# block 1

Block 1, cell outlines without signal wires:
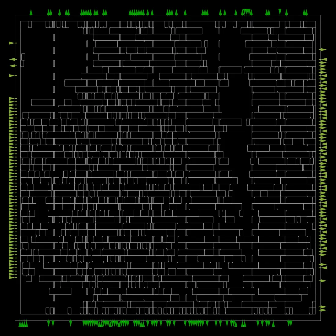

$ cat config.mk
export PLATFORM = sky130hd
export DESIGN_NAME = fetch_queue_stage
export DESIGN_NICKNAME = d
export VERILOG_FILES = /design/src/rtl/fetch_pkg.sv /design/src/rtl/fetch_fifo.sv /design/src/rtl/fetch_queue_stage.sv
export SDC_FILE = /design/constraint.sdc
export NUM_CORES = 1
export LEC_CHECK = 0
export CORE_MARGIN = 2
export CORE_UTILIZATION = 60
export CTS_BUF_LIST = sky130_fd_sc_hd__clkbuf_16
export CTS_CLUSTER_DIAMETER = 120
export DETAILED_ROUTE_END_ITERATION = 6
export DONT_BUFFER_PORTS = 1
export PLACE_DENSITY = 0.87
export SYNTH_ARGS = -nofsm -noshare
export SYNTH_HDL_FRONTEND = slang
export SYNTH_SLANG_ARGS = --single-unit
$ cat constraint.sdc
create_clock -name clk -period 5.25 [get_ports clk]
set_input_delay 1.05 -clock clk [delete_from_list [all_inputs] [get_ports clk]]
set_output_delay 1.05 -clock clk [all_outputs]
set_load 0.03 [all_outputs]
$ cat src/rtl/fetch_pkg.sv
// fetch_pkg: shared constants and the fetch-queue entry type for the fetch stage
package fetch_pkg;
    localparam int INSTR_W = 32;
    localparam logic [INSTR_W-1:0] NOP_INSTR = 32'h0;
    // Entries carry the widest PC supported; narrower PCs are zero-extended on push
    localparam int PC_MAX_W = 64;
    typedef struct packed {
        logic [INSTR_W-1:0]  instr;
        logic [PC_MAX_W-1:0] pc_next;
    } fetch_entry_t;
endpackage

$ cat src/rtl/fetch_fifo.sv
// fetch_fifo: power-of-two circular queue with single-cycle flush
module fetch_fifo #(
    parameter int DEPTH = 2,
    parameter int W     = 32
) (
    input  logic                         clk,
    input  logic                         rst_n,
    input  logic                         flush,
    input  logic                         push,
    input  logic [W-1:0]                 push_data,
    input  logic                         pop,
    output logic [W-1:0]                 pop_data,
    output logic [$clog2(DEPTH+1)-1:0]   count
);
    localparam int AW = $clog2(DEPTH);
    localparam int CW = $clog2(DEPTH + 1);
    logic [W-1:0]  mem [DEPTH];
    logic [AW-1:0] rd_ptr;
    logic [AW-1:0] wr_ptr;
    // pointer and occupancy tracking; flush empties the queue in one cycle
    always_ff @(posedge clk or negedge rst_n) begin
        if (!rst_n) begin
            rd_ptr <= '0;
            wr_ptr <= '0;
            count  <= '0;
        end else if (flush) begin
            rd_ptr <= '0;
            wr_ptr <= '0;
            count  <= '0;
        end else begin
            if (push) wr_ptr <= wr_ptr + AW'(1);
            if (pop) rd_ptr <= rd_ptr + AW'(1);
            count <= count + CW'(push) - CW'(pop);
        end
    end
    // storage needs no reset: the head is only used while count says it is valid
    always_ff @(posedge clk) begin
        if (push && !flush) mem[wr_ptr] <= push_data;
    end
    assign pop_data = mem[rd_ptr];
    // overflow or underflow here means the issue credit logic upstream is broken
    always_ff @(posedge clk) begin
        if (rst_n && !flush) begin
            assert (!(push && !pop && count == CW'(DEPTH)));
            assert (!(pop && count == '0));
        end
    end
endmodule

$ cat src/rtl/fetch_queue_stage.sv
// fetch_queue_stage: PC generation, instruction-memory issue and decode fetch queue
// Optional feature: define FETCH_QUEUE_PERF_EN to build the performance counters.
module fetch_queue_stage
    import fetch_pkg::*;
#(
    parameter int              PC_W     = 32,
    parameter int              IMEM_AW  = 8,
    parameter int              DEPTH    = 2,
    parameter logic [PC_W-1:0] RESET_PC = '0
) (
    input  logic                clk,
    input  logic                rst_n,
    input  logic                jump_taken,
    input  logic [PC_W-1:0]     pc_jump,
    input  logic                branch_taken,
    input  logic [PC_W-1:0]     pc_branch,
    output logic [IMEM_AW-1:0]  imem_addr,
    input  logic [INSTR_W-1:0]  imem_rdata,
    output logic                id_valid,
    input  logic                id_ready,
    output logic [INSTR_W-1:0]  id_instr,
    output logic [PC_W-1:0]     id_pc_next,
    output logic [31:0]         perf_fetch_cnt,
    output logic [31:0]         perf_bubble_cnt
);
    localparam int CW = $clog2(DEPTH + 1);
    logic [PC_W-1:0] pc;
    logic [PC_W-1:0] issued_pc;
    logic [PC_W-1:0] issued_next;
    logic [PC_W-1:0] target;
    logic            inflight;
    logic            redirect;
    logic            issue;
    logic            push;
    logic            pop;
    logic [CW-1:0]   count;
    fetch_entry_t    push_entry;
    fetch_entry_t    head;

    assign redirect    = jump_taken | branch_taken;
    assign target      = (jump_taken ? pc_jump : pc_branch) & ~PC_W'(3);
    assign id_valid    = count != '0;
    assign pop         = id_valid && id_ready && !redirect;
    assign push        = inflight && !redirect;
    // A slot freed by this cycle's pop is reusable, which keeps 1 instr/cycle at DEPTH=2
    assign issue       = !redirect &&
                         ({1'b0, count} + (CW+1)'(inflight) < (CW+1)'(DEPTH) + (CW+1)'(pop));
    assign imem_addr   = pc[IMEM_AW+1:2];
    assign issued_next = issued_pc + PC_W'(4);
    assign push_entry  = '{instr: imem_rdata, pc_next: PC_MAX_W'(issued_next)};
    assign id_instr    = id_valid ? head.instr : NOP_INSTR;
    assign id_pc_next  = id_valid ? PC_W'(head.pc_next) : '0;

    // PC and inflight tracking; a redirect drops any outstanding memory response
    always_ff @(posedge clk or negedge rst_n) begin
        if (!rst_n) begin
            pc        <= RESET_PC;
            issued_pc <= RESET_PC;
            inflight  <= 1'b0;
        end else if (redirect) begin
            pc       <= target;
            inflight <= 1'b0;
        end else begin
            inflight <= issue;
            if (issue) begin
                issued_pc <= pc;
                pc        <= pc + PC_W'(4);
            end
        end
    end

    fetch_fifo #(
        .DEPTH (DEPTH),
        .W     ($bits(fetch_entry_t))
    ) u_fifo (
        .clk       (clk),
        .rst_n     (rst_n),
        .flush     (redirect),
        .push      (push),
        .push_data (push_entry),
        .pop       (pop),
        .pop_data  (head),
        .count     (count)
    );

`ifdef FETCH_QUEUE_PERF_EN
    // count accepted instructions and cycles where decode waited on an empty queue
    always_ff @(posedge clk or negedge rst_n) begin
        if (!rst_n) begin
            perf_fetch_cnt  <= '0;
            perf_bubble_cnt <= '0;
        end else begin
            if (pop) perf_fetch_cnt <= perf_fetch_cnt + 32'd1;
            if (id_ready && !id_valid) perf_bubble_cnt <= perf_bubble_cnt + 32'd1;
        end
    end
`else
    assign perf_fetch_cnt  = '0;
    assign perf_bubble_cnt = '0;
`endif
endmodule

# block 2

--- config.mk ---
export PLATFORM = sky130hd
export DESIGN_NAME = button_conditioner_flat
export DESIGN_NICKNAME = d
export VERILOG_FILES = /design/src/rtl/button_conditioner_pkg.sv /design/src/rtl/button_conditioner_if.sv /design/src/rtl/button_conditioner_debounce_bit.sv /design/src/rtl/button_conditioner.sv /design/src/flat_wrapper.sv
export SDC_FILE = /design/constraint.sdc
export NUM_CORES = 1
export LEC_CHECK = 0
export ABC_AREA = 1
export CELL_PAD_IN_SITES_DETAIL_PLACEMENT = 0
export CELL_PAD_IN_SITES_GLOBAL_PLACEMENT = 1
export CORE_UTILIZATION = 42
export DETAILED_ROUTE_END_ITERATION = 10
export GPL_TIMING_DRIVEN = 0
export PLACE_DENSITY = 0.79
export SLEW_MARGIN = 20
export SYNTH_ARGS = -nofsm -noshare
export SYNTH_HDL_FRONTEND = slang
export SYNTH_HIERARCHICAL = 1
export SYNTH_SLANG_ARGS = --single-unit
--- constraint.sdc ---
create_clock -name clk -period 2.05 [get_ports clk]
set_input_delay 0.615 -clock clk [delete_from_list [all_inputs] [get_ports clk]]
set_output_delay 0.615 -clock clk [all_outputs]
set_load 0.02 [all_outputs]
--- src/rtl/button_conditioner_pkg.sv ---
// Shared constants and helpers for the button conditioner.
//   NUM_BTNS                : number of conditioned button lines (bits [NUM_BTNS:1])
//   DEFAULT_DEBOUNCE_CYCLES : default stability count before an output flips
//   cnt_width()             : per-bit counter width, never narrower than 1
package btn_pkg;

    localparam int unsigned NUM_BTNS                = 3;
    localparam int unsigned DEFAULT_DEBOUNCE_CYCLES = 4;

    // Counter must hold 0 .. cycles-1; a single-cycle debounce still needs one bit.
    function automatic int unsigned cnt_width(input int unsigned cycles);
        return (cycles <= 32'd1) ? 32'd1 : 32'($clog2(cycles));
    endfunction

endpackage

--- src/rtl/button_conditioner_if.sv ---
// Button bus between the raw switch lines, the conditioner and the sequence FSM.
//   btn_raw : raw asynchronous button lines
//   b       : debounced levels
//   b_rise  : one-cycle pulse on each debounced 0->1 transition
//   busy    : a change is pending on at least one bit
//   master  : the side driving raw buttons and consuming clean levels
//   slave   : the conditioner itself
interface button_conditioner_if;
    import btn_pkg::*;

    logic [NUM_BTNS:1] btn_raw;
    logic [NUM_BTNS:1] b;
    logic [NUM_BTNS:1] b_rise;
    logic              busy;

    modport master (output btn_raw, input b, b_rise, busy);
    modport slave  (input btn_raw, output b, b_rise, busy);

endinterface

--- src/rtl/button_conditioner_debounce_bit.sv ---
// One conditioned button line: two-flop synchronizer, saturating stability
// counter, debounced level and registered rise pulse.
//   clk, rst_n : clock, async active-low reset
//   raw        : asynchronous raw button input
//   level      : debounced level
//   rise       : one-cycle pulse after level goes 0->1
//   busy       : counter non-zero (a change is pending)
module debounce_bit import btn_pkg::*; #(
    parameter int unsigned DEBOUNCE_CYCLES = DEFAULT_DEBOUNCE_CYCLES
) (
    input  logic clk,
    input  logic rst_n,
    input  logic raw,
    output logic level,
    output logic rise,
    output logic busy
);

    localparam int unsigned CNT_W = cnt_width(DEBOUNCE_CYCLES);

    if (DEBOUNCE_CYCLES < 1) begin : g_bad_cycles
        $error("debounce_bit: DEBOUNCE_CYCLES must be at least 1");
    end

    localparam logic [CNT_W-1:0] CNT_MAX = CNT_W'(DEBOUNCE_CYCLES - 1);

    logic             sync1;
    logic             sync2;
    logic [CNT_W-1:0] cnt;
    logic [CNT_W-1:0] cnt_n;
    logic             level_n;
    logic             rise_n;
    logic             busy_n;

    // Synchronizer: back-to-back flops, nothing in between.
    always_ff @(posedge clk or negedge rst_n) begin
        if (!rst_n) begin
            sync1 <= 1'b0;
            sync2 <= 1'b0;
        end else begin
            sync1 <= raw;
            sync2 <= sync1;
        end
    end

    // Next-state: any agreement with the current level discards the pending change.
    always_comb begin
        cnt_n   = cnt;
        level_n = level;
        if (sync2 == level) begin
            cnt_n = '0;
        end else if (cnt == CNT_MAX) begin
            level_n = sync2;
            cnt_n   = '0;
        end else begin
            cnt_n = cnt + CNT_W'(1);
        end
        rise_n = level_n & ~level;
        busy_n = (cnt_n != '0);
    end

    // Debounce state and registered outputs.
    always_ff @(posedge clk or negedge rst_n) begin
        if (!rst_n) begin
            cnt   <= '0;
            level <= 1'b0;
            rise  <= 1'b0;
            busy  <= 1'b0;
        end else begin
            cnt   <= cnt_n;
            level <= level_n;
            rise  <= rise_n;
            busy  <= busy_n;
        end
    end

endmodule

--- src/rtl/button_conditioner.sv ---
// Conditions NUM_BTNS raw button lines for the sequence FSM: each bit is
// synchronized and debounced independently.
//   clk, rst_n : clock, async active-low reset
//   bus        : slave side of the button bus (btn_raw in; b, b_rise, busy out)
module button_conditioner import btn_pkg::*; #(
    parameter int unsigned DEBOUNCE_CYCLES = DEFAULT_DEBOUNCE_CYCLES
) (
    input  logic                 clk,
    input  logic                 rst_n,
    button_conditioner_if.slave  bus
);

    logic [NUM_BTNS:1] busy_bit;

    for (genvar i = 1; i <= NUM_BTNS; i++) begin : g_bit
        debounce_bit #(
            .DEBOUNCE_CYCLES (DEBOUNCE_CYCLES)
        ) u_bit (
            .clk   (clk),
            .rst_n (rst_n),
            .raw   (bus.btn_raw[i]),
            .level (bus.b[i]),
            .rise  (bus.b_rise[i]),
            .busy  (busy_bit[i])
        );
    end

    // Per-bit busy terms are flop outputs, so this stays coincident with counter state.
    assign bus.busy = |busy_bit;

endmodule
--- src/flat_wrapper.sv ---
// flat-port wrapper written by rule: the top's interface ports become plain ports
module button_conditioner_flat import btn_pkg::*;
#(
    parameter int unsigned DEBOUNCE_CYCLES = DEFAULT_DEBOUNCE_CYCLES
)
  (clk, rst_n, bus_btn_raw, bus_b, bus_b_rise, bus_busy);
  button_conditioner_if bus_i ();
  input  logic clk;
  input  logic rst_n;
  input wire logic [$bits(bus_i.btn_raw)-1:0] bus_btn_raw;
  output wire logic [$bits(bus_i.b)-1:0] bus_b;
  output wire logic [$bits(bus_i.b_rise)-1:0] bus_b_rise;
  output wire logic [$bits(bus_i.busy)-1:0] bus_busy;
  assign bus_i.btn_raw = bus_btn_raw;
  assign bus_b = bus_i.b;
  assign bus_b_rise = bus_i.b_rise;
  assign bus_busy = bus_i.busy;
  button_conditioner #(.DEBOUNCE_CYCLES(DEBOUNCE_CYCLES)) u_core (.clk(clk), .rst_n(rst_n), .bus(bus_i));
endmodule
# block 3

[src/rtl/branch_exec_queue_if.sv]
// Handshake and result bus between the branch RS, the branch execution queue and the CDB arbiter.
// master = RS/CDB side, slave = branch_exec_queue.
interface branch_exec_queue_if #(
    parameter int XLEN        = 32,
    parameter int PRF_LEN     = 6,
    parameter int ROB_LEN     = 5,
    parameter int QUEUE_DEPTH = 4
);
    localparam int CW = $clog2(QUEUE_DEPTH) + 1;

    logic               in_valid;
    logic               in_ready;
    logic [XLEN-1:0]    in_pc;
    logic [XLEN-1:0]    in_opa;
    logic [XLEN-1:0]    in_opb;
    logic [XLEN-1:0]    in_offset;
    logic [2:0]         in_func;
    logic               in_cond_branch;
    logic               in_jalr;
    logic               in_pred_taken;
    logic [XLEN-1:0]    in_pred_target;
    logic [PRF_LEN-1:0] in_dest_preg;
    logic [ROB_LEN-1:0] in_rob_idx;
    logic               cdb_grant;
    logic               out_valid;
    logic               out_taken;
    logic [XLEN-1:0]    out_target;
    logic [XLEN-1:0]    out_link;
    logic               out_mis_pred;
    logic [PRF_LEN-1:0] out_prf_idx;
    logic [ROB_LEN-1:0] out_rob_idx;
    logic [CW-1:0]      out_count;

    modport master (
        output in_valid, in_pc, in_opa, in_opb, in_offset, in_func, in_cond_branch,
               in_jalr, in_pred_taken, in_pred_target, in_dest_preg, in_rob_idx, cdb_grant,
        input  in_ready, out_valid, out_taken, out_target, out_link, out_mis_pred,
               out_prf_idx, out_rob_idx, out_count
    );

    modport slave (
        input  in_valid, in_pc, in_opa, in_opb, in_offset, in_func, in_cond_branch,
               in_jalr, in_pred_taken, in_pred_target, in_dest_preg, in_rob_idx, cdb_grant,
        output in_ready, out_valid, out_taken, out_target, out_link, out_mis_pred,
               out_prf_idx, out_rob_idx, out_count
    );
endinterface

[src/rtl/branch_exec_queue.sv]
// Branch execution unit: resolves B-type/JAL/JALR and buffers results in a FIFO until CDB grant.
// Optional macro BR_STATS_EN adds resolved/mispredict counters (stat_resolved, stat_mispred).
module branch_exec_queue #(
    parameter int XLEN        = 32,
    parameter int PRF_LEN     = 6,
    parameter int ROB_LEN     = 5,
    parameter int QUEUE_DEPTH = 4
) (
    input  logic                  clock,
    input  logic                  reset,
    input  logic                  flush,
    branch_exec_queue_if.slave    bq
`ifdef BR_STATS_EN
    ,
    output logic [31:0]           stat_resolved,
    output logic [31:0]           stat_mispred
`endif
);
    localparam int PW = $clog2(QUEUE_DEPTH);
    localparam int CW = PW + 1;

    typedef struct packed {
        logic               taken;
        logic [XLEN-1:0]    target;
        logic [XLEN-1:0]    link;
        logic               mis_pred;
        logic [PRF_LEN-1:0] prf;
        logic [ROB_LEN-1:0] rob;
    } entry_t;

    entry_t          mem [QUEUE_DEPTH];
    entry_t          res;
    entry_t          next_head_entry;
    entry_t          out_q;
    logic [PW-1:0]   head;
    logic [PW-1:0]   tail;
    logic [PW-1:0]   head_n;
    logic [CW-1:0]   count;
    logic [CW-1:0]   count_n;
    logic            cond;
    logic            taken;
    logic [XLEN-1:0] target;
    logic [XLEN-1:0] jalr_sum;
    logic            push;
    logic            pop;

    always_comb begin
        cond = 1'b0;
        case (bq.in_func)
            3'b000:  cond = (bq.in_opa == bq.in_opb);
            3'b001:  cond = (bq.in_opa != bq.in_opb);
            3'b100:  cond = ($signed(bq.in_opa) < $signed(bq.in_opb));
            3'b101:  cond = ($signed(bq.in_opa) >= $signed(bq.in_opb));
            3'b110:  cond = (bq.in_opa < bq.in_opb);
            3'b111:  cond = (bq.in_opa >= bq.in_opb);
            default: cond = 1'b0;
        endcase
        taken    = bq.in_cond_branch ? cond : 1'b1;
        jalr_sum = bq.in_opa + bq.in_offset;
        if (bq.in_jalr && !bq.in_cond_branch)
            target = {jalr_sum[XLEN-1:1], 1'b0};
        else
            target = bq.in_pc + bq.in_offset;
        res.taken    = taken;
        res.target   = target;
        res.link     = bq.in_pc + XLEN'(4);
        // a not-taken prediction that holds never compares targets
        res.mis_pred = (taken != bq.in_pred_taken) || (taken && (target != bq.in_pred_target));
        res.prf      = bq.in_dest_preg;
        res.rob      = bq.in_rob_idx;
    end

    assign bq.in_ready = (count < CW'(QUEUE_DEPTH)) && !flush;
    assign push        = bq.in_valid && bq.in_ready;
    assign pop         = bq.cdb_grant && (count != '0) && !flush;
    assign head_n      = pop ? head + PW'(1) : head;

    always_comb begin
        count_n = count;
        if (push && !pop)
            count_n = count + CW'(1);
        else if (pop && !push)
            count_n = count - CW'(1);
    end

    // the entry about to become head may be the one written this very edge
    always_comb begin
        if (push && (tail == head_n))
            next_head_entry = res;
        else
            next_head_entry = mem[head_n];
    end

    always_ff @(posedge clock) begin
        if (push)
            mem[tail] <= res;
    end

    always_ff @(posedge clock) begin
        if (!reset) begin
            head  <= '0;
            tail  <= '0;
            count <= '0;
            out_q <= '0;
        end else if (flush) begin
            head  <= '0;
            tail  <= '0;
            count <= '0;
        end else begin
            if (push)
                tail <= tail + PW'(1);
            head  <= head_n;
            count <= count_n;
            if (count_n != '0)
                out_q <= next_head_entry;
        end
    end

    assign bq.out_valid    = (count != '0);
    assign bq.out_count    = count;
    assign bq.out_taken    = out_q.taken;
    assign bq.out_target   = out_q.target;
    assign bq.out_link     = out_q.link;
    assign bq.out_mis_pred = out_q.mis_pred;
    assign bq.out_prf_idx  = out_q.prf;
    assign bq.out_rob_idx  = out_q.rob;

`ifdef BR_STATS_EN
    always_ff @(posedge clock) begin
        if (!reset) begin
            stat_resolved <= '0;
            stat_mispred  <= '0;
        end else if (pop) begin
            stat_resolved <= stat_resolved + 32'd1;
            if (out_q.mis_pred)
                stat_mispred <= stat_mispred + 32'd1;
        end
    end
`endif

endmodule

[src/flat_wrapper.sv]
// flat-port wrapper written by rule: the top's interface ports become plain ports
module branch_exec_queue_flat 
#(
    parameter int XLEN        = 32,
    parameter int PRF_LEN     = 6,
    parameter int ROB_LEN     = 5,
    parameter int QUEUE_DEPTH = 4
)
  (clock, reset, flush, bq_in_valid, bq_in_pc, bq_in_opa, bq_in_opb, bq_in_offset, bq_in_func, bq_in_cond_branch, bq_in_jalr, bq_in_pred_taken, bq_in_pred_target, bq_in_dest_preg, bq_in_rob_idx, bq_cdb_grant, bq_in_ready, bq_out_valid, bq_out_taken, bq_out_target, bq_out_link, bq_out_mis_pred, bq_out_prf_idx, bq_out_rob_idx, bq_out_count);
  branch_exec_queue_if #(.XLEN(XLEN), .PRF_LEN(PRF_LEN), .ROB_LEN(ROB_LEN), .QUEUE_DEPTH(QUEUE_DEPTH)) bq_i ();
  input  logic clock;
  input  logic reset;
  input  logic flush;
  input wire logic [$bits(bq_i.in_valid)-1:0] bq_in_valid;
  input wire logic [$bits(bq_i.in_pc)-1:0] bq_in_pc;
  input wire logic [$bits(bq_i.in_opa)-1:0] bq_in_opa;
  input wire logic [$bits(bq_i.in_opb)-1:0] bq_in_opb;
  input wire logic [$bits(bq_i.in_offset)-1:0] bq_in_offset;
  input wire logic [$bits(bq_i.in_func)-1:0] bq_in_func;
  input wire logic [$bits(bq_i.in_cond_branch)-1:0] bq_in_cond_branch;
  input wire logic [$bits(bq_i.in_jalr)-1:0] bq_in_jalr;
  input wire logic [$bits(bq_i.in_pred_taken)-1:0] bq_in_pred_taken;
  input wire logic [$bits(bq_i.in_pred_target)-1:0] bq_in_pred_target;
  input wire logic [$bits(bq_i.in_dest_preg)-1:0] bq_in_dest_preg;
  input wire logic [$bits(bq_i.in_rob_idx)-1:0] bq_in_rob_idx;
  input wire logic [$bits(bq_i.cdb_grant)-1:0] bq_cdb_grant;
  output wire logic [$bits(bq_i.in_ready)-1:0] bq_in_ready;
  output wire logic [$bits(bq_i.out_valid)-1:0] bq_out_valid;
  output wire logic [$bits(bq_i.out_taken)-1:0] bq_out_taken;
  output wire logic [$bits(bq_i.out_target)-1:0] bq_out_target;
  output wire logic [$bits(bq_i.out_link)-1:0] bq_out_link;
  output wire logic [$bits(bq_i.out_mis_pred)-1:0] bq_out_mis_pred;
  output wire logic [$bits(bq_i.out_prf_idx)-1:0] bq_out_prf_idx;
  output wire logic [$bits(bq_i.out_rob_idx)-1:0] bq_out_rob_idx;
  output wire logic [$bits(bq_i.out_count)-1:0] bq_out_count;
  assign bq_i.in_valid = bq_in_valid;
  assign bq_i.in_pc = bq_in_pc;
  assign bq_i.in_opa = bq_in_opa;
  assign bq_i.in_opb = bq_in_opb;
  assign bq_i.in_offset = bq_in_offset;
  assign bq_i.in_func = bq_in_func;
  assign bq_i.in_cond_branch = bq_in_cond_branch;
  assign bq_i.in_jalr = bq_in_jalr;
  assign bq_i.in_pred_taken = bq_in_pred_taken;
  assign bq_i.in_pred_target = bq_in_pred_target;
  assign bq_i.in_dest_preg = bq_in_dest_preg;
  assign bq_i.in_rob_idx = bq_in_rob_idx;
  assign bq_i.cdb_grant = bq_cdb_grant;
  assign bq_in_ready = bq_i.in_ready;
  assign bq_out_valid = bq_i.out_valid;
  assign bq_out_taken = bq_i.out_taken;
  assign bq_out_target = bq_i.out_target;
  assign bq_out_link = bq_i.out_link;
  assign bq_out_mis_pred = bq_i.out_mis_pred;
  assign bq_out_prf_idx = bq_i.out_prf_idx;
  assign bq_out_rob_idx = bq_i.out_rob_idx;
  assign bq_out_count = bq_i.out_count;
  branch_exec_queue #(.XLEN(XLEN), .PRF_LEN(PRF_LEN), .ROB_LEN(ROB_LEN), .QUEUE_DEPTH(QUEUE_DEPTH)) u_core (.clock(clock), .reset(reset), .flush(flush), .bq(bq_i));
endmodule
[config.mk]
export PLATFORM = sky130hd
export DESIGN_NAME = branch_exec_queue_flat
export DESIGN_NICKNAME = d
export VERILOG_FILES = /design/src/rtl/branch_exec_queue_if.sv /design/src/rtl/branch_exec_queue.sv /design/src/flat_wrapper.sv
export SDC_FILE = /design/constraint.sdc
export NUM_CORES = 1
export LEC_CHECK = 0
export CORE_ASPECT_RATIO = 1.75
export CORE_MARGIN = 1
export CORE_UTILIZATION = 25
export DETAILED_ROUTE_END_ITERATION = 12
export GPL_TIMING_DRIVEN = 1
export PLACE_DENSITY_LB_ADDON = 0.05
export SYNTH_ARGS = -nofsm -noshare
export SYNTH_HDL_FRONTEND = slang
export SYNTH_SLANG_ARGS = --single-unit
[constraint.sdc]
create_clock -name clock -period 4 [get_ports clock]
set_input_delay 0.6 -clock clock [delete_from_list [all_inputs] [get_ports clock]]
set_output_delay 0.6 -clock clock [all_outputs]
set_load 0.05 [all_outputs]
# block 4

$ cat src/rtl/psum_sum_node_if.sv
// Valid/ready packet channel used on both sides of the partial-sum node.
// The master drives data and valid, and the slave drives ready.
interface psum_sum_node_if #(
    parameter int DATA_WIDTH = 18
);
    logic [DATA_WIDTH-1:0] data;
    logic                  valid;
    logic                  ready;

    modport master (output data, output valid, input ready);
    modport slave  (input data, input valid, output ready);
endinterface

$ cat src/rtl/psum_sum_node.sv
// Partial-sum reduction node. It collects NUM_PE row partial sums per output
// pixel, emits one output-feature-map packet per completed pixel toward the
// memory node, and pulses done once every pixel of the map has gone out.
module psum_sum_node #(
    parameter int                DATA_WIDTH       = 18,
    parameter int                VALID_DATA_WIDTH = 8,
    parameter int                WIDTH            = 4,
    parameter int                NUM_PE           = 5,
    parameter int                NUM_OUT          = 9,
    parameter logic [WIDTH-1:0]  SELF_INDEX       = 4'd10,
    parameter logic [WIDTH-1:0]  MEM_INDEX        = 4'd11
) (
    input  logic                   clk,
    input  logic                   rst,
    psum_sum_node_if.slave         in_if,
    psum_sum_node_if.master        out_if,
    output logic                   done,
    output logic [7:0]             drop_count,
    output logic                   busy
);
    localparam int                CNT_W      = 3;
    localparam logic [1:0]        TYPE_PSUM  = 2'b10;
    localparam logic [1:0]        TYPE_OFMAP = 2'b11;
    localparam logic [CNT_W-1:0]  LAST_CNT   = CNT_W'(NUM_PE - 1);

    // Per-slot state and its next-state image
    logic [VALID_DATA_WIDTH-1:0] acc_r   [NUM_OUT];
    logic [VALID_DATA_WIDTH-1:0] acc_n_s [NUM_OUT];
    logic [CNT_W-1:0]            cnt_r   [NUM_OUT];
    logic [CNT_W-1:0]            cnt_n_s [NUM_OUT];
    logic [NUM_OUT-1:0]          emitted_r, emitted_n_s;

    // Registered outputs and their next-state values
    logic                  out_valid_r, out_valid_n_s;
    logic [DATA_WIDTH-1:0] out_data_r, out_data_n_s;
    logic                  done_r, done_n_s;
    logic [7:0]            drop_count_r, drop_count_n_s;
    logic                  busy_r, busy_n_s;

    // Handshake and decoded packet fields
    logic                        in_ready_s, in_xfer_s, out_xfer_s;
    logic [WIDTH-1:0]            idx_s, dest_s;
    logic [1:0]                  type_s;
    logic [VALID_DATA_WIDTH-1:0] psum_s;
    logic [NUM_OUT-1:0]          sel_s;
    logic [VALID_DATA_WIDTH-1:0] sel_acc_s, sum_s;
    logic [CNT_W-1:0]            sel_cnt_s;
    logic                        accept_s, complete_s;

    // Input is refused while an output is pending, so there is never a
    // same-cycle input/output bypass.
    assign in_ready_s = !out_valid_r && !rst;
    assign in_xfer_s  = in_if.valid && in_ready_s;
    assign out_xfer_s = out_valid_r && out_if.ready;

    assign idx_s  = in_if.data[DATA_WIDTH-1 -: WIDTH];
    assign dest_s = in_if.data[VALID_DATA_WIDTH+2+WIDTH-1 : VALID_DATA_WIDTH+2];
    assign type_s = in_if.data[VALID_DATA_WIDTH+1 : VALID_DATA_WIDTH];
    assign psum_s = in_if.data[VALID_DATA_WIDTH-1:0];

    // Decode the addressed slot and gather its current accumulator and count
    always_comb begin
        sel_s     = '0;
        sel_acc_s = '0;
        sel_cnt_s = '0;
        for (int i = 0; i < NUM_OUT; i++) begin
            if (idx_s == WIDTH'(i)) begin
                sel_s[i]  = 1'b1;
                sel_acc_s = acc_r[i];
                sel_cnt_s = cnt_r[i];
            end else begin
                sel_s[i] = 1'b0;
            end
        end
    end

    // An index outside 0..NUM_OUT-1 selects no slot, so it fails the fresh-slot test
    assign accept_s   = in_xfer_s && (dest_s == SELF_INDEX) && (type_s == TYPE_PSUM)
                        && (|(sel_s & ~emitted_r));
    assign sum_s      = sel_acc_s + psum_s;
    assign complete_s = (sel_cnt_s == LAST_CNT);

    // Next-state logic: drain, accumulate/complete, or count a dropped packet
    always_comb begin
        acc_n_s        = acc_r;
        cnt_n_s        = cnt_r;
        emitted_n_s    = emitted_r;
        out_valid_n_s  = out_valid_r;
        out_data_n_s   = out_data_r;
        done_n_s       = 1'b0;
        drop_count_n_s = drop_count_r;
        if (out_xfer_s) begin
            out_valid_n_s = 1'b0;
            // The pending packet was the last pixel of the map
            if (&emitted_r) begin
                done_n_s    = 1'b1;
                emitted_n_s = '0;
            end else begin
                done_n_s = 1'b0;
            end
        end else if (accept_s) begin
            for (int i = 0; i < NUM_OUT; i++) begin
                if (sel_s[i] && complete_s) begin
                    acc_n_s[i]     = '0;
                    cnt_n_s[i]     = '0;
                    emitted_n_s[i] = 1'b1;
                end else if (sel_s[i]) begin
                    acc_n_s[i] = sum_s;
                    cnt_n_s[i] = cnt_r[i] + 3'd1;
                end else begin
                    acc_n_s[i] = acc_r[i];
                end
            end
            if (complete_s) begin
                out_valid_n_s = 1'b1;
                out_data_n_s  = {idx_s, MEM_INDEX, TYPE_OFMAP, sum_s};
            end else begin
                out_valid_n_s = out_valid_r;
            end
        end else if (in_xfer_s) begin
            if (drop_count_r != 8'hFF) begin
                drop_count_n_s = drop_count_r + 8'd1;
            end else begin
                drop_count_n_s = drop_count_r;
            end
        end else begin
            done_n_s = 1'b0;
        end
    end

    // Busy is derived from next state so that the registered flag lines up with the slots
    always_comb begin
        busy_n_s = out_valid_n_s;
        for (int i = 0; i < NUM_OUT; i++) begin
            busy_n_s = busy_n_s | (cnt_n_s[i] != '0);
        end
    end

    // State registers with synchronous reset that discards any partial map
    always_ff @(posedge clk) begin
        if (rst) begin
            for (int i = 0; i < NUM_OUT; i++) begin
                acc_r[i] <= '0;
                cnt_r[i] <= '0;
            end
            emitted_r    <= '0;
            out_valid_r  <= 1'b0;
            out_data_r   <= '0;
            done_r       <= 1'b0;
            drop_count_r <= 8'd0;
            busy_r       <= 1'b0;
        end else begin
            acc_r        <= acc_n_s;
            cnt_r        <= cnt_n_s;
            emitted_r    <= emitted_n_s;
            out_valid_r  <= out_valid_n_s;
            out_data_r   <= out_data_n_s;
            done_r       <= done_n_s;
            drop_count_r <= drop_count_n_s;
            busy_r       <= busy_n_s;
        end
    end

    assign in_if.ready  = in_ready_s;
    assign out_if.valid = out_valid_r;
    assign out_if.data  = out_data_r;
    assign done         = done_r;
    assign drop_count   = drop_count_r;
    assign busy         = busy_r;
endmodule

$ cat src/flat_wrapper.sv
// flat-port wrapper written by rule: the top's interface ports become plain ports
module psum_sum_node_flat 
#(
    parameter int                DATA_WIDTH       = 18,
    parameter int                VALID_DATA_WIDTH = 8,
    parameter int                WIDTH            = 4,
    parameter int                NUM_PE           = 5,
    parameter int                NUM_OUT          = 9,
    parameter logic [WIDTH-1:0]  SELF_INDEX       = 4'd10,
    parameter logic [WIDTH-1:0]  MEM_INDEX        = 4'd11
)
  (clk, rst, done, drop_count, busy, in_if_data, in_if_valid, in_if_ready, out_if_data, out_if_valid, out_if_ready);
  psum_sum_node_if #(.DATA_WIDTH(DATA_WIDTH)) in_if_i ();
  psum_sum_node_if #(.DATA_WIDTH(DATA_WIDTH)) out_if_i ();
  input  logic clk;
  input  logic rst;
  output logic done;
  output logic [7:0] drop_count;
  output logic busy;
  input wire logic [$bits(in_if_i.data)-1:0] in_if_data;
  input wire logic [$bits(in_if_i.valid)-1:0] in_if_valid;
  output wire logic [$bits(in_if_i.ready)-1:0] in_if_ready;
  output wire logic [$bits(out_if_i.data)-1:0] out_if_data;
  output wire logic [$bits(out_if_i.valid)-1:0] out_if_valid;
  input wire logic [$bits(out_if_i.ready)-1:0] out_if_ready;
  assign in_if_i.data = in_if_data;
  assign in_if_i.valid = in_if_valid;
  assign in_if_ready = in_if_i.ready;
  assign out_if_data = out_if_i.data;
  assign out_if_valid = out_if_i.valid;
  assign out_if_i.ready = out_if_ready;
  psum_sum_node #(.DATA_WIDTH(DATA_WIDTH), .VALID_DATA_WIDTH(VALID_DATA_WIDTH), .WIDTH(WIDTH), .NUM_PE(NUM_PE), .NUM_OUT(NUM_OUT), .SELF_INDEX(SELF_INDEX), .MEM_INDEX(MEM_INDEX)) u_core (.clk(clk), .rst(rst), .in_if(in_if_i), .out_if(out_if_i), .done(done), .drop_count(drop_count), .busy(busy));
endmodule
$ cat config.mk
export PLATFORM = sky130hd
export DESIGN_NAME = psum_sum_node_flat
export DESIGN_NICKNAME = d
export VERILOG_FILES = /design/src/rtl/psum_sum_node_if.sv /design/src/rtl/psum_sum_node.sv /design/src/flat_wrapper.sv
export SDC_FILE = /design/constraint.sdc
export NUM_CORES = 1
export LEC_CHECK = 0
export ABC_AREA = 0
export CORE_MARGIN = 2
export CORE_UTILIZATION = 55
export CTS_CLUSTER_SIZE = 16
export DETAILED_ROUTE_END_ITERATION = 8
export PLACE_DENSITY = 0.77
export RECOVER_POWER = 50
export SLEW_MARGIN = 40
export SYNTH_ARGS = -nofsm -noshare
export SYNTH_HDL_FRONTEND = slang
export SYNTH_SLANG_ARGS = --single-unit
$ cat constraint.sdc
create_clock -name clk -period 5.9 [get_ports clk]
set_clock_uncertainty 0.05 [all_clocks]
set_input_delay 1.18 -clock clk [delete_from_list [all_inputs] [get_ports clk]]
set_output_delay 1.18 -clock clk [all_outputs]
set_load 0.05 [all_outputs]
Block 3, clock network drawn from the DEF:
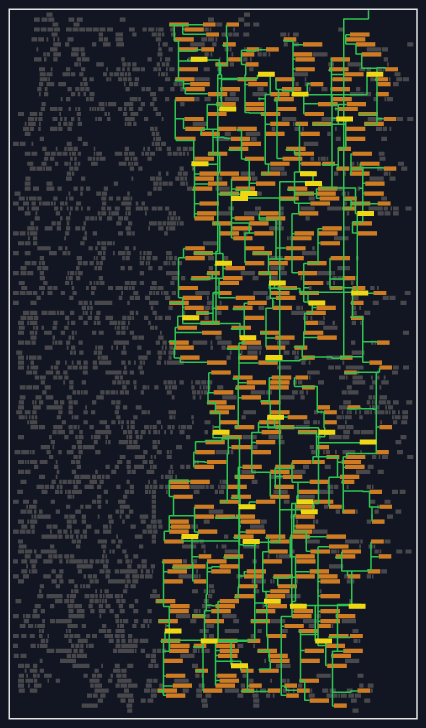
orange -> flip-flops  # count 392
green -> clock wires  # length 5430 µm
yellow -> clock-net drivers  # count 35
routed clock nets = 36
later-pin clock latency in the skew report: 540 ps
proportion of power drawn by the clock network: 29.1%
skew final: 13.63 ps

==> qor.yml, block 3 <==
pg_clk_mw: 3.22
mostFrequentLayoutCell: "sky130_fd_sc_hd__buf_4"
grt_max_degree: 79
design.final.nets: 2732
warning_count: 32
maxUsedRoutingLayer: "met5"
status: "finished clean"
power.sequential.total_mw: 4.67
ys_warn_count: 0
final-nonclk-buf-share_pct: 20.53
worst_path_max_delay_cell: "sky130_fd_sc_hd__clkdlybuf4s50_1"
chip_area_um2: 86090
synthTopLogicFamily: "AND-OR/OR-AND gates"
dominant-cell-class: "registers"
route.vias.total: 16910
n_antenna_cell: 2
layout.area.comb_um2: 10510
netSwitchingPower_mw: 3.306
clkTransAtPathRegs_ps: 70
design.portCount: 264
grt_pass1_wl_um: 114300
synth-main-ff-cell: "sky130_fd_sc_hd__edfxtp_1"
seq-cell-share_pct: 36.07
start_kind: "input pin"
worstPathArrival_ps: 4400
power.share.switching_pct: 29.80
power.largest_group: "registers"
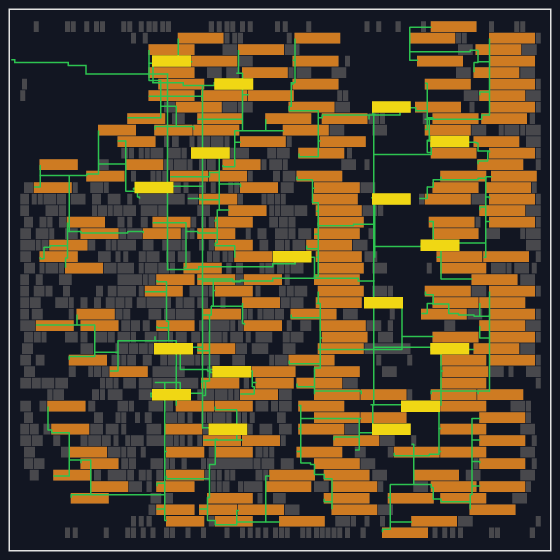
Block 1: clock network drawn from the DEF
green -> clock wires  # length 1890 µm
orange -> flip-flops  # count 189
yellow -> clock-net drivers  # count 17
flops lie = all over the die

Block 1, placed cells, one colour a class:
The bar under the picture is 50 µm long. Fill, decap, tap and diode cells in grey.
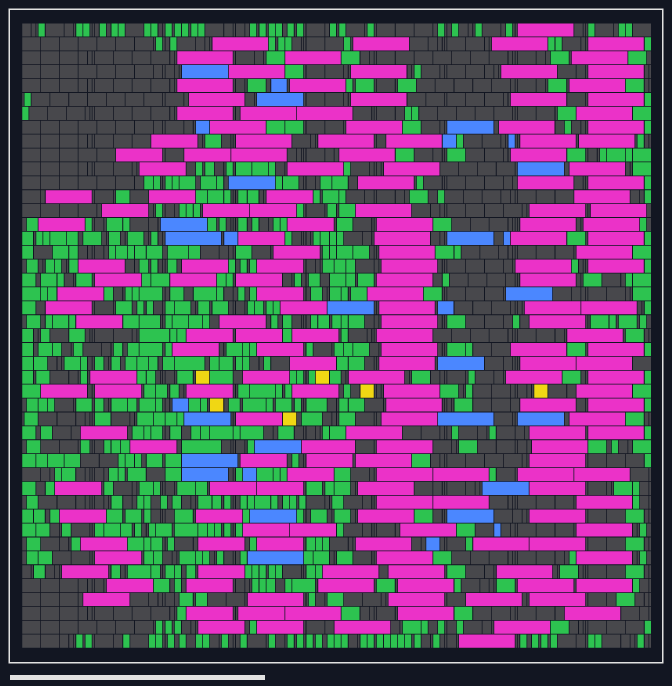
magenta -> sequential cells  # cells 189, share of their area 57%
yellow -> remaining buffers and delay cells  # cells 6, share of their area 0.48%
green -> remaining logic cells  # cells 569, share of their area 36%
blue -> clock drivers and dummy loads  # cells 32, share of their area 6.6%

Notes on 'cell outlines without signal wires' of block 1 above:
Seq area share: 55.52%
final design utilization: 63.91%
Cell Count, Final, Fillers Out: 984
number of filler instances in the final layout: 1118

==> qor.yml, block 1 <==
status: "finished clean"
postLayoutCellArea_um2: 9643
max_freq_mhz: 295.9
floorplan.tapcells: 188
synthCells: 802
grt_pass1_vias: 5077
number_of_flip_flops_in_the_largest_register: 124
postCtsResizedCells: 0
finalHoldViolCount: 0
pg_clk_mw: 1.33
maxSlewViolCount: 0
critical_path.max_stage_delay_ps: 1120
reg2reg_depth: 7
area_taken_by_flip_flops_and_latches_um2: 5354
path_class: "flop to output port"
cts.hold.buffers_added: 0
ys_ff: 189
power.sequential.total_mw: 1.79
post_synth.cell_area_avg_um2: 11.44
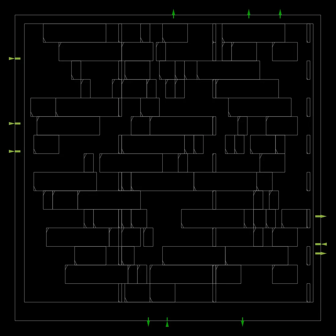
Block 2: cell outlines without signal wires
total number of placement rows: 15
standard cell core area: 1727 µm²
number of filler instances in the final layout: 175
Seq area share: 56.07%
final design utilization: 54.28%

==> qor.yml, block 2 <==
status: "finished clean"
r2r-start: "u_core/g_bit[1].u_bit/cnt[0]"
floorplan.initialDensity_pct: 44.57
chip_area_um2: 2007
dp_cells: 102
maxSlewViolCount: 0
synth_dominant_cell_count: "sky130_fd_sc_hd__dfrtp_1"
synth_sequential_area_ratio_pct: 68.29
synth-main-ff-cell: "sky130_fd_sc_hd__dfrtp_1"
reg2reg_setup_slack_ps: 1090
path_class: "flop to output port"
path_delay_family: "buffers and inverters"
post-layout-total-power_mw: 1.198
crit_start: "u_core/g_bit[2].u_bit/busy"
stages_on_the_worst_setup_path: 3
tns_ps: 0
Block 4, the metal 2 layer:
The bar under the picture is 20 µm long.
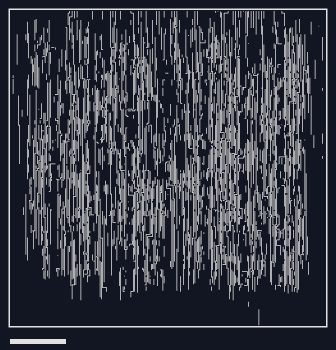
share of all routed wire = 47%
longest straight run = 40.8 µm

Block 4, placed cells, one colour a class:
The bar under the picture is 20 µm long. Fill, decap, tap and diode cells in grey.
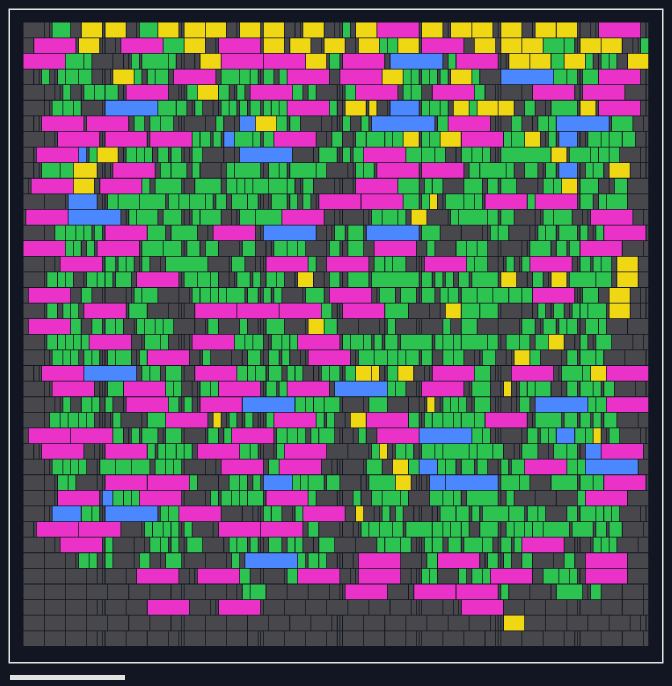
blue -> clock drivers and dummy loads  # cells 32, share of their area 7.7%
magenta -> sequential cells  # cells 132, share of their area 35%
yellow -> remaining buffers and delay cells  # cells 80, share of their area 9.2%
green -> remaining logic cells  # cells 666, share of their area 48%
total number of placement rows: 40
Seq area share: 34.17%
final design utilization: 65.20%
cell area after layout: 7734 µm²
standard cell core area: 11860 µm²

==> qor.yml, block 4 <==
mostFrequentLayoutCells: "sky130_fd_sc_hd__nand2_1 (199), sky130_fd_sc_hd__dfxtp_1 (132), sky130_fd_sc_hd__a21oi_1 (129)"
grt_max_degree: 86
mostFrequentLayoutCell: "sky130_fd_sc_hd__nand2_1"
max_buffers_root_to_sink: 2
wire_per_inst_um: 19.42
first_pass_iters: 5
power.sequential.total_uw: 894
status: "finished clean"
maxUsedRoutingLayer: "met4"
fp.dieH_um: 113.7
dp_hpwl_um: 13990
crit_start: "in_if_data[17]"
detailedRoute.firstIterationViolations: 819
drive_gt1_share_pct: 7.143
mappedNetlistNets: 905

==> screenshots <==
PDN straps and rails.
Pins as bars on the die edge. Tap cells in grey.
shot_01.png
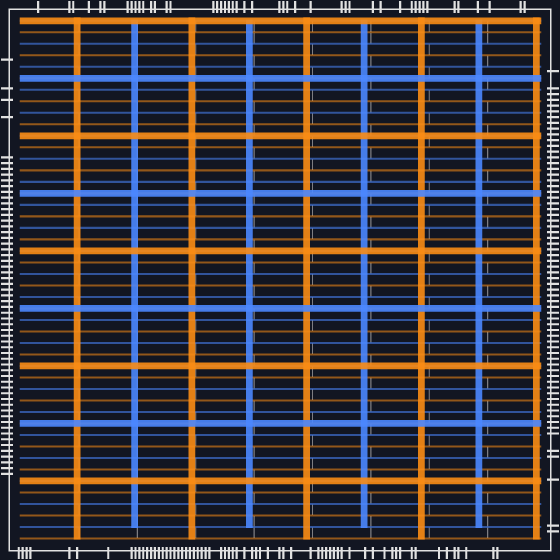
shot_02.png
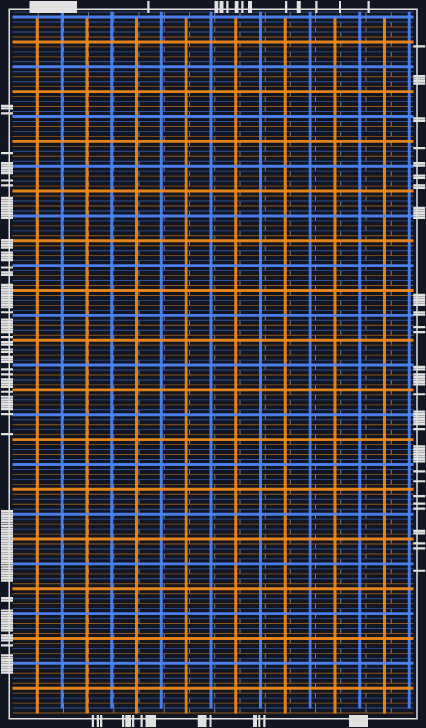
shot_03.png
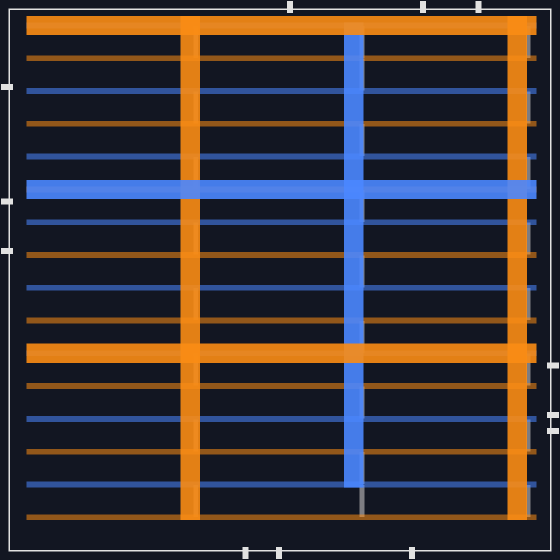
shot_04.png
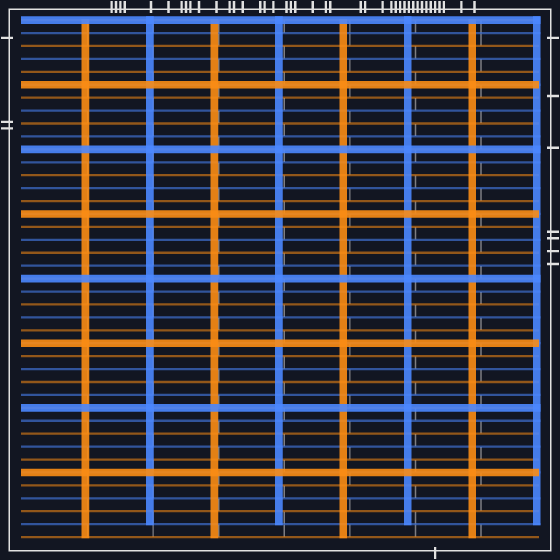
- fewest pins: shot_03.png
block 1: shot_01.png
block 2: shot_03.png
block 4: shot_04.png
block 3: shot_02.png


# block 5

Block 5, clock network drawn from the DEF:
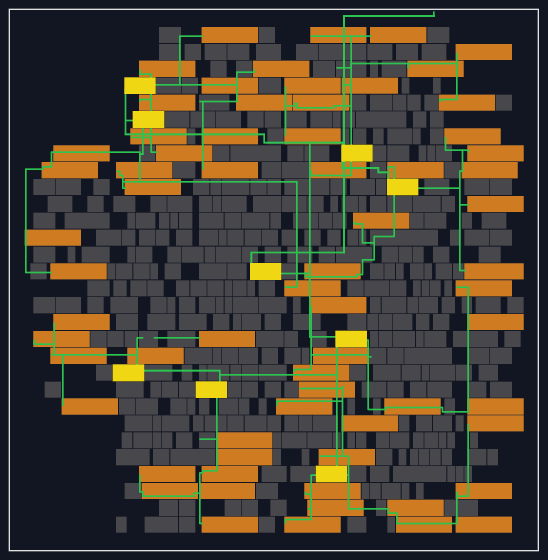

<file path="src/rtl/seg7_scan_driver_pkg.sv">
// Shared 7-segment definitions: segment patterns {a,b,c,d,e,f,g,dp} and digit nibble width.
package seg7_scan_driver_pkg;

  localparam int unsigned NIB_W = 4;

  localparam logic [7:0] SEG_BLANK = 8'h00;
  localparam logic [7:0] SEG_0 = 8'b1111_1100;
  localparam logic [7:0] SEG_1 = 8'b0110_0000;
  localparam logic [7:0] SEG_2 = 8'b1101_1010;
  localparam logic [7:0] SEG_3 = 8'b1111_0010;
  localparam logic [7:0] SEG_4 = 8'b0110_0110;
  localparam logic [7:0] SEG_5 = 8'b1011_0110;
  localparam logic [7:0] SEG_6 = 8'b1011_1110;
  localparam logic [7:0] SEG_7 = 8'b1110_0000;
  localparam logic [7:0] SEG_8 = 8'b1111_1110;
  localparam logic [7:0] SEG_9 = 8'b1111_0110;
  localparam logic [7:0] SEG_A = 8'b1110_1110;
  localparam logic [7:0] SEG_B = 8'b0011_1110;
  localparam logic [7:0] SEG_C = 8'b0001_1010;
  localparam logic [7:0] SEG_D = 8'b0111_1010;
  localparam logic [7:0] SEG_E = 8'b1001_1110;
  localparam logic [7:0] SEG_F = 8'b1000_1110;

endpackage

</file>
<file path="src/rtl/hex_to_seg7.sv">
// Combinational hex nibble to 7-segment {a..g} decoder, active-high.
module hex_to_seg7
  import seg7_scan_driver_pkg::*;
(
  input  logic [NIB_W-1:0] hex,
  output logic [6:0]       seg7
);

  logic [7:0] pat;

  always_comb begin
    pat = SEG_BLANK;
    case (hex)
      4'h0:    pat = SEG_0;
      4'h1:    pat = SEG_1;
      4'h2:    pat = SEG_2;
      4'h3:    pat = SEG_3;
      4'h4:    pat = SEG_4;
      4'h5:    pat = SEG_5;
      4'h6:    pat = SEG_6;
      4'h7:    pat = SEG_7;
      4'h8:    pat = SEG_8;
      4'h9:    pat = SEG_9;
      4'hA:    pat = SEG_A;
      4'hB:    pat = SEG_B;
      4'hC:    pat = SEG_C;
      4'hD:    pat = SEG_D;
      4'hE:    pat = SEG_E;
      default: pat = SEG_F;
    endcase
  end

  assign seg7 = pat[7:1];

endmodule

</file>
<file path="src/rtl/seg7_scan_driver.sv">
// Time-multiplexed hex display driver with prescaled scan, frame-synchronous shadow load,
// leading-zero blanking and per-digit decimal points. All outputs registered.
module seg7_scan_driver
  import seg7_scan_driver_pkg::*;
#(
  parameter int unsigned NDIG     = 4,
  parameter int unsigned SCAN_DIV = 1000
) (
  input  logic                  clk,
  input  logic                  rst_n,
  input  logic                  en,
  input  logic                  load,
  input  logic [NIB_W*NDIG-1:0] data,
  input  logic [NDIG-1:0]       dp_in,
  input  logic                  lzb,
  output logic [7:0]            seg,
  output logic [NDIG-1:0]       digit_sel,
  output logic                  frame,
  output logic                  pending
);

  localparam int unsigned PW = $clog2(SCAN_DIV);
  localparam int unsigned IW = $clog2(NDIG);
  localparam logic [PW-1:0] PRESC_MAX = PW'(SCAN_DIV - 1);
  localparam logic [IW-1:0] IDX_MAX   = IW'(NDIG - 1);

  logic [PW-1:0]         presc_q, presc_d;
  logic [IW-1:0]         idx_q, idx_d;
  logic                  run_q, run_d;
  logic [NIB_W*NDIG-1:0] disp_q, disp_d, shad_q, shad_d;
  logic [NDIG-1:0]       disp_dp_q, disp_dp_d, shad_dp_q, shad_dp_d;
  logic                  pending_q, pending_d;
  logic [7:0]            seg_q, seg_d;
  logic [NDIG-1:0]       digit_sel_q, digit_sel_d;
  logic                  frame_q, frame_d;
  logic                  wrap;

  logic [NIB_W-1:0] digs [NDIG];
  logic [NIB_W-1:0] nib;
  logic [6:0]       dec_seg;
  logic [NDIG-1:0]  blank;

  // Scan counter and display/shadow register next state.
  always_comb begin
    presc_d   = presc_q;
    idx_d     = idx_q;
    run_d     = run_q;
    disp_d    = disp_q;
    disp_dp_d = disp_dp_q;
    shad_d    = shad_q;
    shad_dp_d = shad_dp_q;
    pending_d = pending_q;
    wrap      = 1'b0;

    if (!en) begin
      presc_d = '0;
      idx_d   = '0;
      run_d   = 1'b0;
      if (load) begin
        disp_d    = data;
        disp_dp_d = dp_in;
        pending_d = 1'b0;
      end
    end else begin
      run_d = 1'b1;
      if (!run_q) begin
        presc_d = '0;
        idx_d   = '0;
      end else if (presc_q == PRESC_MAX) begin
        presc_d = '0;
        if (idx_q == IDX_MAX) begin
          idx_d = '0;
          wrap  = 1'b1;
        end else begin
          idx_d = idx_q + 1'b1;
        end
      end else begin
        presc_d = presc_q + 1'b1;
      end

      // A LOAD landing on the wrap edge bypasses the shadow entirely.
      if (wrap && load) begin
        disp_d    = data;
        disp_dp_d = dp_in;
        pending_d = 1'b0;
      end else if (wrap && pending_q) begin
        disp_d    = shad_q;
        disp_dp_d = shad_dp_q;
        pending_d = 1'b0;
      end else if (load) begin
        shad_d    = data;
        shad_dp_d = dp_in;
        pending_d = 1'b1;
      end
    end
  end

  always_comb begin
    for (int i = 0; i < NDIG; i++) begin
      digs[i] = disp_d[i*NIB_W +: NIB_W];
    end
  end

  assign nib = digs[idx_d];

  hex_to_seg7 u_dec (
    .hex  (nib),
    .seg7 (dec_seg)
  );

  // Digit i is blank when it and every digit above it are zero; digit 0 always shows.
  always_comb begin
    logic zero_above;
    blank      = '0;
    zero_above = lzb;
    for (int i = NDIG - 1; i > 0; i--) begin
      zero_above = zero_above && (digs[i] == '0);
      blank[i]   = zero_above;
    end
  end

  always_comb begin
    seg_d       = SEG_BLANK;
    digit_sel_d = '0;
    frame_d     = wrap;
    if (en) begin
      seg_d       = {blank[idx_d] ? 7'b0 : dec_seg, disp_dp_d[idx_d]};
      digit_sel_d = NDIG'(1) << idx_d;
    end
  end

  always_ff @(posedge clk or negedge rst_n) begin
    if (!rst_n) begin
      presc_q     <= '0;
      idx_q       <= '0;
      run_q       <= 1'b0;
      disp_q      <= '0;
      disp_dp_q   <= '0;
      shad_q      <= '0;
      shad_dp_q   <= '0;
      pending_q   <= 1'b0;
      seg_q       <= SEG_BLANK;
      digit_sel_q <= '0;
      frame_q     <= 1'b0;
    end else begin
      presc_q     <= presc_d;
      idx_q       <= idx_d;
      run_q       <= run_d;
      disp_q      <= disp_d;
      disp_dp_q   <= disp_dp_d;
      shad_q      <= shad_d;
      shad_dp_q   <= shad_dp_d;
      pending_q   <= pending_d;
      seg_q       <= seg_d;
      digit_sel_q <= digit_sel_d;
      frame_q     <= frame_d;
    end
  end

  assign seg       = seg_q;
  assign digit_sel = digit_sel_q;
  assign frame     = frame_q;
  assign pending   = pending_q;

endmodule

</file>
<file path="config.mk">
export PLATFORM = sky130hd
export DESIGN_NAME = seg7_scan_driver
export DESIGN_NICKNAME = d
export VERILOG_FILES = /design/src/rtl/seg7_scan_driver_pkg.sv /design/src/rtl/hex_to_seg7.sv /design/src/rtl/seg7_scan_driver.sv
export SDC_FILE = /design/constraint.sdc
export NUM_CORES = 1
export LEC_CHECK = 0
export CORE_AREA = 2 2 83 85
export CTS_BUF_LIST = sky130_fd_sc_hd__clkbuf_8
export DETAILED_ROUTE_END_ITERATION = 12
export DIE_AREA = 0 0 85 87
export GPL_TIMING_DRIVEN = 1
export PLACE_DENSITY = 0.89
export SYNTH_ARGS = -nofsm -noshare
export SYNTH_HDL_FRONTEND = slang
export SYNTH_SLANG_ARGS = --single-unit
</file>
<file path="constraint.sdc">
create_clock -name clk -period 3.38 [get_ports clk]
set_input_delay 1.014 -clock clk [delete_from_list [all_inputs] [get_ports clk]]
set_output_delay 1.014 -clock clk [all_outputs]
set_load 0.1 [all_outputs]
</file>
# block 6

**src/rtl/ring_freq_meter.sv**
```systemverilog
// Ring-oscillator frequency meter: enables the oscillator, waits a settle period,
// then counts synchronized rising edges of the tap over a gate window of clk cycles.
module ring_freq_meter #(
  parameter int GATE_W        = 16,
  parameter int CNT_W         = 16,
  parameter int SETTLE_CYCLES = 16
) (
  input  logic              clk,
  input  logic              rst,
  input  logic              start,
  input  logic              continuous,
  input  logic [GATE_W-1:0] gate_len,
  input  logic              ro_in,
  output logic              ro_en,
  output logic              busy,
  output logic [CNT_W-1:0]  result,
  output logic              result_valid,
  input  logic              result_ack,
  output logic              overflow,
  output logic              overrun,
  output logic [1:0]        dbg_state
);

  localparam int SET_W = (SETTLE_CYCLES > 1) ? $clog2(SETTLE_CYCLES) : 1;
  localparam logic [SET_W-1:0]  SETTLE_INIT = SET_W'(SETTLE_CYCLES - 1);
  localparam logic [SET_W-1:0]  SET_ONE     = SET_W'(1);
  localparam logic [GATE_W-1:0] GATE_ONE    = GATE_W'(1);
  localparam logic [CNT_W-1:0]  CNT_ONE     = CNT_W'(1);
  localparam logic [CNT_W-1:0]  CNT_MAX     = '1;

  typedef enum logic [1:0] {
    ST_IDLE  = 2'd0,
    ST_ARM   = 2'd1,
    ST_COUNT = 2'd2
  } state_t;

  state_t            state_q;
  logic              sync1_q, sync2_q, prev_q;
  logic [SET_W-1:0]  settle_q;
  logic [GATE_W-1:0] glen_q;
  logic [GATE_W-1:0] gate_q;
  logic [CNT_W-1:0]  cnt_q;
  logic              sat_q;
  logic              ro_en_q, busy_q;
  logic [CNT_W-1:0]  result_q;
  logic              result_valid_q, overflow_q, overrun_q;

  logic              rise;
  logic [CNT_W-1:0]  cnt_d;
  logic              sat_d;

  // Count including this cycle's rise; the saturation flag marks a lost edge.
  always_comb begin
    rise  = sync2_q & ~prev_q;
    cnt_d = cnt_q;
    sat_d = sat_q;
    if (rise) begin
      if (cnt_q == CNT_MAX) begin
        sat_d = 1'b1;
      end else begin
        cnt_d = cnt_q + CNT_ONE;
      end
    end
  end

  // Result handshake: result_valid stays high until a cycle with result_ack=1;
  // a window completing in that same cycle wins and keeps result_valid high.
  always_ff @(posedge clk or posedge rst) begin
    if (rst) begin
      state_q        <= ST_IDLE;
      sync1_q        <= 1'b0;
      sync2_q        <= 1'b0;
      prev_q         <= 1'b0;
      settle_q       <= '0;
      glen_q         <= '0;
      gate_q         <= '0;
      cnt_q          <= '0;
      sat_q          <= 1'b0;
      ro_en_q        <= 1'b0;
      busy_q         <= 1'b0;
      result_q       <= '0;
      result_valid_q <= 1'b0;
      overflow_q     <= 1'b0;
      overrun_q      <= 1'b0;
    end else begin
      sync1_q <= ro_in;
      sync2_q <= sync1_q;
      prev_q  <= sync2_q;

      if (result_ack && result_valid_q) begin
        result_valid_q <= 1'b0;
        overrun_q      <= 1'b0;
      end

      case (state_q)
        ST_IDLE: begin
          if (start) begin
            glen_q   <= (gate_len == '0) ? GATE_ONE : gate_len;
            settle_q <= SETTLE_INIT;
            ro_en_q  <= 1'b1;
            busy_q   <= 1'b1;
            state_q  <= ST_ARM;
          end
        end
        ST_ARM: begin
          if (settle_q == '0) begin
            cnt_q   <= '0;
            sat_q   <= 1'b0;
            gate_q  <= glen_q - GATE_ONE;
            state_q <= ST_COUNT;
          end else begin
            settle_q <= settle_q - SET_ONE;
          end
        end
        ST_COUNT: begin
          if (gate_q == '0) begin
            result_q       <= cnt_d;
            overflow_q     <= sat_d;
            result_valid_q <= 1'b1;
            if (result_valid_q && !result_ack) begin
              overrun_q <= 1'b1;
            end
            if (continuous) begin
              gate_q <= glen_q - GATE_ONE;
              cnt_q  <= '0;
              sat_q  <= 1'b0;
            end else begin
              ro_en_q <= 1'b0;
              busy_q  <= 1'b0;
              state_q <= ST_IDLE;
            end
          end else begin
            gate_q <= gate_q - GATE_ONE;
            cnt_q  <= cnt_d;
            sat_q  <= sat_d;
          end
        end
        default: begin
          ro_en_q <= 1'b0;
          busy_q  <= 1'b0;
          state_q <= ST_IDLE;
        end
      endcase
    end
  end

  assign ro_en        = ro_en_q;
  assign busy         = busy_q;
  assign result       = result_q;
  assign result_valid = result_valid_q;
  assign overflow     = overflow_q;
  assign overrun      = overrun_q;
  assign dbg_state    = state_q;

endmodule
```
**config.mk**
```make
export PLATFORM = sky130hd
export DESIGN_NAME = ring_freq_meter
export DESIGN_NICKNAME = d
export VERILOG_FILES = /design/src/rtl/ring_freq_meter.sv
export SDC_FILE = /design/constraint.sdc
export NUM_CORES = 1
export LEC_CHECK = 0
export CAP_MARGIN = 0
export CORE_UTILIZATION = 35
export DETAILED_ROUTE_END_ITERATION = 10
export DONT_BUFFER_PORTS = 1
export HOLD_SLACK_MARGIN = 0.02
export PLACE_DENSITY_LB_ADDON = 0.12
export SKIP_LAST_GASP = 1
export SLEW_MARGIN = 20
export SYNTH_ARGS = -nofsm -noshare
export SYNTH_HDL_FRONTEND = slang
export SYNTH_SLANG_ARGS = --single-unit
```
**constraint.sdc**
```tcl
create_clock -name clk -period 3.8 [get_ports clk]
set_input_delay 0.76 -clock clk [delete_from_list [all_inputs] [get_ports clk]]
set_output_delay 0.76 -clock clk [all_outputs]
set_load 0.005 [all_outputs]
```
# block 7

===== config.mk =====
export PLATFORM = sky130hd
export DESIGN_NAME = multu_hilo
export DESIGN_NICKNAME = d
export VERILOG_FILES = /design/src/rtl/multu_hilo.sv
export SDC_FILE = /design/constraint.sdc
export NUM_CORES = 1
export LEC_CHECK = 0
export ABC_AREA = 1
export CAP_MARGIN = 20
export CORE_UTILIZATION = 60
export DETAILED_ROUTE_END_ITERATION = 8
export PLACE_DENSITY = 0.86
export SETUP_SLACK_MARGIN = 0.5
export SLEW_MARGIN = 15
export SYNTH_ARGS = -nofsm -noshare
export SYNTH_HDL_FRONTEND = slang
export SYNTH_SLANG_ARGS = --single-unit

===== constraint.sdc =====
create_clock -name clk -period 5.5 [get_ports clk]
set_input_delay 0.825 -clock clk [delete_from_list [all_inputs] [get_ports clk]]
set_output_delay 0.825 -clock clk [all_outputs]
set_load 0.005 [all_outputs]

===== src/rtl/multu_hilo.sv =====
// Unsigned 32x32 -> 64 multiplier for the HI/LO register pair.
// One shift-add step per RUN cycle; HI/LO change only when a product completes.
module multu_hilo #(
    parameter logic [5:0] FUNCT_MULTU = 6'b011001,
    parameter int         ITER        = 32
) (
    input  logic        clk,
    input  logic        rst_n,
    input  logic [31:0] dataA,
    input  logic [31:0] dataB,
    input  logic [5:0]  Signal,
    output logic        busy,
    output logic        done,
    output logic [31:0] HiOut,
    output logic [31:0] LoOut
);

    typedef enum logic [1:0] {
        S_IDLE = 2'd0,
        S_RUN  = 2'd1,
        S_DONE = 2'd2
    } state_t;

    state_t      r_state;
    state_t      w_state_next;
    logic [5:0]  r_cnt;
    logic [31:0] r_mcand;
    logic [31:0] r_mplier;
    logic [63:0] r_acc;

    logic        w_start;
    logic        w_last;
    logic [32:0] w_sum;
    logic [63:0] w_acc_next;

    assign w_start = ((r_state == S_IDLE) || (r_state == S_DONE)) && (Signal == FUNCT_MULTU);
    assign w_last  = (r_cnt == 6'(ITER - 1));

    // One shift-add step: conditional add into the upper half, then shift {carry, acc} right
    always_comb begin
        w_sum      = {1'b0, r_acc[63:32]} + (r_mplier[0] ? {1'b0, r_mcand} : 33'd0);
        w_acc_next = {w_sum, r_acc[31:1]};
    end

    // State register
    always_ff @(posedge clk or negedge rst_n) begin
        if (!rst_n) begin
            r_state <= S_IDLE;
        end else begin
            r_state <= w_state_next;
        end
    end

    // Next-state logic
    always_comb begin
        w_state_next = r_state;
        case (r_state)
            S_IDLE:  w_state_next = w_start ? S_RUN : S_IDLE;
            S_RUN:   w_state_next = w_last ? S_DONE : S_RUN;
            S_DONE:  w_state_next = w_start ? S_RUN : S_IDLE;
            default: w_state_next = S_IDLE;
        endcase
    end

    // Status outputs decoded from state
    always_comb begin
        busy = (r_state == S_RUN);
        done = (r_state == S_DONE);
    end

    // Operand capture, iteration datapath and HI/LO result registers
    always_ff @(posedge clk or negedge rst_n) begin
        if (!rst_n) begin
            r_cnt    <= '0;
            r_mcand  <= '0;
            r_mplier <= '0;
            r_acc    <= '0;
            HiOut    <= '0;
            LoOut    <= '0;
        end else if (w_start) begin
            r_cnt    <= '0;
            r_mcand  <= dataA;
            r_mplier <= dataB;
            r_acc    <= '0;
        end else if (r_state == S_RUN) begin
            r_cnt    <= r_cnt + 6'd1;
            r_mplier <= {1'b0, r_mplier[31:1]};
            r_acc    <= w_acc_next;
            if (w_last) begin
                HiOut <= w_acc_next[63:32];
                LoOut <= w_acc_next[31:0];
            end
        end
    end

endmodule

Block 6, placed cells, one colour a class:
The bar under the picture is 20 µm long. Fill, decap, tap and diode cells in grey.
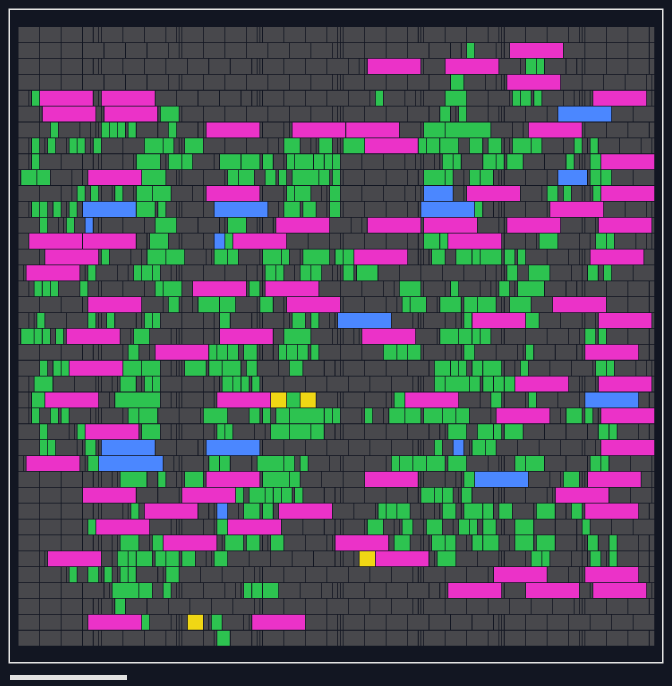
magenta -> sequential cells  # cells 78, share of their area 44%
blue -> clock drivers and dummy loads  # cells 16, share of their area 6.8%
yellow -> remaining buffers and delay cells  # cells 4, share of their area 0.68%
green -> remaining logic cells  # cells 369, share of their area 49%

==> qor.yml, block 6 <==
status: "finished, violations left"
violations: "DRC"
final-nonclk-buf-share_pct: 0.6497
layout.non_clock_buffers: 4
gr-usage-met1_pct: 21.26
aoi_share_pct: 16.08
post_synth_mux_area_share_pct: 1.427
dr_drc_count: 6
final_cells: 610
power_frac_seq_pct: 46.4
maxUsedRoutingLayer: "met4"
floorplan.initialDensity_pct: 36.40
route.vias.total: 3376
chip_area_um2: 12470
synth.cellmix.adderShare_pct: 1.486
Block 5, PDN straps and rails:
Pins as bars on the die edge. Tap cells in grey.
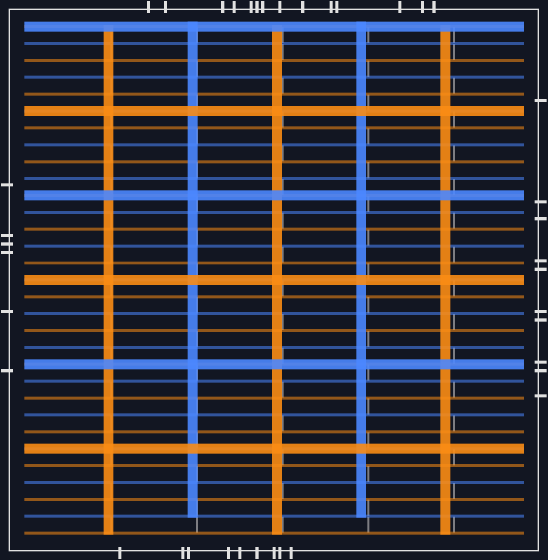
blue -> VDD
orange -> VSS
met1 rails = 31
rows = 30
met5 straps = 6
met4 straps = 5

About 'clock network drawn from the DEF' of block 5:
yellow -> clock-net drivers  # count 9
green -> clock wires  # length 852 µm
orange -> flip-flops  # count 67
flops lie = all over the die

==> qor.yml, block 5 <==
cts.hold.buffers_added: 0
maxSlewViolCount: 0
power_frac_comb_pct: 27.1
cp.buffers_inverters: 6
power_attributed_to_combinational_cells_uw: 611
core_um2: 6569
dp_cells: 506
route.vias.total: 3258
power.largest_group: "registers"
synth_top_cell_by_area: "sky130_fd_sc_hd__dfrtp_1"
post_cts.repair.setup_buffers: 0
power_frac_seq_pct: 41.8
mostFrequentLayoutCells: "sky130_fd_sc_hd__buf_4 (73), sky130_fd_sc_hd__dfrtp_1 (66), sky130_fd_sc_hd__mux2_2 (35)"
dp_worst_setup_slack_ps: -363.6
tritoncts: "built"
tns_ps: 0
post_synth_mux_area_share_pct: 14.58
yosys.stat.chipArea_um2: 3751
ys_sh_xor_pct: 1.634
area_share_of_the_leading_cell_type_in_the_synthesized_netlist_pct: 44.70
synthTopLogicFamily: "AND-OR/OR-AND gates"
final-nonclk-buf-share_pct: 17.20
worst_r2r_endpoint: "seg[1]"
met2RoutedLength_um: 4921
place.port_buffers: 38
period_minus_slack_ps: 3317
layout.area.comb_um2: 1984
postCtsResizedCells: 9
status: "finished clean"
Block 7, placed cells, one colour a class:
The bar under the picture is 50 µm long. Fill, decap, tap and diode cells in grey.
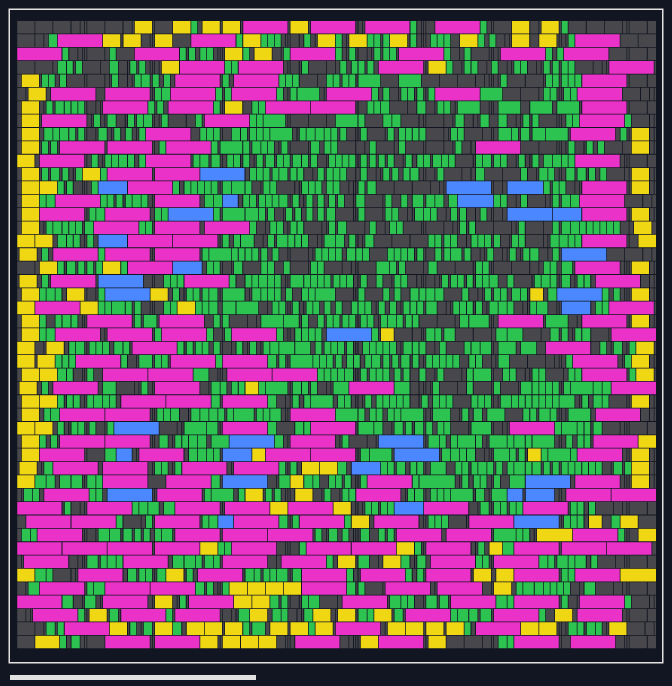
magenta -> sequential cells  # cells 199, share of their area 41%
green -> remaining logic cells  # cells 1116, share of their area 42%
blue -> clock drivers and dummy loads  # cells 32, share of their area 5.3%
yellow -> remaining buffers and delay cells  # cells 147, share of their area 12%
total number of placement rows: 47
final design utilization: 74.66%
cell area after layout: 12430 µm²
Seq area share: 40.08%
standard cell core area: 16640 µm²

Block 7, cell outlines without signal wires:
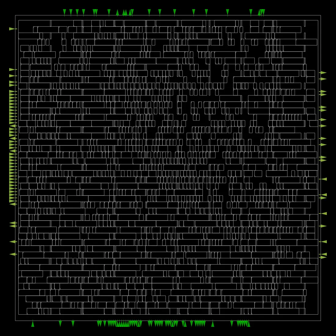
Cell Count, Final, Fillers Out: 1714
seq_cells: 199
number of tap instances: 220

==> qor.yml, block 7 <==
finalHoldViolCount: 0
rsz0062_at_grt: "false"
dr_drc_count: 0
status: "finished clean"
max_freq_mhz: 342.5
synth-main-ff-cell: "sky130_fd_sc_hd__dfrtp_1"
synth_sequential_area_ratio_pct: 48.57
synth.cellmix.adderShare_pct: 4.223
mappedNetlistNets: 1469
top_register: "r_acc"
peak_supply_drop_v: 0.0003024
ys_sh_simple_pct: 29.97
cts-buffers-inserted: 17
min_path_type: "input pin to async pin"
grt_antenna_before_repair: 0
aoi_share_pct: 6.920
dp_cells: 1680

# block 8

Block 8, clock network drawn from the DEF:
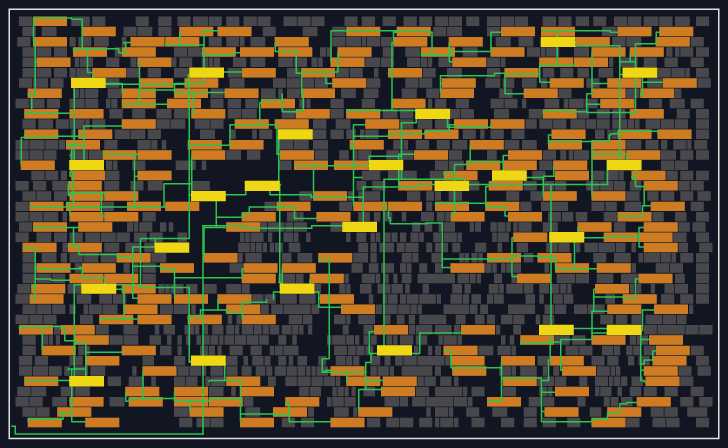

--- src/rtl/eth_tx_frame_builder.sv ---
// Ethernet TX frame builder: prepends the dst/src/EtherType header to a 64-bit AXI-Stream
// payload, realigns the payload by the 14-byte header and pads short frames to 60 bytes.
module eth_tx_frame_builder #(
    parameter int unsigned AXIS_DATA_WIDTH = 64,
    parameter int unsigned LEN_WIDTH       = 16
) (
    input  logic                         clk,
    input  logic                         rstn,
    input  logic [47:0]                  dst_addr,
    input  logic [47:0]                  src_addr,
    input  logic [15:0]                  eth_type,
    input  logic [LEN_WIDTH-1:0]         tx_size,
    input  logic [AXIS_DATA_WIDTH-1:0]   s_axis_tdata,
    input  logic [AXIS_DATA_WIDTH/8-1:0] s_axis_tkeep,
    input  logic                         s_axis_tvalid,
    input  logic                         s_axis_tlast,
    output logic                         s_axis_tready,
    output logic [AXIS_DATA_WIDTH-1:0]   m_axis_tdata,
    output logic [AXIS_DATA_WIDTH/8-1:0] m_axis_tkeep,
    output logic                         m_axis_tvalid,
    output logic                         m_axis_tlast,
    input  logic                         m_axis_tready,
    output logic                         len_err,
    output logic [15:0]                  frame_cnt
);

    localparam int unsigned KEEP_W = AXIS_DATA_WIDTH / 8;
    localparam int unsigned CNT_W  = LEN_WIDTH + 1;

    localparam logic [2:0] S_IDLE    = 3'd0;
    localparam logic [2:0] S_HDR1    = 3'd1;
    localparam logic [2:0] S_PAYLOAD = 3'd2;
    localparam logic [2:0] S_FLUSH   = 3'd3;
    localparam logic [2:0] S_PAD     = 3'd4;

    function automatic logic [63:0] rev_bytes(input logic [63:0] x);
        logic [63:0] r;
        for (int i = 0; i < 8; i++) r[8*i +: 8] = x[8*(7-i) +: 8];
        return r;
    endfunction

    function automatic logic [7:0] keep_mask(input logic [3:0] n);
        logic [8:0] m;
        m = (9'h1 << n) - 9'h1;
        return m[7:0];
    endfunction

    function automatic logic [63:0] byte_mask(input logic [7:0] k);
        logic [63:0] r;
        for (int i = 0; i < 8; i++) r[8*i +: 8] = {8{k[i]}};
        return r;
    endfunction

    function automatic logic [3:0] popcount(input logic [KEEP_W-1:0] k);
        logic [3:0] c;
        c = '0;
        for (int i = 0; i < int'(KEEP_W); i++) c = c + 4'(k[i]);
        return c;
    endfunction

    logic [2:0]       state, state_nxt;
    logic [31:0]      src_lo;
    logic [15:0]      type_q;
    logic [LEN_WIDTH-1:0] size_q;
    logic [47:0]      hold, hold_nxt;
    logic [3:0]       hold_n, hold_n_nxt;
    logic [3:0]       beat_idx;
    logic [CNT_W-1:0] byte_cnt, cnt_nxt;

    logic        adv, pend, in_xfer, start, load, ld_last, fin, tail;
    logic [3:0]  in_n, tail_n;
    logic [7:0]  ld_keep, mask_t;
    logic [63:0] ld_data;

    // The final beat sits in the output register until the MAC takes it; nothing else loads meanwhile.
    assign adv     = !m_axis_tvalid || m_axis_tready;
    assign pend    = m_axis_tvalid && m_axis_tlast;
    assign s_axis_tready = ((state == S_HDR1) || (state == S_PAYLOAD)) && adv && !pend;
    assign in_xfer = s_axis_tvalid && s_axis_tready;
    assign in_n    = popcount(s_axis_tkeep);
    assign cnt_nxt = byte_cnt + (in_xfer ? CNT_W'(in_n) : CNT_W'(0));

    always_ff @(posedge clk or negedge rstn) begin
        if (!rstn) state <= S_IDLE;
        else       state <= state_nxt;
    end

    always_comb begin
        state_nxt  = state;
        start      = 1'b0;
        load       = 1'b0;
        ld_data    = '0;
        ld_keep    = '0;
        ld_last    = 1'b0;
        fin        = 1'b0;
        tail       = 1'b0;
        tail_n     = 4'd0;
        mask_t     = '0;
        hold_nxt   = hold;
        hold_n_nxt = hold_n;
        if (pend) begin
            if (m_axis_tready) state_nxt = S_IDLE;
        end else begin
            case (state)
                S_IDLE: begin
                    if (s_axis_tvalid && adv) begin
                        start     = 1'b1;
                        load      = 1'b1;
                        ld_data   = rev_bytes({dst_addr, src_addr[47:32]});
                        ld_keep   = 8'hFF;
                        state_nxt = S_HDR1;
                    end
                end
                S_HDR1, S_PAYLOAD: begin
                    if (in_xfer) begin
                        load     = 1'b1;
                        ld_keep  = 8'hFF;
                        ld_data  = (state == S_HDR1)
                                 ? (rev_bytes({src_lo, type_q, 16'h0}) | {s_axis_tdata[15:0], 48'h0})
                                 : {s_axis_tdata[15:0], hold};
                        hold_nxt = s_axis_tdata[63:16];
                        if (!s_axis_tlast) begin
                            state_nxt = S_PAYLOAD;
                        end else if (in_n <= 4'd2) begin
                            tail   = 1'b1;
                            tail_n = 4'd6 + in_n;
                        end else begin
                            hold_n_nxt = in_n - 4'd2;
                            state_nxt  = S_FLUSH;
                        end
                    end
                end
                S_FLUSH: begin
                    if (adv) begin
                        load    = 1'b1;
                        ld_data = {16'h0, hold};
                        tail    = 1'b1;
                        tail_n  = hold_n;
                    end
                end
                S_PAD: begin
                    if (adv) begin
                        load   = 1'b1;
                        tail   = 1'b1;
                        tail_n = 4'd0;
                    end
                end
                default: state_nxt = S_IDLE;
            endcase
        end
        // Last data beat: zero-fill it; before beat 7 keep padding, at beat 7 cut at byte 60.
        if (tail) begin
            mask_t  = keep_mask(tail_n);
            ld_data = ld_data & byte_mask(mask_t);
            if (beat_idx < 4'd7) begin
                ld_keep   = 8'hFF;
                state_nxt = S_PAD;
            end else begin
                ld_last = 1'b1;
                fin     = 1'b1;
                ld_keep = ((beat_idx == 4'd7) && (tail_n < 4'd4)) ? 8'h0F : mask_t;
            end
        end
    end

    always_ff @(posedge clk or negedge rstn) begin
        if (!rstn) begin
            src_lo        <= '0;
            type_q        <= '0;
            size_q        <= '0;
            hold          <= '0;
            hold_n        <= '0;
            beat_idx      <= '0;
            byte_cnt      <= '0;
            m_axis_tvalid <= 1'b0;
            m_axis_tlast  <= 1'b0;
            m_axis_tdata  <= '0;
            m_axis_tkeep  <= '0;
            len_err       <= 1'b0;
            frame_cnt     <= '0;
        end else begin
            if (start) begin
                src_lo   <= src_addr[31:0];
                type_q   <= eth_type;
                size_q   <= tx_size;
                byte_cnt <= '0;
                beat_idx <= 4'd1;
            end else begin
                byte_cnt <= cnt_nxt;
                if (load && (beat_idx != 4'd8)) beat_idx <= beat_idx + 4'd1;
            end
            hold   <= hold_nxt;
            hold_n <= hold_n_nxt;
            if (adv) begin
                m_axis_tvalid <= load;
                m_axis_tlast  <= ld_last;
                if (load) begin
                    m_axis_tdata <= ld_data;
                    m_axis_tkeep <= ld_keep;
                end
            end
            len_err <= fin && (cnt_nxt != CNT_W'(size_q));
            if (pend && m_axis_tready) frame_cnt <= frame_cnt + 16'd1;
        end
    end

endmodule

--- config.mk ---
export PLATFORM = sky130hd
export DESIGN_NAME = eth_tx_frame_builder
export DESIGN_NICKNAME = d
export VERILOG_FILES = /design/src/rtl/eth_tx_frame_builder.sv
export SDC_FILE = /design/constraint.sdc
export NUM_CORES = 1
export LEC_CHECK = 0
export CAP_MARGIN = 20
export CORE_ASPECT_RATIO = 0.6
export CORE_MARGIN = 1
export CORE_UTILIZATION = 53
export CTS_CLUSTER_DIAMETER = 200
export DETAILED_ROUTE_END_ITERATION = 8
export PLACE_DENSITY_LB_ADDON = 0.2
export REMOVE_ABC_BUFFERS = 1
export SLEW_MARGIN = 15
export SYNTH_ARGS = -nofsm -noshare
export SYNTH_HDL_FRONTEND = slang
export SYNTH_SLANG_ARGS = --single-unit
--- constraint.sdc ---
create_clock -name clk -period 7.1 [get_ports clk]
set_clock_uncertainty 0.15 [all_clocks]
set_input_delay 0.71 -clock clk [delete_from_list [all_inputs] [get_ports clk]]
set_output_delay 0.71 -clock clk [all_outputs]
set_load 0.05 [all_outputs]
# block 9

### src/rtl/j68_muldiv_seq_if.sv
// j68_muldiv_seq_if: start/done handshake, operands, result and the
// shared adder bus of the J68 multiply/divide sequencer.
interface j68_muldiv_seq_if;
  logic        start;
  logic        op_div;
`ifdef J68_MULDIV_SIGNED_EN
  logic        op_signed;
`endif
  logic [31:0] opa;
  logic [15:0] opb;
  logic        busy;
  logic        done;
  logic [31:0] result;
  logic        div_zero;
  logic        overflow;
  logic        as_add_sub;
  logic [31:0] as_dataa;
  logic [31:0] as_datab;
  logic [31:0] as_result;
  logic        as_cout;

`ifdef J68_MULDIV_SIGNED_EN
  modport master (
    output start, op_div, op_signed, opa, opb,
    output as_result, as_cout,
    input  busy, done, result, div_zero, overflow,
    input  as_add_sub, as_dataa, as_datab
  );
  modport slave (
    input  start, op_div, op_signed, opa, opb,
    input  as_result, as_cout,
    output busy, done, result, div_zero, overflow,
    output as_add_sub, as_dataa, as_datab
  );
`else
  modport master (
    output start, op_div, opa, opb,
    output as_result, as_cout,
    input  busy, done, result, div_zero, overflow,
    input  as_add_sub, as_dataa, as_datab
  );
  modport slave (
    input  start, op_div, opa, opb,
    input  as_result, as_cout,
    output busy, done, result, div_zero, overflow,
    output as_add_sub, as_dataa, as_datab
  );
`endif
endinterface

### src/rtl/j68_muldiv_seq.sv
// j68_muldiv_seq: MULU/DIVU sequencer over one shared 32-bit adder.
// Signed MULS/DIVS are added when J68_MULDIV_SIGNED_EN is defined.
module j68_muldiv_seq (
  input  logic            clk,
  input  logic            rst_n,
  j68_muldiv_seq_if.slave bus
);
  typedef enum logic [2:0] {
    S_IDLE, S_MUL, S_CHECK, S_DIV, S_DONE, S_ABS, S_SGN
  } state_t;

  state_t      state_q, state_d;
  logic [3:0]  cnt_q;
  logic [31:0] a_q, acc_q, res_q;
  logic [15:0] b_q, rem_q, quo_q;
  logic        dz_q, ov_q;
  logic        zdiv, last;
  logic [16:0] div_s;
  logic [15:0] q_next, r_next;
  logic [31:0] mul_next, orig_a;
  logic        fin_sgn, sovf;
`ifdef J68_MULDIV_SIGNED_EN
  logic        sgn_q, div_q;
  logic        neg_a_q, neg_b_q, neg_q_q, neg_r_q;
  logic [31:0] orig_q;
`endif

  assign zdiv     = bus.op_div && (bus.opb == 16'd0);
  assign last     = (cnt_q == 4'd15);
  // dividend low half is consumed MSB first
  assign div_s    = {rem_q, a_q[~cnt_q]};
  assign q_next   = {quo_q[14:0], bus.as_cout};
  assign r_next   = bus.as_cout ? bus.as_result[15:0]
                                : div_s[15:0];
  assign mul_next = a_q[cnt_q] ? bus.as_result : acc_q;

`ifdef J68_MULDIV_SIGNED_EN
  assign orig_a  = orig_q;
  assign fin_sgn = neg_q_q | neg_r_q;
  assign sovf    = sgn_q & (neg_q_q ? (q_next > 16'h8000)
                                    : q_next[15]);
`else
  assign orig_a  = a_q;
  assign fin_sgn = 1'b0;
  assign sovf    = 1'b0;
`endif

  always_ff @(posedge clk or negedge rst_n) begin
    if (!rst_n) begin
      state_q <= S_IDLE;
      cnt_q   <= 4'd0;
    end else begin
      state_q <= state_d;
      cnt_q   <= (state_d != state_q) ? 4'd0 : cnt_q + 4'd1;
    end
  end

  always_comb begin
    state_d = state_q;
    unique case (state_q)
      S_IDLE:
        if (bus.start) begin
          if (zdiv)
            state_d = S_DONE;
`ifdef J68_MULDIV_SIGNED_EN
          else if (bus.op_signed)
            state_d = S_ABS;
`endif
          else if (bus.op_div)
            state_d = S_CHECK;
          else
            state_d = S_MUL;
        end
`ifdef J68_MULDIV_SIGNED_EN
      S_ABS:
        if (cnt_q[0])
          state_d = div_q ? S_CHECK : S_MUL;
      S_SGN:
        if (!(div_q && neg_q_q && neg_r_q))
          state_d = S_DONE;
`endif
      S_MUL:
        if (last)
          state_d = fin_sgn ? S_SGN : S_DONE;
      S_CHECK:
        state_d = bus.as_cout ? S_DONE : S_DIV;
      S_DIV:
        if (last)
          state_d = (!sovf && fin_sgn) ? S_SGN : S_DONE;
      S_DONE:
        state_d = S_IDLE;
      default:
        state_d = S_IDLE;
    endcase
  end

  always_comb begin
    bus.as_add_sub = 1'b1;
    bus.as_dataa   = '0;
    bus.as_datab   = '0;
    unique case (state_q)
      S_MUL: begin
        bus.as_dataa = acc_q;
        bus.as_datab = {16'b0, b_q} << cnt_q;
      end
      S_CHECK: begin
        bus.as_add_sub = 1'b0;
        bus.as_dataa   = {16'b0, a_q[31:16]};
        bus.as_datab   = {16'b0, b_q};
      end
      S_DIV: begin
        bus.as_add_sub = 1'b0;
        bus.as_dataa   = {15'b0, div_s};
        bus.as_datab   = {16'b0, b_q};
      end
`ifdef J68_MULDIV_SIGNED_EN
      S_ABS:
        if (!cnt_q[0] && neg_a_q) begin
          bus.as_add_sub = 1'b0;
          bus.as_datab   = div_q ? a_q
                                 : {{16{a_q[15]}}, a_q[15:0]};
        end else if (cnt_q[0] && neg_b_q) begin
          bus.as_add_sub = 1'b0;
          bus.as_datab   = {{16{b_q[15]}}, b_q};
        end
      S_SGN: begin
        bus.as_add_sub = 1'b0;
        if (!div_q)
          bus.as_datab = acc_q;
        else if (neg_q_q)
          bus.as_datab = {16'b0, quo_q};
        else
          bus.as_datab = {16'b0, rem_q};
      end
`endif
      default: ;
    endcase
  end

  always_ff @(posedge clk or negedge rst_n) begin
    if (!rst_n) begin
      a_q     <= '0;
      b_q     <= '0;
      acc_q   <= '0;
      rem_q   <= '0;
      quo_q   <= '0;
      res_q   <= '0;
      dz_q    <= 1'b0;
      ov_q    <= 1'b0;
`ifdef J68_MULDIV_SIGNED_EN
      sgn_q   <= 1'b0;
      div_q   <= 1'b0;
      neg_a_q <= 1'b0;
      neg_b_q <= 1'b0;
      neg_q_q <= 1'b0;
      neg_r_q <= 1'b0;
      orig_q  <= '0;
`endif
    end else begin
      unique case (state_q)
        S_IDLE:
          if (bus.start) begin
            a_q   <= bus.opa;
            b_q   <= bus.opb;
            acc_q <= '0;
            rem_q <= '0;
            quo_q <= '0;
            dz_q  <= zdiv;
            ov_q  <= 1'b0;
            res_q <= zdiv ? bus.opa : '0;
`ifdef J68_MULDIV_SIGNED_EN
            sgn_q   <= bus.op_signed;
            div_q   <= bus.op_div;
            orig_q  <= bus.opa;
            neg_a_q <= bus.op_signed &
                       (bus.op_div ? bus.opa[31] : bus.opa[15]);
            neg_b_q <= bus.op_signed & bus.opb[15];
            neg_q_q <= bus.op_signed &
                       ((bus.op_div ? bus.opa[31] : bus.opa[15])
                        ^ bus.opb[15]);
            neg_r_q <= bus.op_signed & bus.op_div & bus.opa[31];
`endif
          end
`ifdef J68_MULDIV_SIGNED_EN
        S_ABS:
          if (!cnt_q[0] && neg_a_q)
            a_q <= bus.as_result;
          else if (cnt_q[0] && neg_b_q)
            b_q <= bus.as_result[15:0];
        S_SGN:
          if (!div_q) begin
            res_q <= bus.as_result;
          end else if (neg_q_q) begin
            quo_q   <= bus.as_result[15:0];
            neg_q_q <= 1'b0;
            res_q   <= {rem_q, bus.as_result[15:0]};
          end else begin
            rem_q   <= bus.as_result[15:0];
            neg_r_q <= 1'b0;
            res_q   <= {bus.as_result[15:0], quo_q};
          end
`endif
        S_MUL: begin
          acc_q <= mul_next;
          if (last)
            res_q <= mul_next;
        end
        S_CHECK: begin
          rem_q <= a_q[31:16];
          if (bus.as_cout) begin
            ov_q  <= 1'b1;
            res_q <= orig_a;
          end
        end
        S_DIV: begin
          rem_q <= r_next;
          quo_q <= q_next;
          if (last) begin
            if (sovf) begin
              ov_q  <= 1'b1;
              res_q <= orig_a;
            end else begin
              res_q <= {r_next, q_next};
            end
          end
        end
        default: ;
      endcase
    end
  end

  assign bus.busy     = (state_q != S_IDLE);
  assign bus.done     = (state_q == S_DONE);
  assign bus.result   = res_q;
  assign bus.div_zero = dz_q;
  assign bus.overflow = ov_q;
endmodule

### src/flat_wrapper.sv
// flat-port wrapper written by rule: the top's interface ports become plain ports
module j68_muldiv_seq_flat 
  (clk, rst_n, bus_start, bus_op_div, bus_opa, bus_opb, bus_as_result, bus_as_cout, bus_busy, bus_done, bus_result, bus_div_zero, bus_overflow, bus_as_add_sub, bus_as_dataa, bus_as_datab);
  j68_muldiv_seq_if bus_i ();
  input  logic clk;
  input  logic rst_n;
  input wire logic [$bits(bus_i.start)-1:0] bus_start;
  input wire logic [$bits(bus_i.op_div)-1:0] bus_op_div;
  input wire logic [$bits(bus_i.opa)-1:0] bus_opa;
  input wire logic [$bits(bus_i.opb)-1:0] bus_opb;
  input wire logic [$bits(bus_i.as_result)-1:0] bus_as_result;
  input wire logic [$bits(bus_i.as_cout)-1:0] bus_as_cout;
  output wire logic [$bits(bus_i.busy)-1:0] bus_busy;
  output wire logic [$bits(bus_i.done)-1:0] bus_done;
  output wire logic [$bits(bus_i.result)-1:0] bus_result;
  output wire logic [$bits(bus_i.div_zero)-1:0] bus_div_zero;
  output wire logic [$bits(bus_i.overflow)-1:0] bus_overflow;
  output wire logic [$bits(bus_i.as_add_sub)-1:0] bus_as_add_sub;
  output wire logic [$bits(bus_i.as_dataa)-1:0] bus_as_dataa;
  output wire logic [$bits(bus_i.as_datab)-1:0] bus_as_datab;
  assign bus_i.start = bus_start;
  assign bus_i.op_div = bus_op_div;
  assign bus_i.opa = bus_opa;
  assign bus_i.opb = bus_opb;
  assign bus_i.as_result = bus_as_result;
  assign bus_i.as_cout = bus_as_cout;
  assign bus_busy = bus_i.busy;
  assign bus_done = bus_i.done;
  assign bus_result = bus_i.result;
  assign bus_div_zero = bus_i.div_zero;
  assign bus_overflow = bus_i.overflow;
  assign bus_as_add_sub = bus_i.as_add_sub;
  assign bus_as_dataa = bus_i.as_dataa;
  assign bus_as_datab = bus_i.as_datab;
  j68_muldiv_seq u_core (.clk(clk), .rst_n(rst_n), .bus(bus_i));
endmodule
### config.mk
export PLATFORM = sky130hd
export DESIGN_NAME = j68_muldiv_seq_flat
export DESIGN_NICKNAME = d
export VERILOG_FILES = /design/src/rtl/j68_muldiv_seq_if.sv /design/src/rtl/j68_muldiv_seq.sv /design/src/flat_wrapper.sv
export SDC_FILE = /design/constraint.sdc
export NUM_CORES = 1
export LEC_CHECK = 0
export ABC_CLOCK_PERIOD_IN_PS = 2500
export CAP_MARGIN = 25
export CORE_ASPECT_RATIO = 1.1
export CORE_MARGIN = 5
export CORE_UTILIZATION = 31
export CTS_CLUSTER_SIZE = 8
export DETAILED_ROUTE_END_ITERATION = 7
export SYNTH_ARGS = -nofsm -noshare
export SYNTH_HDL_FRONTEND = slang
export SYNTH_SLANG_ARGS = --single-unit
### constraint.sdc
create_clock -name clk -period 2.5 [get_ports clk]
set_clock_uncertainty 0.15 [all_clocks]
set_input_delay 0.5 -clock clk [delete_from_list [all_inputs] [get_ports clk]]
set_output_delay 0.5 -clock clk [all_outputs]
set_load 0.05 [all_outputs]
# block 10

File: config.mk
export PLATFORM = sky130hd
export DESIGN_NAME = train_sensor_emulator
export DESIGN_NICKNAME = d
export VERILOG_FILES = /design/src/rtl/train_sensor_emulator.sv
export SDC_FILE = /design/constraint.sdc
export NUM_CORES = 1
export LEC_CHECK = 0
export CAP_MARGIN = 20
export CELL_PAD_IN_SITES_DETAIL_PLACEMENT = 2
export CELL_PAD_IN_SITES_GLOBAL_PLACEMENT = 2
export CORE_ASPECT_RATIO = 1.4
export CORE_UTILIZATION = 36
export DETAILED_ROUTE_END_ITERATION = 7
export GPL_ROUTABILITY_DRIVEN = 0
export HOLD_SLACK_MARGIN = 0.06
export PLACE_DENSITY = 0.83
export SYNTH_ARGS = -nofsm -noshare
export SYNTH_HDL_FRONTEND = slang
export SYNTH_SLANG_ARGS = --single-unit
File: constraint.sdc
create_clock -name clk -period 5.6 [get_ports clk]
set_clock_uncertainty 0.2 [all_clocks]
set_input_delay 0.56 -clock clk [delete_from_list [all_inputs] [get_ports clk]]
set_output_delay 0.56 -clock clk [all_outputs]
set_load 0.01 [all_outputs]
File: src/rtl/train_sensor_emulator.sv
// Track-sensor emulator: steps a single active-high pulse around sensors S1..S6 with a
// programmable gap and pulse width. Define SENSOR_BOUNCE_EN to prefix each pulse with a 1,0,1,0 bounce.
module train_sensor_emulator #(
  parameter int INTERVAL_W = 19,
  parameter int PULSE_W    = 8
) (
  input  logic                  clk,
  input  logic                  rst,
  input  logic                  start,
  input  logic                  stop,
  input  logic [INTERVAL_W-1:0] interval,
  input  logic [PULSE_W-1:0]    pulse_len,
  input  logic                  direction,
  output logic                  S1,
  output logic                  S2,
  output logic                  S3,
  output logic                  S4,
  output logic                  S5,
  output logic                  S6,
  output logic                  busy,
  output logic [2:0]            sensor_idx,
  output logic                  lap_done
);

  typedef enum logic [1:0] {IDLE, GAP, PULSE} state_t;

  state_t                state_reg, state_next;
  logic [INTERVAL_W-1:0] interval_reg, interval_next;
  logic [PULSE_W-1:0]    pulse_reg, pulse_next;
  logic                  dir_reg, dir_next;
  logic [INTERVAL_W-1:0] gap_cnt_reg, gap_cnt_next;
  logic [PULSE_W-1:0]    pulse_cnt_reg, pulse_cnt_next;
  logic [2:0]            nxt_reg, nxt_next;
  logic                  started_reg, started_next;
  logic [5:0]            sensor_reg, sensor_next;
  logic                  busy_reg, busy_next;
  logic [2:0]            idx_reg, idx_next;
  logic                  lap_reg, lap_next;
  logic                  level;
`ifdef SENSOR_BOUNCE_EN
  logic [2:0]            bounce_cnt_reg, bounce_cnt_next;
`endif

  // Next sensor in the selected rotation, wrapping at the ends.
  function automatic logic [2:0] advance(input logic [2:0] cur, input logic rev);
    if (rev) return (cur == 3'd1) ? 3'd6 : cur - 3'd1;
    else     return (cur == 3'd6) ? 3'd1 : cur + 3'd1;
  endfunction

  always_comb begin
    state_next     = state_reg;
    interval_next  = interval_reg;
    pulse_next     = pulse_reg;
    dir_next       = dir_reg;
    gap_cnt_next   = gap_cnt_reg;
    pulse_cnt_next = pulse_cnt_reg;
    nxt_next       = nxt_reg;
    started_next   = started_reg;
    idx_next       = idx_reg;
    lap_next       = 1'b0;
`ifdef SENSOR_BOUNCE_EN
    bounce_cnt_next = bounce_cnt_reg;
`endif
    case (state_reg)
      IDLE: begin
        if (start) begin
          interval_next = (interval == '0) ? INTERVAL_W'(1) : interval;
          pulse_next    = (pulse_len == '0) ? PULSE_W'(1) : pulse_len;
          dir_next      = direction;
          gap_cnt_next  = (interval == '0) ? INTERVAL_W'(1) : interval;
          nxt_next      = direction ? 3'd6 : 3'd1;
          started_next  = 1'b0;
          state_next    = GAP;
        end
      end
      GAP: begin
        if (gap_cnt_reg <= INTERVAL_W'(1)) begin
          state_next     = PULSE;
          pulse_cnt_next = pulse_reg;
          idx_next       = nxt_reg;
          // The starting sensor comes round again only after a full lap.
          lap_next       = started_reg && (nxt_reg == (dir_reg ? 3'd6 : 3'd1));
          started_next   = 1'b1;
`ifdef SENSOR_BOUNCE_EN
          bounce_cnt_next = 3'd4;
`endif
        end else begin
          gap_cnt_next = gap_cnt_reg - INTERVAL_W'(1);
        end
      end
      PULSE: begin
`ifdef SENSOR_BOUNCE_EN
        if (bounce_cnt_reg != 3'd0) begin
          bounce_cnt_next = bounce_cnt_reg - 3'd1;
        end else
`endif
        if (pulse_cnt_reg <= PULSE_W'(1)) begin
          state_next   = GAP;
          gap_cnt_next = interval_reg;
          nxt_next     = advance(nxt_reg, dir_reg);
        end else begin
          pulse_cnt_next = pulse_cnt_reg - PULSE_W'(1);
        end
      end
      default: state_next = IDLE;
    endcase

    // Abort beats everything else, including a rise scheduled this cycle.
    if (stop) begin
      state_next = IDLE;
      idx_next   = idx_reg;
      lap_next   = 1'b0;
    end
    busy_next = (state_next != IDLE);

`ifdef SENSOR_BOUNCE_EN
    // Bounce counter 4..1 gives 1,0,1,0; zero means solid high.
    level = ~bounce_cnt_next[0];
`else
    level = 1'b1;
`endif
    sensor_next = 6'd0;
    if (state_next == PULSE && level) sensor_next = 6'd1 << (nxt_next - 3'd1);
  end

  always_ff @(posedge clk) begin
    if (rst) begin
      state_reg     <= IDLE;
      interval_reg  <= '0;
      pulse_reg     <= '0;
      dir_reg       <= 1'b0;
      gap_cnt_reg   <= '0;
      pulse_cnt_reg <= '0;
      nxt_reg       <= 3'd0;
      started_reg   <= 1'b0;
      sensor_reg    <= 6'd0;
      busy_reg      <= 1'b0;
      idx_reg       <= 3'd0;
      lap_reg       <= 1'b0;
`ifdef SENSOR_BOUNCE_EN
      bounce_cnt_reg <= 3'd0;
`endif
    end else begin
      state_reg     <= state_next;
      interval_reg  <= interval_next;
      pulse_reg     <= pulse_next;
      dir_reg       <= dir_next;
      gap_cnt_reg   <= gap_cnt_next;
      pulse_cnt_reg <= pulse_cnt_next;
      nxt_reg       <= nxt_next;
      started_reg   <= started_next;
      sensor_reg    <= sensor_next;
      busy_reg      <= busy_next;
      idx_reg       <= idx_next;
      lap_reg       <= lap_next;
`ifdef SENSOR_BOUNCE_EN
      bounce_cnt_reg <= bounce_cnt_next;
`endif
    end
  end

  assign {S6, S5, S4, S3, S2, S1} = sensor_reg;
  assign busy       = busy_reg;
  assign sensor_idx = idx_reg;
  assign lap_done   = lap_reg;

endmodule

# block 11

<file path="src/rtl/cmdrdctrl.sv">
// Command-frame reader: hunts for EB 90, checks type 04, decodes the code byte and streams PAYLOAD_LEN bytes.
// Optional mid-frame idle timeout is built only when CMDRD_TIMEOUT_EN is defined.
module cmdrdctrl #(
    parameter int PAYLOAD_LEN = 8,
    parameter int TIMEOUT     = 1024
) (
    input  logic       clk,
    input  logic       rst,
    input  logic       empty,
    input  logic [7:0] rdata,
    output logic       ren,
    input  logic       hold,
    output logic [4:0] cmd,
    output logic       newcmd,
    output logic [7:0] dout,
    output logic       dvalid,
    output logic       frame_done,
    output logic       frame_err
);
    localparam int CW = $clog2(PAYLOAD_LEN + 1);

    typedef enum logic [2:0] {HUNT, SYNC2, TYPE, CODE, PAYLOAD} state_t;

    state_t          state, state_d;
    logic            rvld;
    logic [CW-1:0]   cnt, cnt_d, cnt_inc;
    logic [4:0]      cmd_d, code_oh;
    logic [7:0]      dout_d;
    logic            newcmd_d, dvalid_d, frame_done_d, frame_err_d;
    logic            last_byte;

    assign ren       = !empty && !hold;
    assign cnt_inc   = cnt + CW'(1);
    assign last_byte = (cnt_inc == CW'(PAYLOAD_LEN));

    always_comb begin
        code_oh = 5'b00000;
        case (rdata)
            8'h13:   code_oh = 5'b00001;
            8'h25:   code_oh = 5'b00010;
            8'h94:   code_oh = 5'b00100;
            8'h87:   code_oh = 5'b01000;
            8'h63:   code_oh = 5'b10000;
            default: code_oh = 5'b00000;
        endcase
    end

`ifdef CMDRD_TIMEOUT_EN
    localparam int TW = $clog2(TIMEOUT + 1);
    logic [TW-1:0] to_cnt;
    logic          to_hit;

    // Counts idle cycles spent mid-frame; any processed byte restarts it.
    assign to_hit = (state != HUNT) && !rvld && ((to_cnt + TW'(1)) == TW'(TIMEOUT));

    always_ff @(posedge clk or posedge rst) begin
        if (rst)
            to_cnt <= '0;
        else if (rvld || state == HUNT || to_hit)
            to_cnt <= '0;
        else
            to_cnt <= to_cnt + TW'(1);
    end
`endif

    always_comb begin
        state_d      = state;
        cnt_d        = cnt;
        cmd_d        = cmd;
        dout_d       = dout;
        newcmd_d     = 1'b0;
        dvalid_d     = 1'b0;
        frame_done_d = 1'b0;
        frame_err_d  = 1'b0;
        if (rvld) begin
            case (state)
                HUNT: begin
                    if (rdata == 8'hEB) state_d = SYNC2;
                end
                SYNC2: begin
                    if (rdata == 8'h90)      state_d = TYPE;
                    else if (rdata == 8'hEB) state_d = SYNC2;
                    else                     state_d = HUNT;
                end
                TYPE: begin
                    if (rdata == 8'h04) begin
                        state_d = CODE;
                    end else begin
                        frame_err_d = 1'b1;
                        state_d     = HUNT;
                    end
                end
                CODE: begin
                    if (|code_oh) begin
                        cmd_d    = code_oh;
                        newcmd_d = 1'b1;
                        cnt_d    = '0;
                        state_d  = PAYLOAD;
                    end else begin
                        frame_err_d = 1'b1;
                        state_d     = HUNT;
                    end
                end
                PAYLOAD: begin
                    // Payload is opaque: an embedded EB 90 is just data.
                    dout_d   = rdata;
                    dvalid_d = 1'b1;
                    cnt_d    = cnt_inc;
                    if (last_byte) begin
                        frame_done_d = 1'b1;
                        state_d      = HUNT;
                    end
                end
                default: state_d = HUNT;
            endcase
        end
`ifdef CMDRD_TIMEOUT_EN
        else if (to_hit) begin
            frame_err_d = 1'b1;
            state_d     = HUNT;
            cnt_d       = '0;
        end
`endif
    end

    always_ff @(posedge clk or posedge rst) begin
        if (rst) begin
            state      <= HUNT;
            rvld       <= 1'b0;
            cnt        <= '0;
            cmd        <= '0;
            dout       <= '0;
            newcmd     <= 1'b0;
            dvalid     <= 1'b0;
            frame_done <= 1'b0;
            frame_err  <= 1'b0;
        end else begin
            state      <= state_d;
            rvld       <= ren;
            cnt        <= cnt_d;
            cmd        <= cmd_d;
            dout       <= dout_d;
            newcmd     <= newcmd_d;
            dvalid     <= dvalid_d;
            frame_done <= frame_done_d;
            frame_err  <= frame_err_d;
        end
    end

endmodule

</file>
<file path="config.mk">
export PLATFORM = sky130hd
export DESIGN_NAME = cmdrdctrl
export DESIGN_NICKNAME = d
export VERILOG_FILES = /design/src/rtl/cmdrdctrl.sv
export SDC_FILE = /design/constraint.sdc
export NUM_CORES = 1
export LEC_CHECK = 0
export ABC_CLOCK_PERIOD_IN_PS = 1700
export CAP_MARGIN = 20
export CORE_MARGIN = 5
export CORE_UTILIZATION = 43
export DETAILED_ROUTE_END_ITERATION = 12
export PLACE_DENSITY = 0.74
export SETUP_SLACK_MARGIN = 0.02
export SYNTH_ARGS = -nofsm -noshare
export SYNTH_HDL_FRONTEND = slang
export SYNTH_SLANG_ARGS = --single-unit
</file>
<file path="constraint.sdc">
create_clock -name clk -period 1.7 [get_ports clk]
set_input_delay 0.17 -clock clk [delete_from_list [all_inputs] [get_ports clk]]
set_output_delay 0.17 -clock clk [all_outputs]
set_load 0.01 [all_outputs]
</file>
Block 8, cell outlines without signal wires:
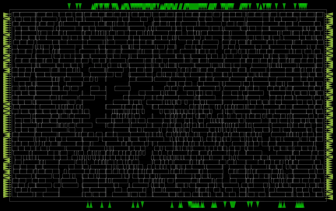
number of filler instances in the final layout: 1406
number of tap instances: 273
Cell Count, Final, Fillers Out: 1502
seq_cells: 231
total number of placement rows: 40

## Picture notes: 'clock network drawn from the DEF' of block 8
yellow -> clock-net drivers  # count 23
orange -> flip-flops  # count 231
green -> clock wires  # length 2840 µm
routed clock nets = 24

==> qor.yml, block 8 <==
max_freq_mhz: 164.5
wire_per_inst_um: 20.93
dr_drc_count: 0
worst-slew-pin-transition_ps: 1150
mostFrequentLayoutCells: "sky130_fd_sc_hd__clkdlybuf4s50_1 (295), sky130_fd_sc_hd__dfrtp_1 (231), sky130_fd_sc_hd__mux2_2 (96)"
grt_pass1_vias: 8644
aoi_share_pct: 15.30
maxSlewViolCount: 0
timing.critical_path.cells: "clkdlybuf4s50_1 -> fa_1 -> inv_1 -> fa_1 -> fa_1 -> inv_1 -> ha_1 -> fa_1 -> nand2_1 -> o2111a_1 -> a32o_1 -> a21oi_1 -> nand2_1 -> ha_1 -> and2_1 -> or3b_1 -> nor3_2 -> and4b_1 -> o31ai_2"
cts.hold.buffers_added: 0
tns_ps: 0
status: "finished clean"
yosys.stat.chipArea_um2: 10910
pg_clk_mw: 1.15
power_attributed_to_combinational_cells_mw: 1.79
synthCells: 943
peak_supply_drop_v: 0.0002084
slew_headroom_pct: 23.36
grt_overflow: 0
maxUsedRoutingLayer: "met5"
drive_gt1_share_pct: 13.26
timing.max_cap.violations: 0
fin_ws_ps: 1020
global_route.usage.met2_pct: 45.45
dp_cells: 1464
area_share_of_the_leading_cell_type_in_the_synthesized_netlist_pct: 53.00
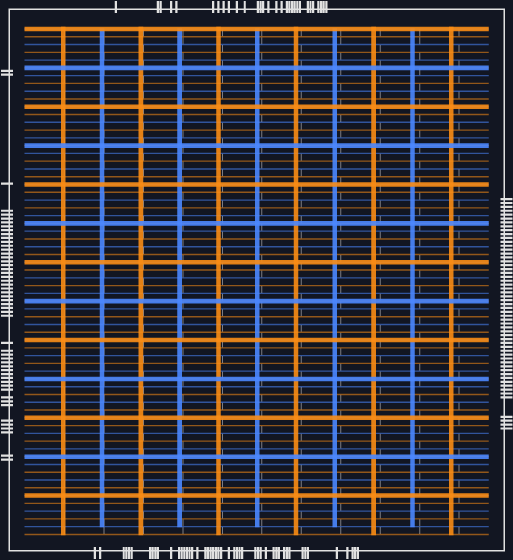
Block 9: PDN straps and rails
Pins as bars on the die edge. Tap cells in grey.
blue -> VDD
orange -> VSS
met5 straps = 13
signal pins = 186
Die Wd: 172.6 µm
Peak supply drop: 0.001644 V
height of the die: 188.9 µm
standard cell core area: 28710 µm²

==> qor.yml, block 9 <==
grt_usage_pct: 20.83
gpl.final_weighted_congestion: 0.9158
enable_flop_cells: 0
violations: "setup timing"
detailedRoute.firstIterationViolations: 796
status: "finished, violations left"
worst_path_max_delay_cell: "sky130_fd_sc_hd__mux4_2"
leakage_nw: 6.354
dp_hpwl_um: 26000
setup_viol: 90
gr-usage-met1_pct: 26.82
post_cts.repair.setup_buffers: 15
slew_headroom_pct: 57.25
grt_antenna_before_repair: 1
maxSlewViolCount: 0
fin_ws_ps: -517.2
clockPowerShare_pct: 10.5
Block 10, clock network drawn from the DEF:
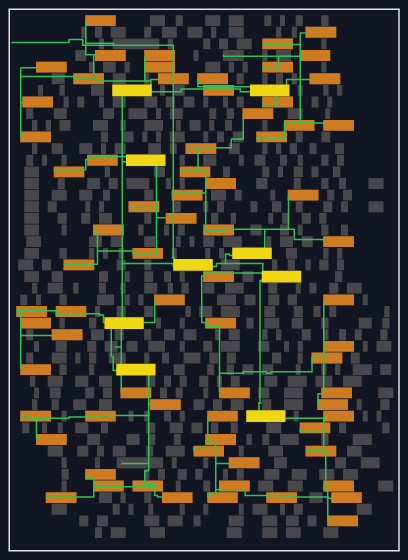
orange -> flip-flops  # count 72
green -> clock wires  # length 1070 µm
yellow -> clock-net drivers  # count 9
flops lie = all over the die
routed clock nets = 10
clock network power: 641 µW
proportion of power drawn by the clock network: 43.6%

==> qor.yml, block 10 <==
status: "finished clean"
worst_r2r_endpoint: "sensor_reg[2]"
power.sequential.total_uw: 573
design.final.nets: 579
grt_max_degree: 61
multiInputCombCellCount: 382
netSwitchingPower_uw: 426.0
max_freq_mhz: 245.9
route.met3.wl_um: 222
area_share_of_the_leading_cell_type_in_the_synthesized_netlist_pct: 36.32
routedLengthMet1_um: 5769
area_delta_synth_final_pct: 20.24
synth_sequential_area_ratio_pct: 36.32
grt_pass1_wl_um: 23480
maxUsedRoutingLayer: "met4"
drt-total-wl_um: 14370
mappedNetlistNets: 554
route.vias.total: 3949
postCtsResizedCells: 0
worst_path_max_delay_cell: "sky130_fd_sc_hd__a311oi_1"
timing.max_cap.violations: 0
worst-path-max-fanout: 22
floorplan.tapcells: 141
design.portCount: 43
synthTopLogicFamily: "AND-OR/OR-AND gates"
synth.top_cells.by_area: "sky130_fd_sc_hd__dfxtp_1 (36%), sky130_fd_sc_hd__nand2_1 (8.7%), sky130_fd_sc_hd__a21oi_1 (7.7%), sky130_fd_sc_hd__ha_1 (4.7%), sky130_fd_sc_hd__o211ai_1 (3.2%)"
globalRouteMet3Util_pct: 3.200
ys_cells: 507
min_from: "interval_reg[9]"
Block 11, PDN straps and rails:
Pins as bars on the die edge. Tap cells in grey.
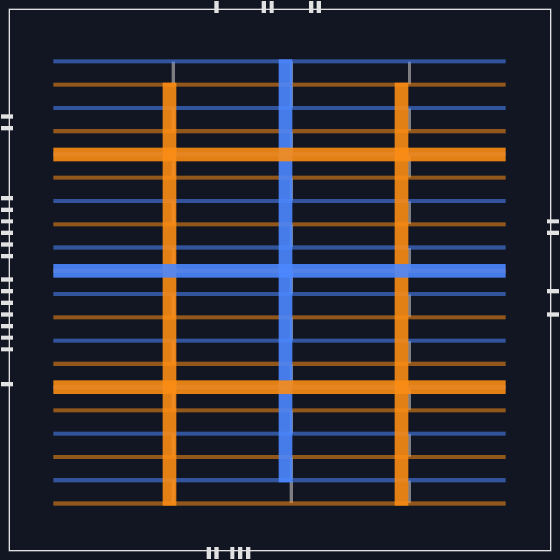
blue -> VDD
orange -> VSS
met1 rails = 20
rows = 19

==> qor.yml, block 11 <==
floorplan.tapcells: 31
post_synth.cell_area_avg_um2: 11.03
aoi_share_pct: 14.85
chip_area_um2: 3985
drive_gt1_share_pct: 28.74
fillerInstances: 201
ys_sh_xor_pct: 0.7216
met2RoutedLength_um: 1618
tns_ps: 0
enable_flop_cells: 0
postLayoutCoreUtil_pct: 65.86
htree_levels: 1
max_freq_mhz: 614.3
cts_root_buffer: "sky130_fd_sc_hd__clkbuf_4"
worst_r2r_endpoint: "cmd[4]"
gpl.final_weighted_congestion: 0.8493
dp_worst_setup_slack_ps: -463.2
place.port_buffers: 29
worst_path_max_delay_cell: "sky130_fd_sc_hd__or4b_4"
status: "finished clean"
fp.dieH_um: 63.13
route.met3.wl_um: 154
rsz0062_at_grt: "false"
mappedNetlistArea_um2: 1214
die_w_um: 63.13

# block 12

Block 12, PDN straps and rails:
Pins as bars on the die edge. Tap cells in grey.
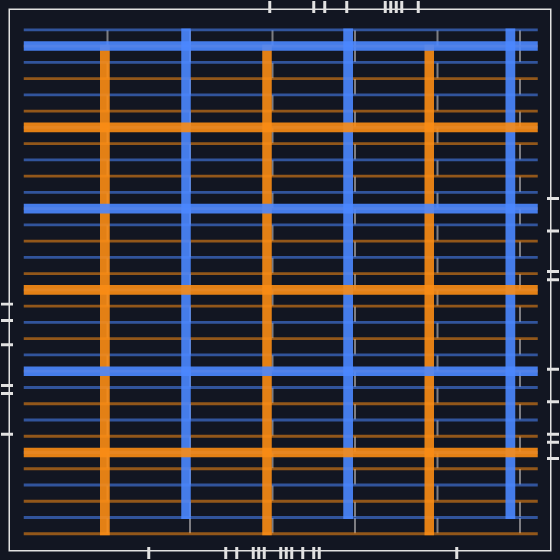
Block 12, the metal 2 layer:
The bar under the picture is 20 µm long.
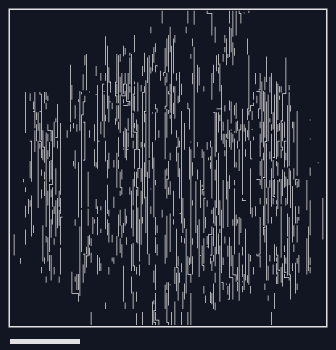
## src/rtl/worm_nav_pkg.sv

```systemverilog
// Shared encodings for the worm navigator: command directions, idle command, FSM states.
package worm_nav_pkg;

  localparam int W = 6;

  localparam logic [1:0] DIR_PX = 2'b00;
  localparam logic [1:0] DIR_NX = 2'b01;
  localparam logic [1:0] DIR_PY = 2'b10;
  localparam logic [1:0] DIR_NY = 2'b11;

  // +x by 0: the worm treats this as a no-op
  localparam logic [5:0] CMD_NOP = 6'b000000;

  typedef enum logic [2:0] {
    IDLE,
    MOVE_X,
    MOVE_Y,
    CHECK,
    DONE
  } state_t;

endpackage

```

## src/rtl/worm_nav_delta.sv

```systemverilog
// Shortest wrapped distance on one axis: direction bit (1 = negative) and step count.
// Purely combinational; a half-grid tie resolves to the positive direction.
module worm_nav_delta #(
  parameter int W = 6
) (
  input  logic [W-1:0] shadow,
  input  logic [W-1:0] tgt,
  output logic         neg,
  output logic [W-1:0] steps
);

  localparam logic [W-1:0] HALF = {1'b1, {(W-1){1'b0}}};

  logic [W-1:0] d;

  assign d = tgt - shadow;

  always_comb begin
    neg   = 1'b0;
    steps = d;
    if (d > HALF) begin
      neg   = 1'b1;
      steps = '0 - d;
    end
  end

endmodule

```

## src/rtl/worm_nav.sv

```systemverilog
// Steers the worm to an accepted target on the shortest wrapped path, one command per cycle.
// First cmd one cycle after handshake; tgt_ready stays low from handshake until the done pulse.
module worm_nav
  import worm_nav_pkg::*;
#(
  parameter int W        = worm_nav_pkg::W,
  parameter int MAX_STEP = 15,
  parameter int CHK_LAT  = 2
) (
  input  logic         clk,
  input  logic         rst,
  input  logic [W-1:0] tgt_x,
  input  logic [W-1:0] tgt_y,
  input  logic         tgt_valid,
  output logic         tgt_ready,
  input  logic [W-1:0] cur_x,
  input  logic [W-1:0] cur_y,
  output logic [5:0]   cmd,
  output logic         cmd_valid,
  output logic         done,
  output logic         err
);

  localparam int CW = (CHK_LAT > 1) ? $clog2(CHK_LAT) : 1;
  localparam logic [W-1:0]  MAX_W    = W'(MAX_STEP);
  localparam logic [CW-1:0] CNT_LAST = CW'(CHK_LAT - 1);

  state_t        state, state_n;
  logic [W-1:0]  shadow_x, shadow_x_n, shadow_y, shadow_y_n;
  logic [W-1:0]  rem_x, rem_x_n, rem_y, rem_y_n;
  logic          neg_x, neg_x_n, neg_y, neg_y_n;
  logic [CW-1:0] cnt, cnt_n;
  logic [5:0]    cmd_n;
  logic          cmd_valid_n, done_n, tgt_ready_n, err_n;

  logic          dx_neg, dy_neg;
  logic [W-1:0]  dx_steps, dy_steps;
  logic [W-1:0]  mag_x, mag_y;

  worm_nav_delta #(.W(W)) u_delta_x (
    .shadow (shadow_x),
    .tgt    (tgt_x),
    .neg    (dx_neg),
    .steps  (dx_steps)
  );

  worm_nav_delta #(.W(W)) u_delta_y (
    .shadow (shadow_y),
    .tgt    (tgt_y),
    .neg    (dy_neg),
    .steps  (dy_steps)
  );

  assign mag_x = (rem_x > MAX_W) ? MAX_W : rem_x;
  assign mag_y = (rem_y > MAX_W) ? MAX_W : rem_y;

  // Every output is computed here one cycle ahead and registered below.
  always_comb begin
    state_n     = state;
    shadow_x_n  = shadow_x;
    shadow_y_n  = shadow_y;
    rem_x_n     = rem_x;
    rem_y_n     = rem_y;
    neg_x_n     = neg_x;
    neg_y_n     = neg_y;
    cnt_n       = cnt;
    cmd_n       = CMD_NOP;
    cmd_valid_n = 1'b0;
    done_n      = 1'b0;
    tgt_ready_n = tgt_ready;
    err_n       = err;

    unique case (state)
      IDLE: begin
        if (tgt_valid && tgt_ready) begin
          rem_x_n     = dx_steps;
          neg_x_n     = dx_neg;
          rem_y_n     = dy_steps;
          neg_y_n     = dy_neg;
          cnt_n       = '0;
          tgt_ready_n = 1'b0;
          state_n     = MOVE_X;
        end
      end
      MOVE_X: begin
        if (rem_x == '0) begin
          state_n = MOVE_Y;
        end else begin
          cmd_n       = {(neg_x ? DIR_NX : DIR_PX), mag_x[3:0]};
          cmd_valid_n = 1'b1;
          rem_x_n     = rem_x - mag_x;
          shadow_x_n  = neg_x ? (shadow_x - mag_x) : (shadow_x + mag_x);
          if (rem_x_n == '0) state_n = MOVE_Y;
        end
      end
      MOVE_Y: begin
        if (rem_y == '0) begin
          state_n = CHECK;
        end else begin
          cmd_n       = {(neg_y ? DIR_NY : DIR_PY), mag_y[3:0]};
          cmd_valid_n = 1'b1;
          rem_y_n     = rem_y - mag_y;
          shadow_y_n  = neg_y ? (shadow_y - mag_y) : (shadow_y + mag_y);
          if (rem_y_n == '0) state_n = CHECK;
        end
      end
      CHECK: begin
        cnt_n = cnt + CW'(1);
        if (cnt == CNT_LAST) begin
          if ((cur_x != shadow_x) || (cur_y != shadow_y)) err_n = 1'b1;
          state_n = DONE;
        end
      end
      DONE: begin
        done_n      = 1'b1;
        tgt_ready_n = 1'b1;
        state_n     = IDLE;
      end
      default: state_n = IDLE;
    endcase
  end

  always_ff @(posedge clk) begin
    if (rst) begin
      state     <= IDLE;
      shadow_x  <= '0;
      shadow_y  <= '0;
      rem_x     <= '0;
      rem_y     <= '0;
      neg_x     <= 1'b0;
      neg_y     <= 1'b0;
      cnt       <= '0;
      cmd       <= CMD_NOP;
      cmd_valid <= 1'b0;
      done      <= 1'b0;
      tgt_ready <= 1'b1;
      err       <= 1'b0;
    end else begin
      state     <= state_n;
      shadow_x  <= shadow_x_n;
      shadow_y  <= shadow_y_n;
      rem_x     <= rem_x_n;
      rem_y     <= rem_y_n;
      neg_x     <= neg_x_n;
      neg_y     <= neg_y_n;
      cnt       <= cnt_n;
      cmd       <= cmd_n;
      cmd_valid <= cmd_valid_n;
      done      <= done_n;
      tgt_ready <= tgt_ready_n;
      err       <= err_n;
    end
  end

endmodule

```

## config.mk

```make
export PLATFORM = sky130hd
export DESIGN_NAME = worm_nav
export DESIGN_NICKNAME = d
export VERILOG_FILES = /design/src/rtl/worm_nav_pkg.sv /design/src/rtl/worm_nav_delta.sv /design/src/rtl/worm_nav.sv
export SDC_FILE = /design/constraint.sdc
export NUM_CORES = 1
export LEC_CHECK = 0
export ABC_AREA = 1
export CAP_MARGIN = 10
export CORE_MARGIN = 2
export CORE_UTILIZATION = 45
export DETAILED_ROUTE_END_ITERATION = 10
export PLACE_DENSITY = 0.66
export SKIP_LAST_GASP = 1
export SLEW_MARGIN = 40
export SYNTH_ARGS = -nofsm -noshare
export SYNTH_HDL_FRONTEND = slang
export SYNTH_SLANG_ARGS = --single-unit
```

## constraint.sdc

```tcl
create_clock -name clk -period 2.8 [get_ports clk]
set_clock_uncertainty 0.2 [all_clocks]
set_input_delay 0.56 -clock clk [delete_from_list [all_inputs] [get_ports clk]]
set_output_delay 0.56 -clock clk [all_outputs]
set_load 0.02 [all_outputs]
```

==> qor.yml <==
cts.hold.buffers_added: 0
status: "finished clean"
drt-total-wl_um: 7762
route.met3.wl_um: 214
reg2reg_depth: 16
design.final.nets: 595
setup_viol: 0
mostFrequentLayoutCell: "sky130_fd_sc_hd__nand2_1"
design.portCount: 37
cts-buffers-inserted: 5
route.vias.total: 3170
synth.top_cells.by_area: "sky130_fd_sc_hd__dfxtp_1 (24%), sky130_fd_sc_hd__nand2_1 (11%), sky130_fd_sc_hd__ha_1 (9.7%), sky130_fd_sc_hd__inv_1 (7.0%), sky130_fd_sc_hd__a21oi_1 (6.7%)"
worst-path-max-fanout: 4
place.port_buffers: 36
via_per_inst: 4.969
tns_ps: 0
floorplan.initialDensity_pct: 46.27
grt_antenna_before_repair: 0
final-nonclk-buf-share_pct: 11.49
cp-endpoint: "rem_y[3]"
finalHoldViolCount: 0
timing.hold.worst_endpoint: "err"
About 'PDN straps and rails' of block 12:
orange -> VSS
blue -> VDD
rows = 31
met5 straps = 6
signal pins = 37
met1 rails = 32
Die Wd: 90.36 µm
height of the die: 90.36 µm
standard cell core area: 7253 µm²

About 'the metal 2 layer' of block 12:
wire length on this layer = 3690 µm
main direction = vertical
share of all routed wire = 48%
longest straight run = 32.6 µm
nets with wire on the layer = 467



==> gallery <==
Clock network drawn from the DEF.
image #1
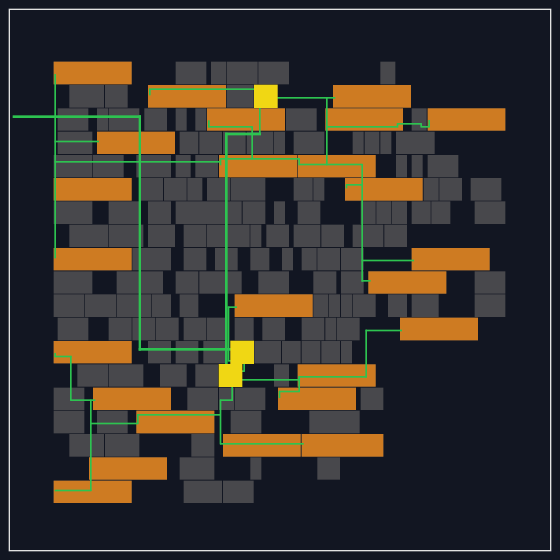
image #2
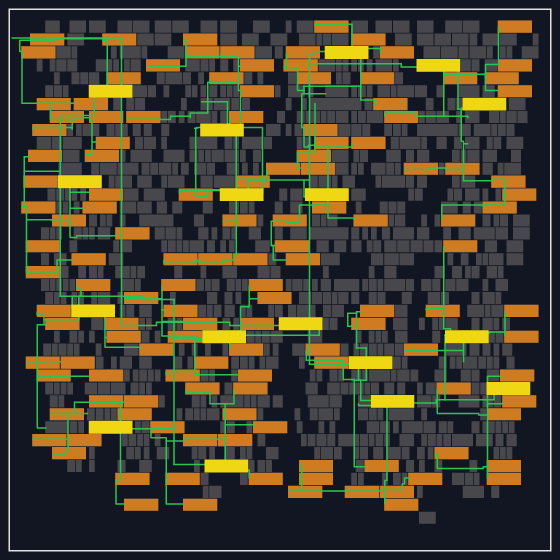
image #3
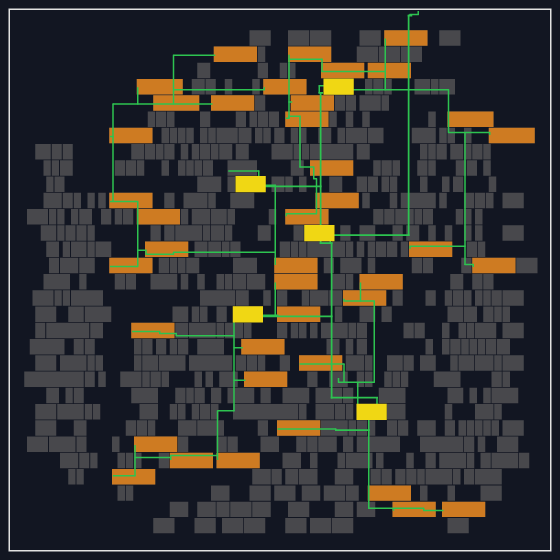
image #4
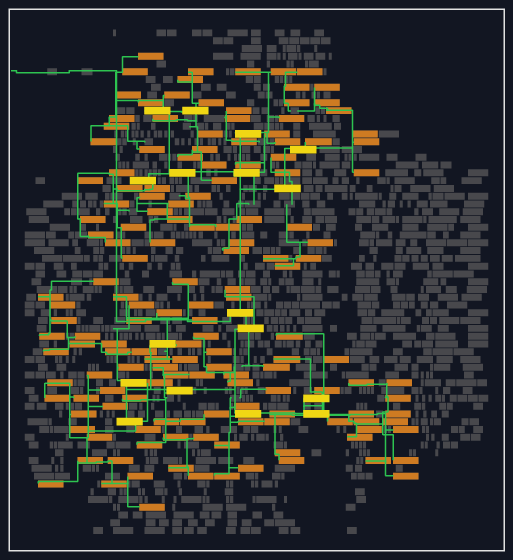
image #5
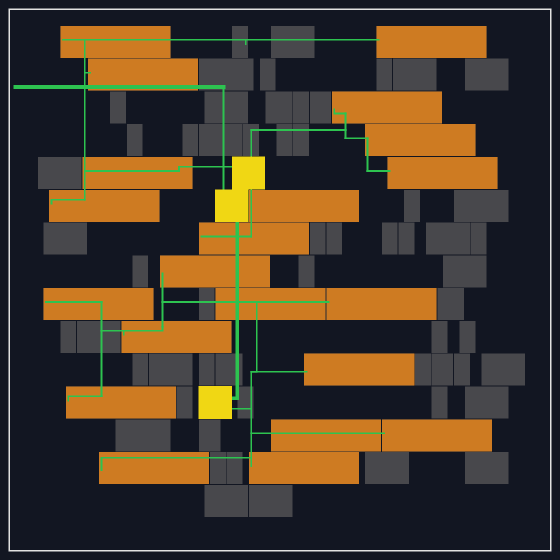
image #6
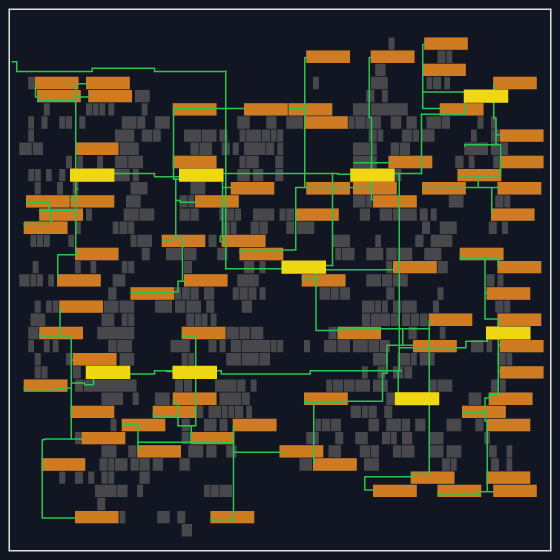
block 11 -> image #1
block 9 -> image #4
block 4 -> image #2
block 2 -> image #5
block 6 -> image #6
block 12 -> image #3


==> notes/layouts.md <==
Pictures saved along the way, in no particular order.

Placed cells, one colour a class.
panel A
The bar under the picture is 50 µm long. Fill, decap, tap and diode cells in grey.
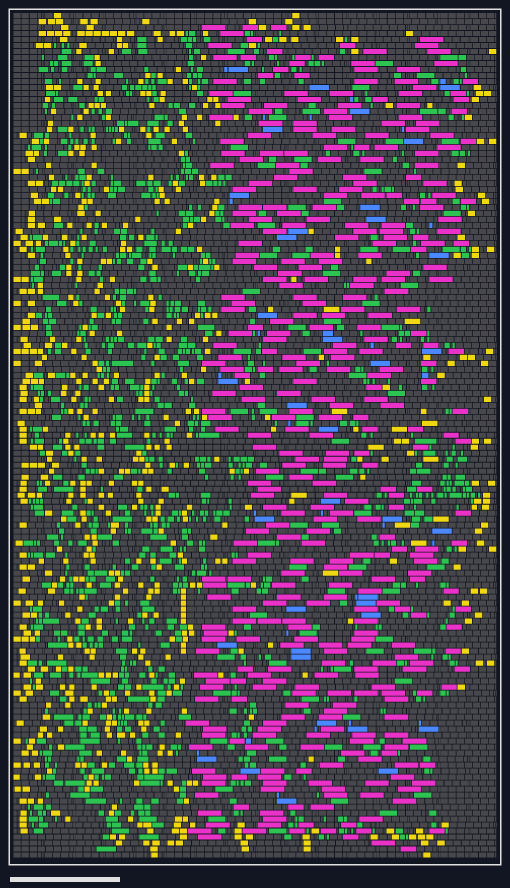
panel B
The bar under the picture is 20 µm long. Fill, decap, tap and diode cells in grey.
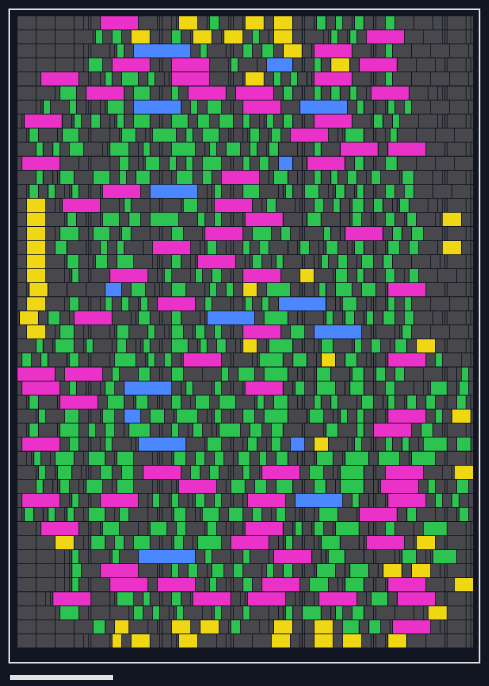
panel C
The bar under the picture is 50 µm long. Fill, decap, tap and diode cells in grey.
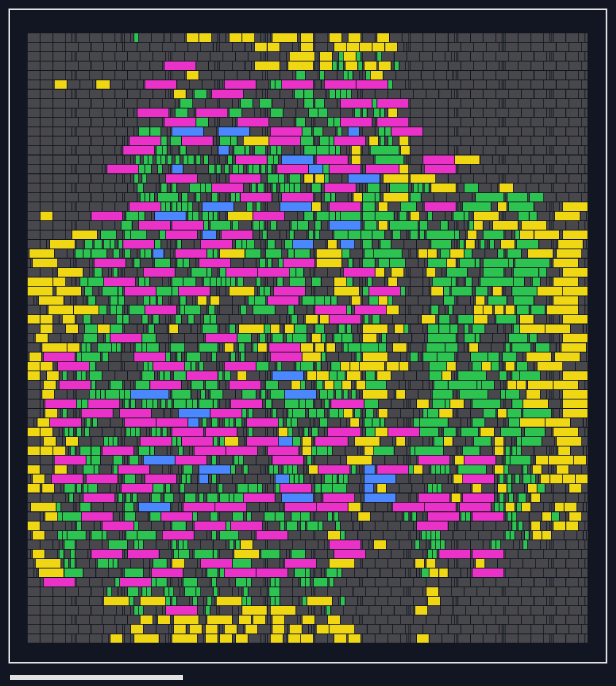
panel D
The bar under the picture is 20 µm long. Fill, decap, tap and diode cells in grey.
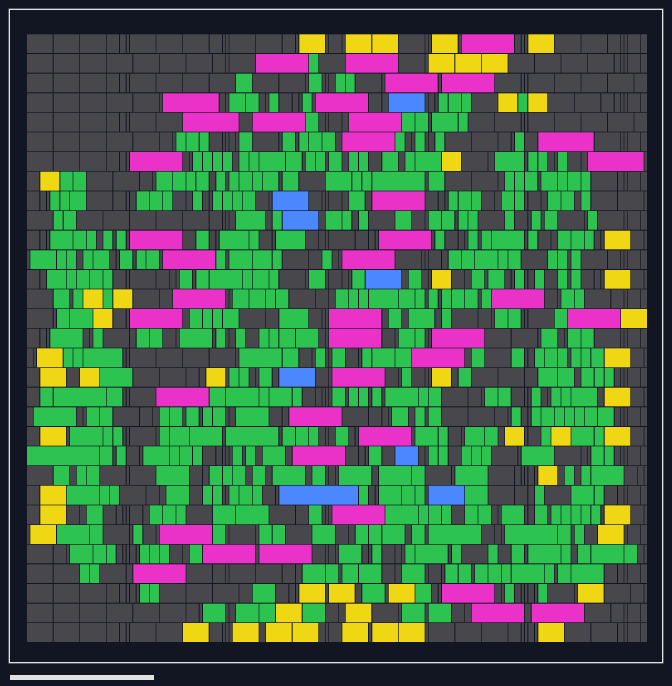
panel E
The bar under the picture is 50 µm long. Fill, decap, tap and diode cells in grey.
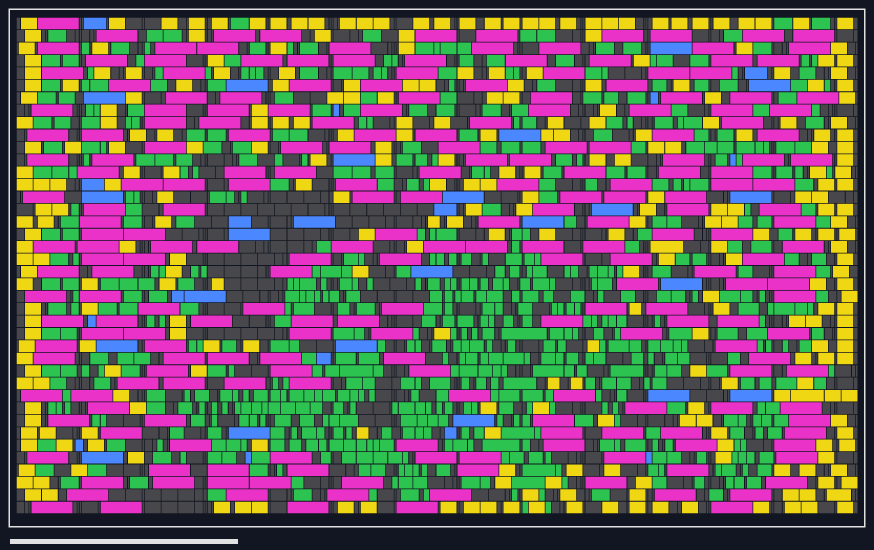
panel F
The bar under the picture is 20 µm long. Fill, decap, tap and diode cells in grey.
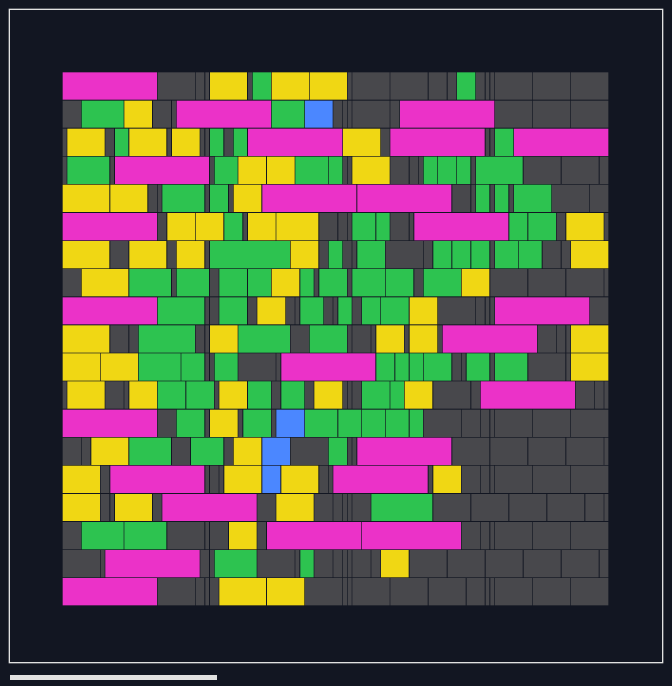
The one with the fewest cells is panel F.
The one with the most cells is panel A.
For block 10, see panel B.
For block 11, see panel F.
For block 9, see panel C.
For block 12, see panel D.
For block 8, see panel E.
For block 3, see panel A.

Power is estimated from default activity; no workload was simulated.
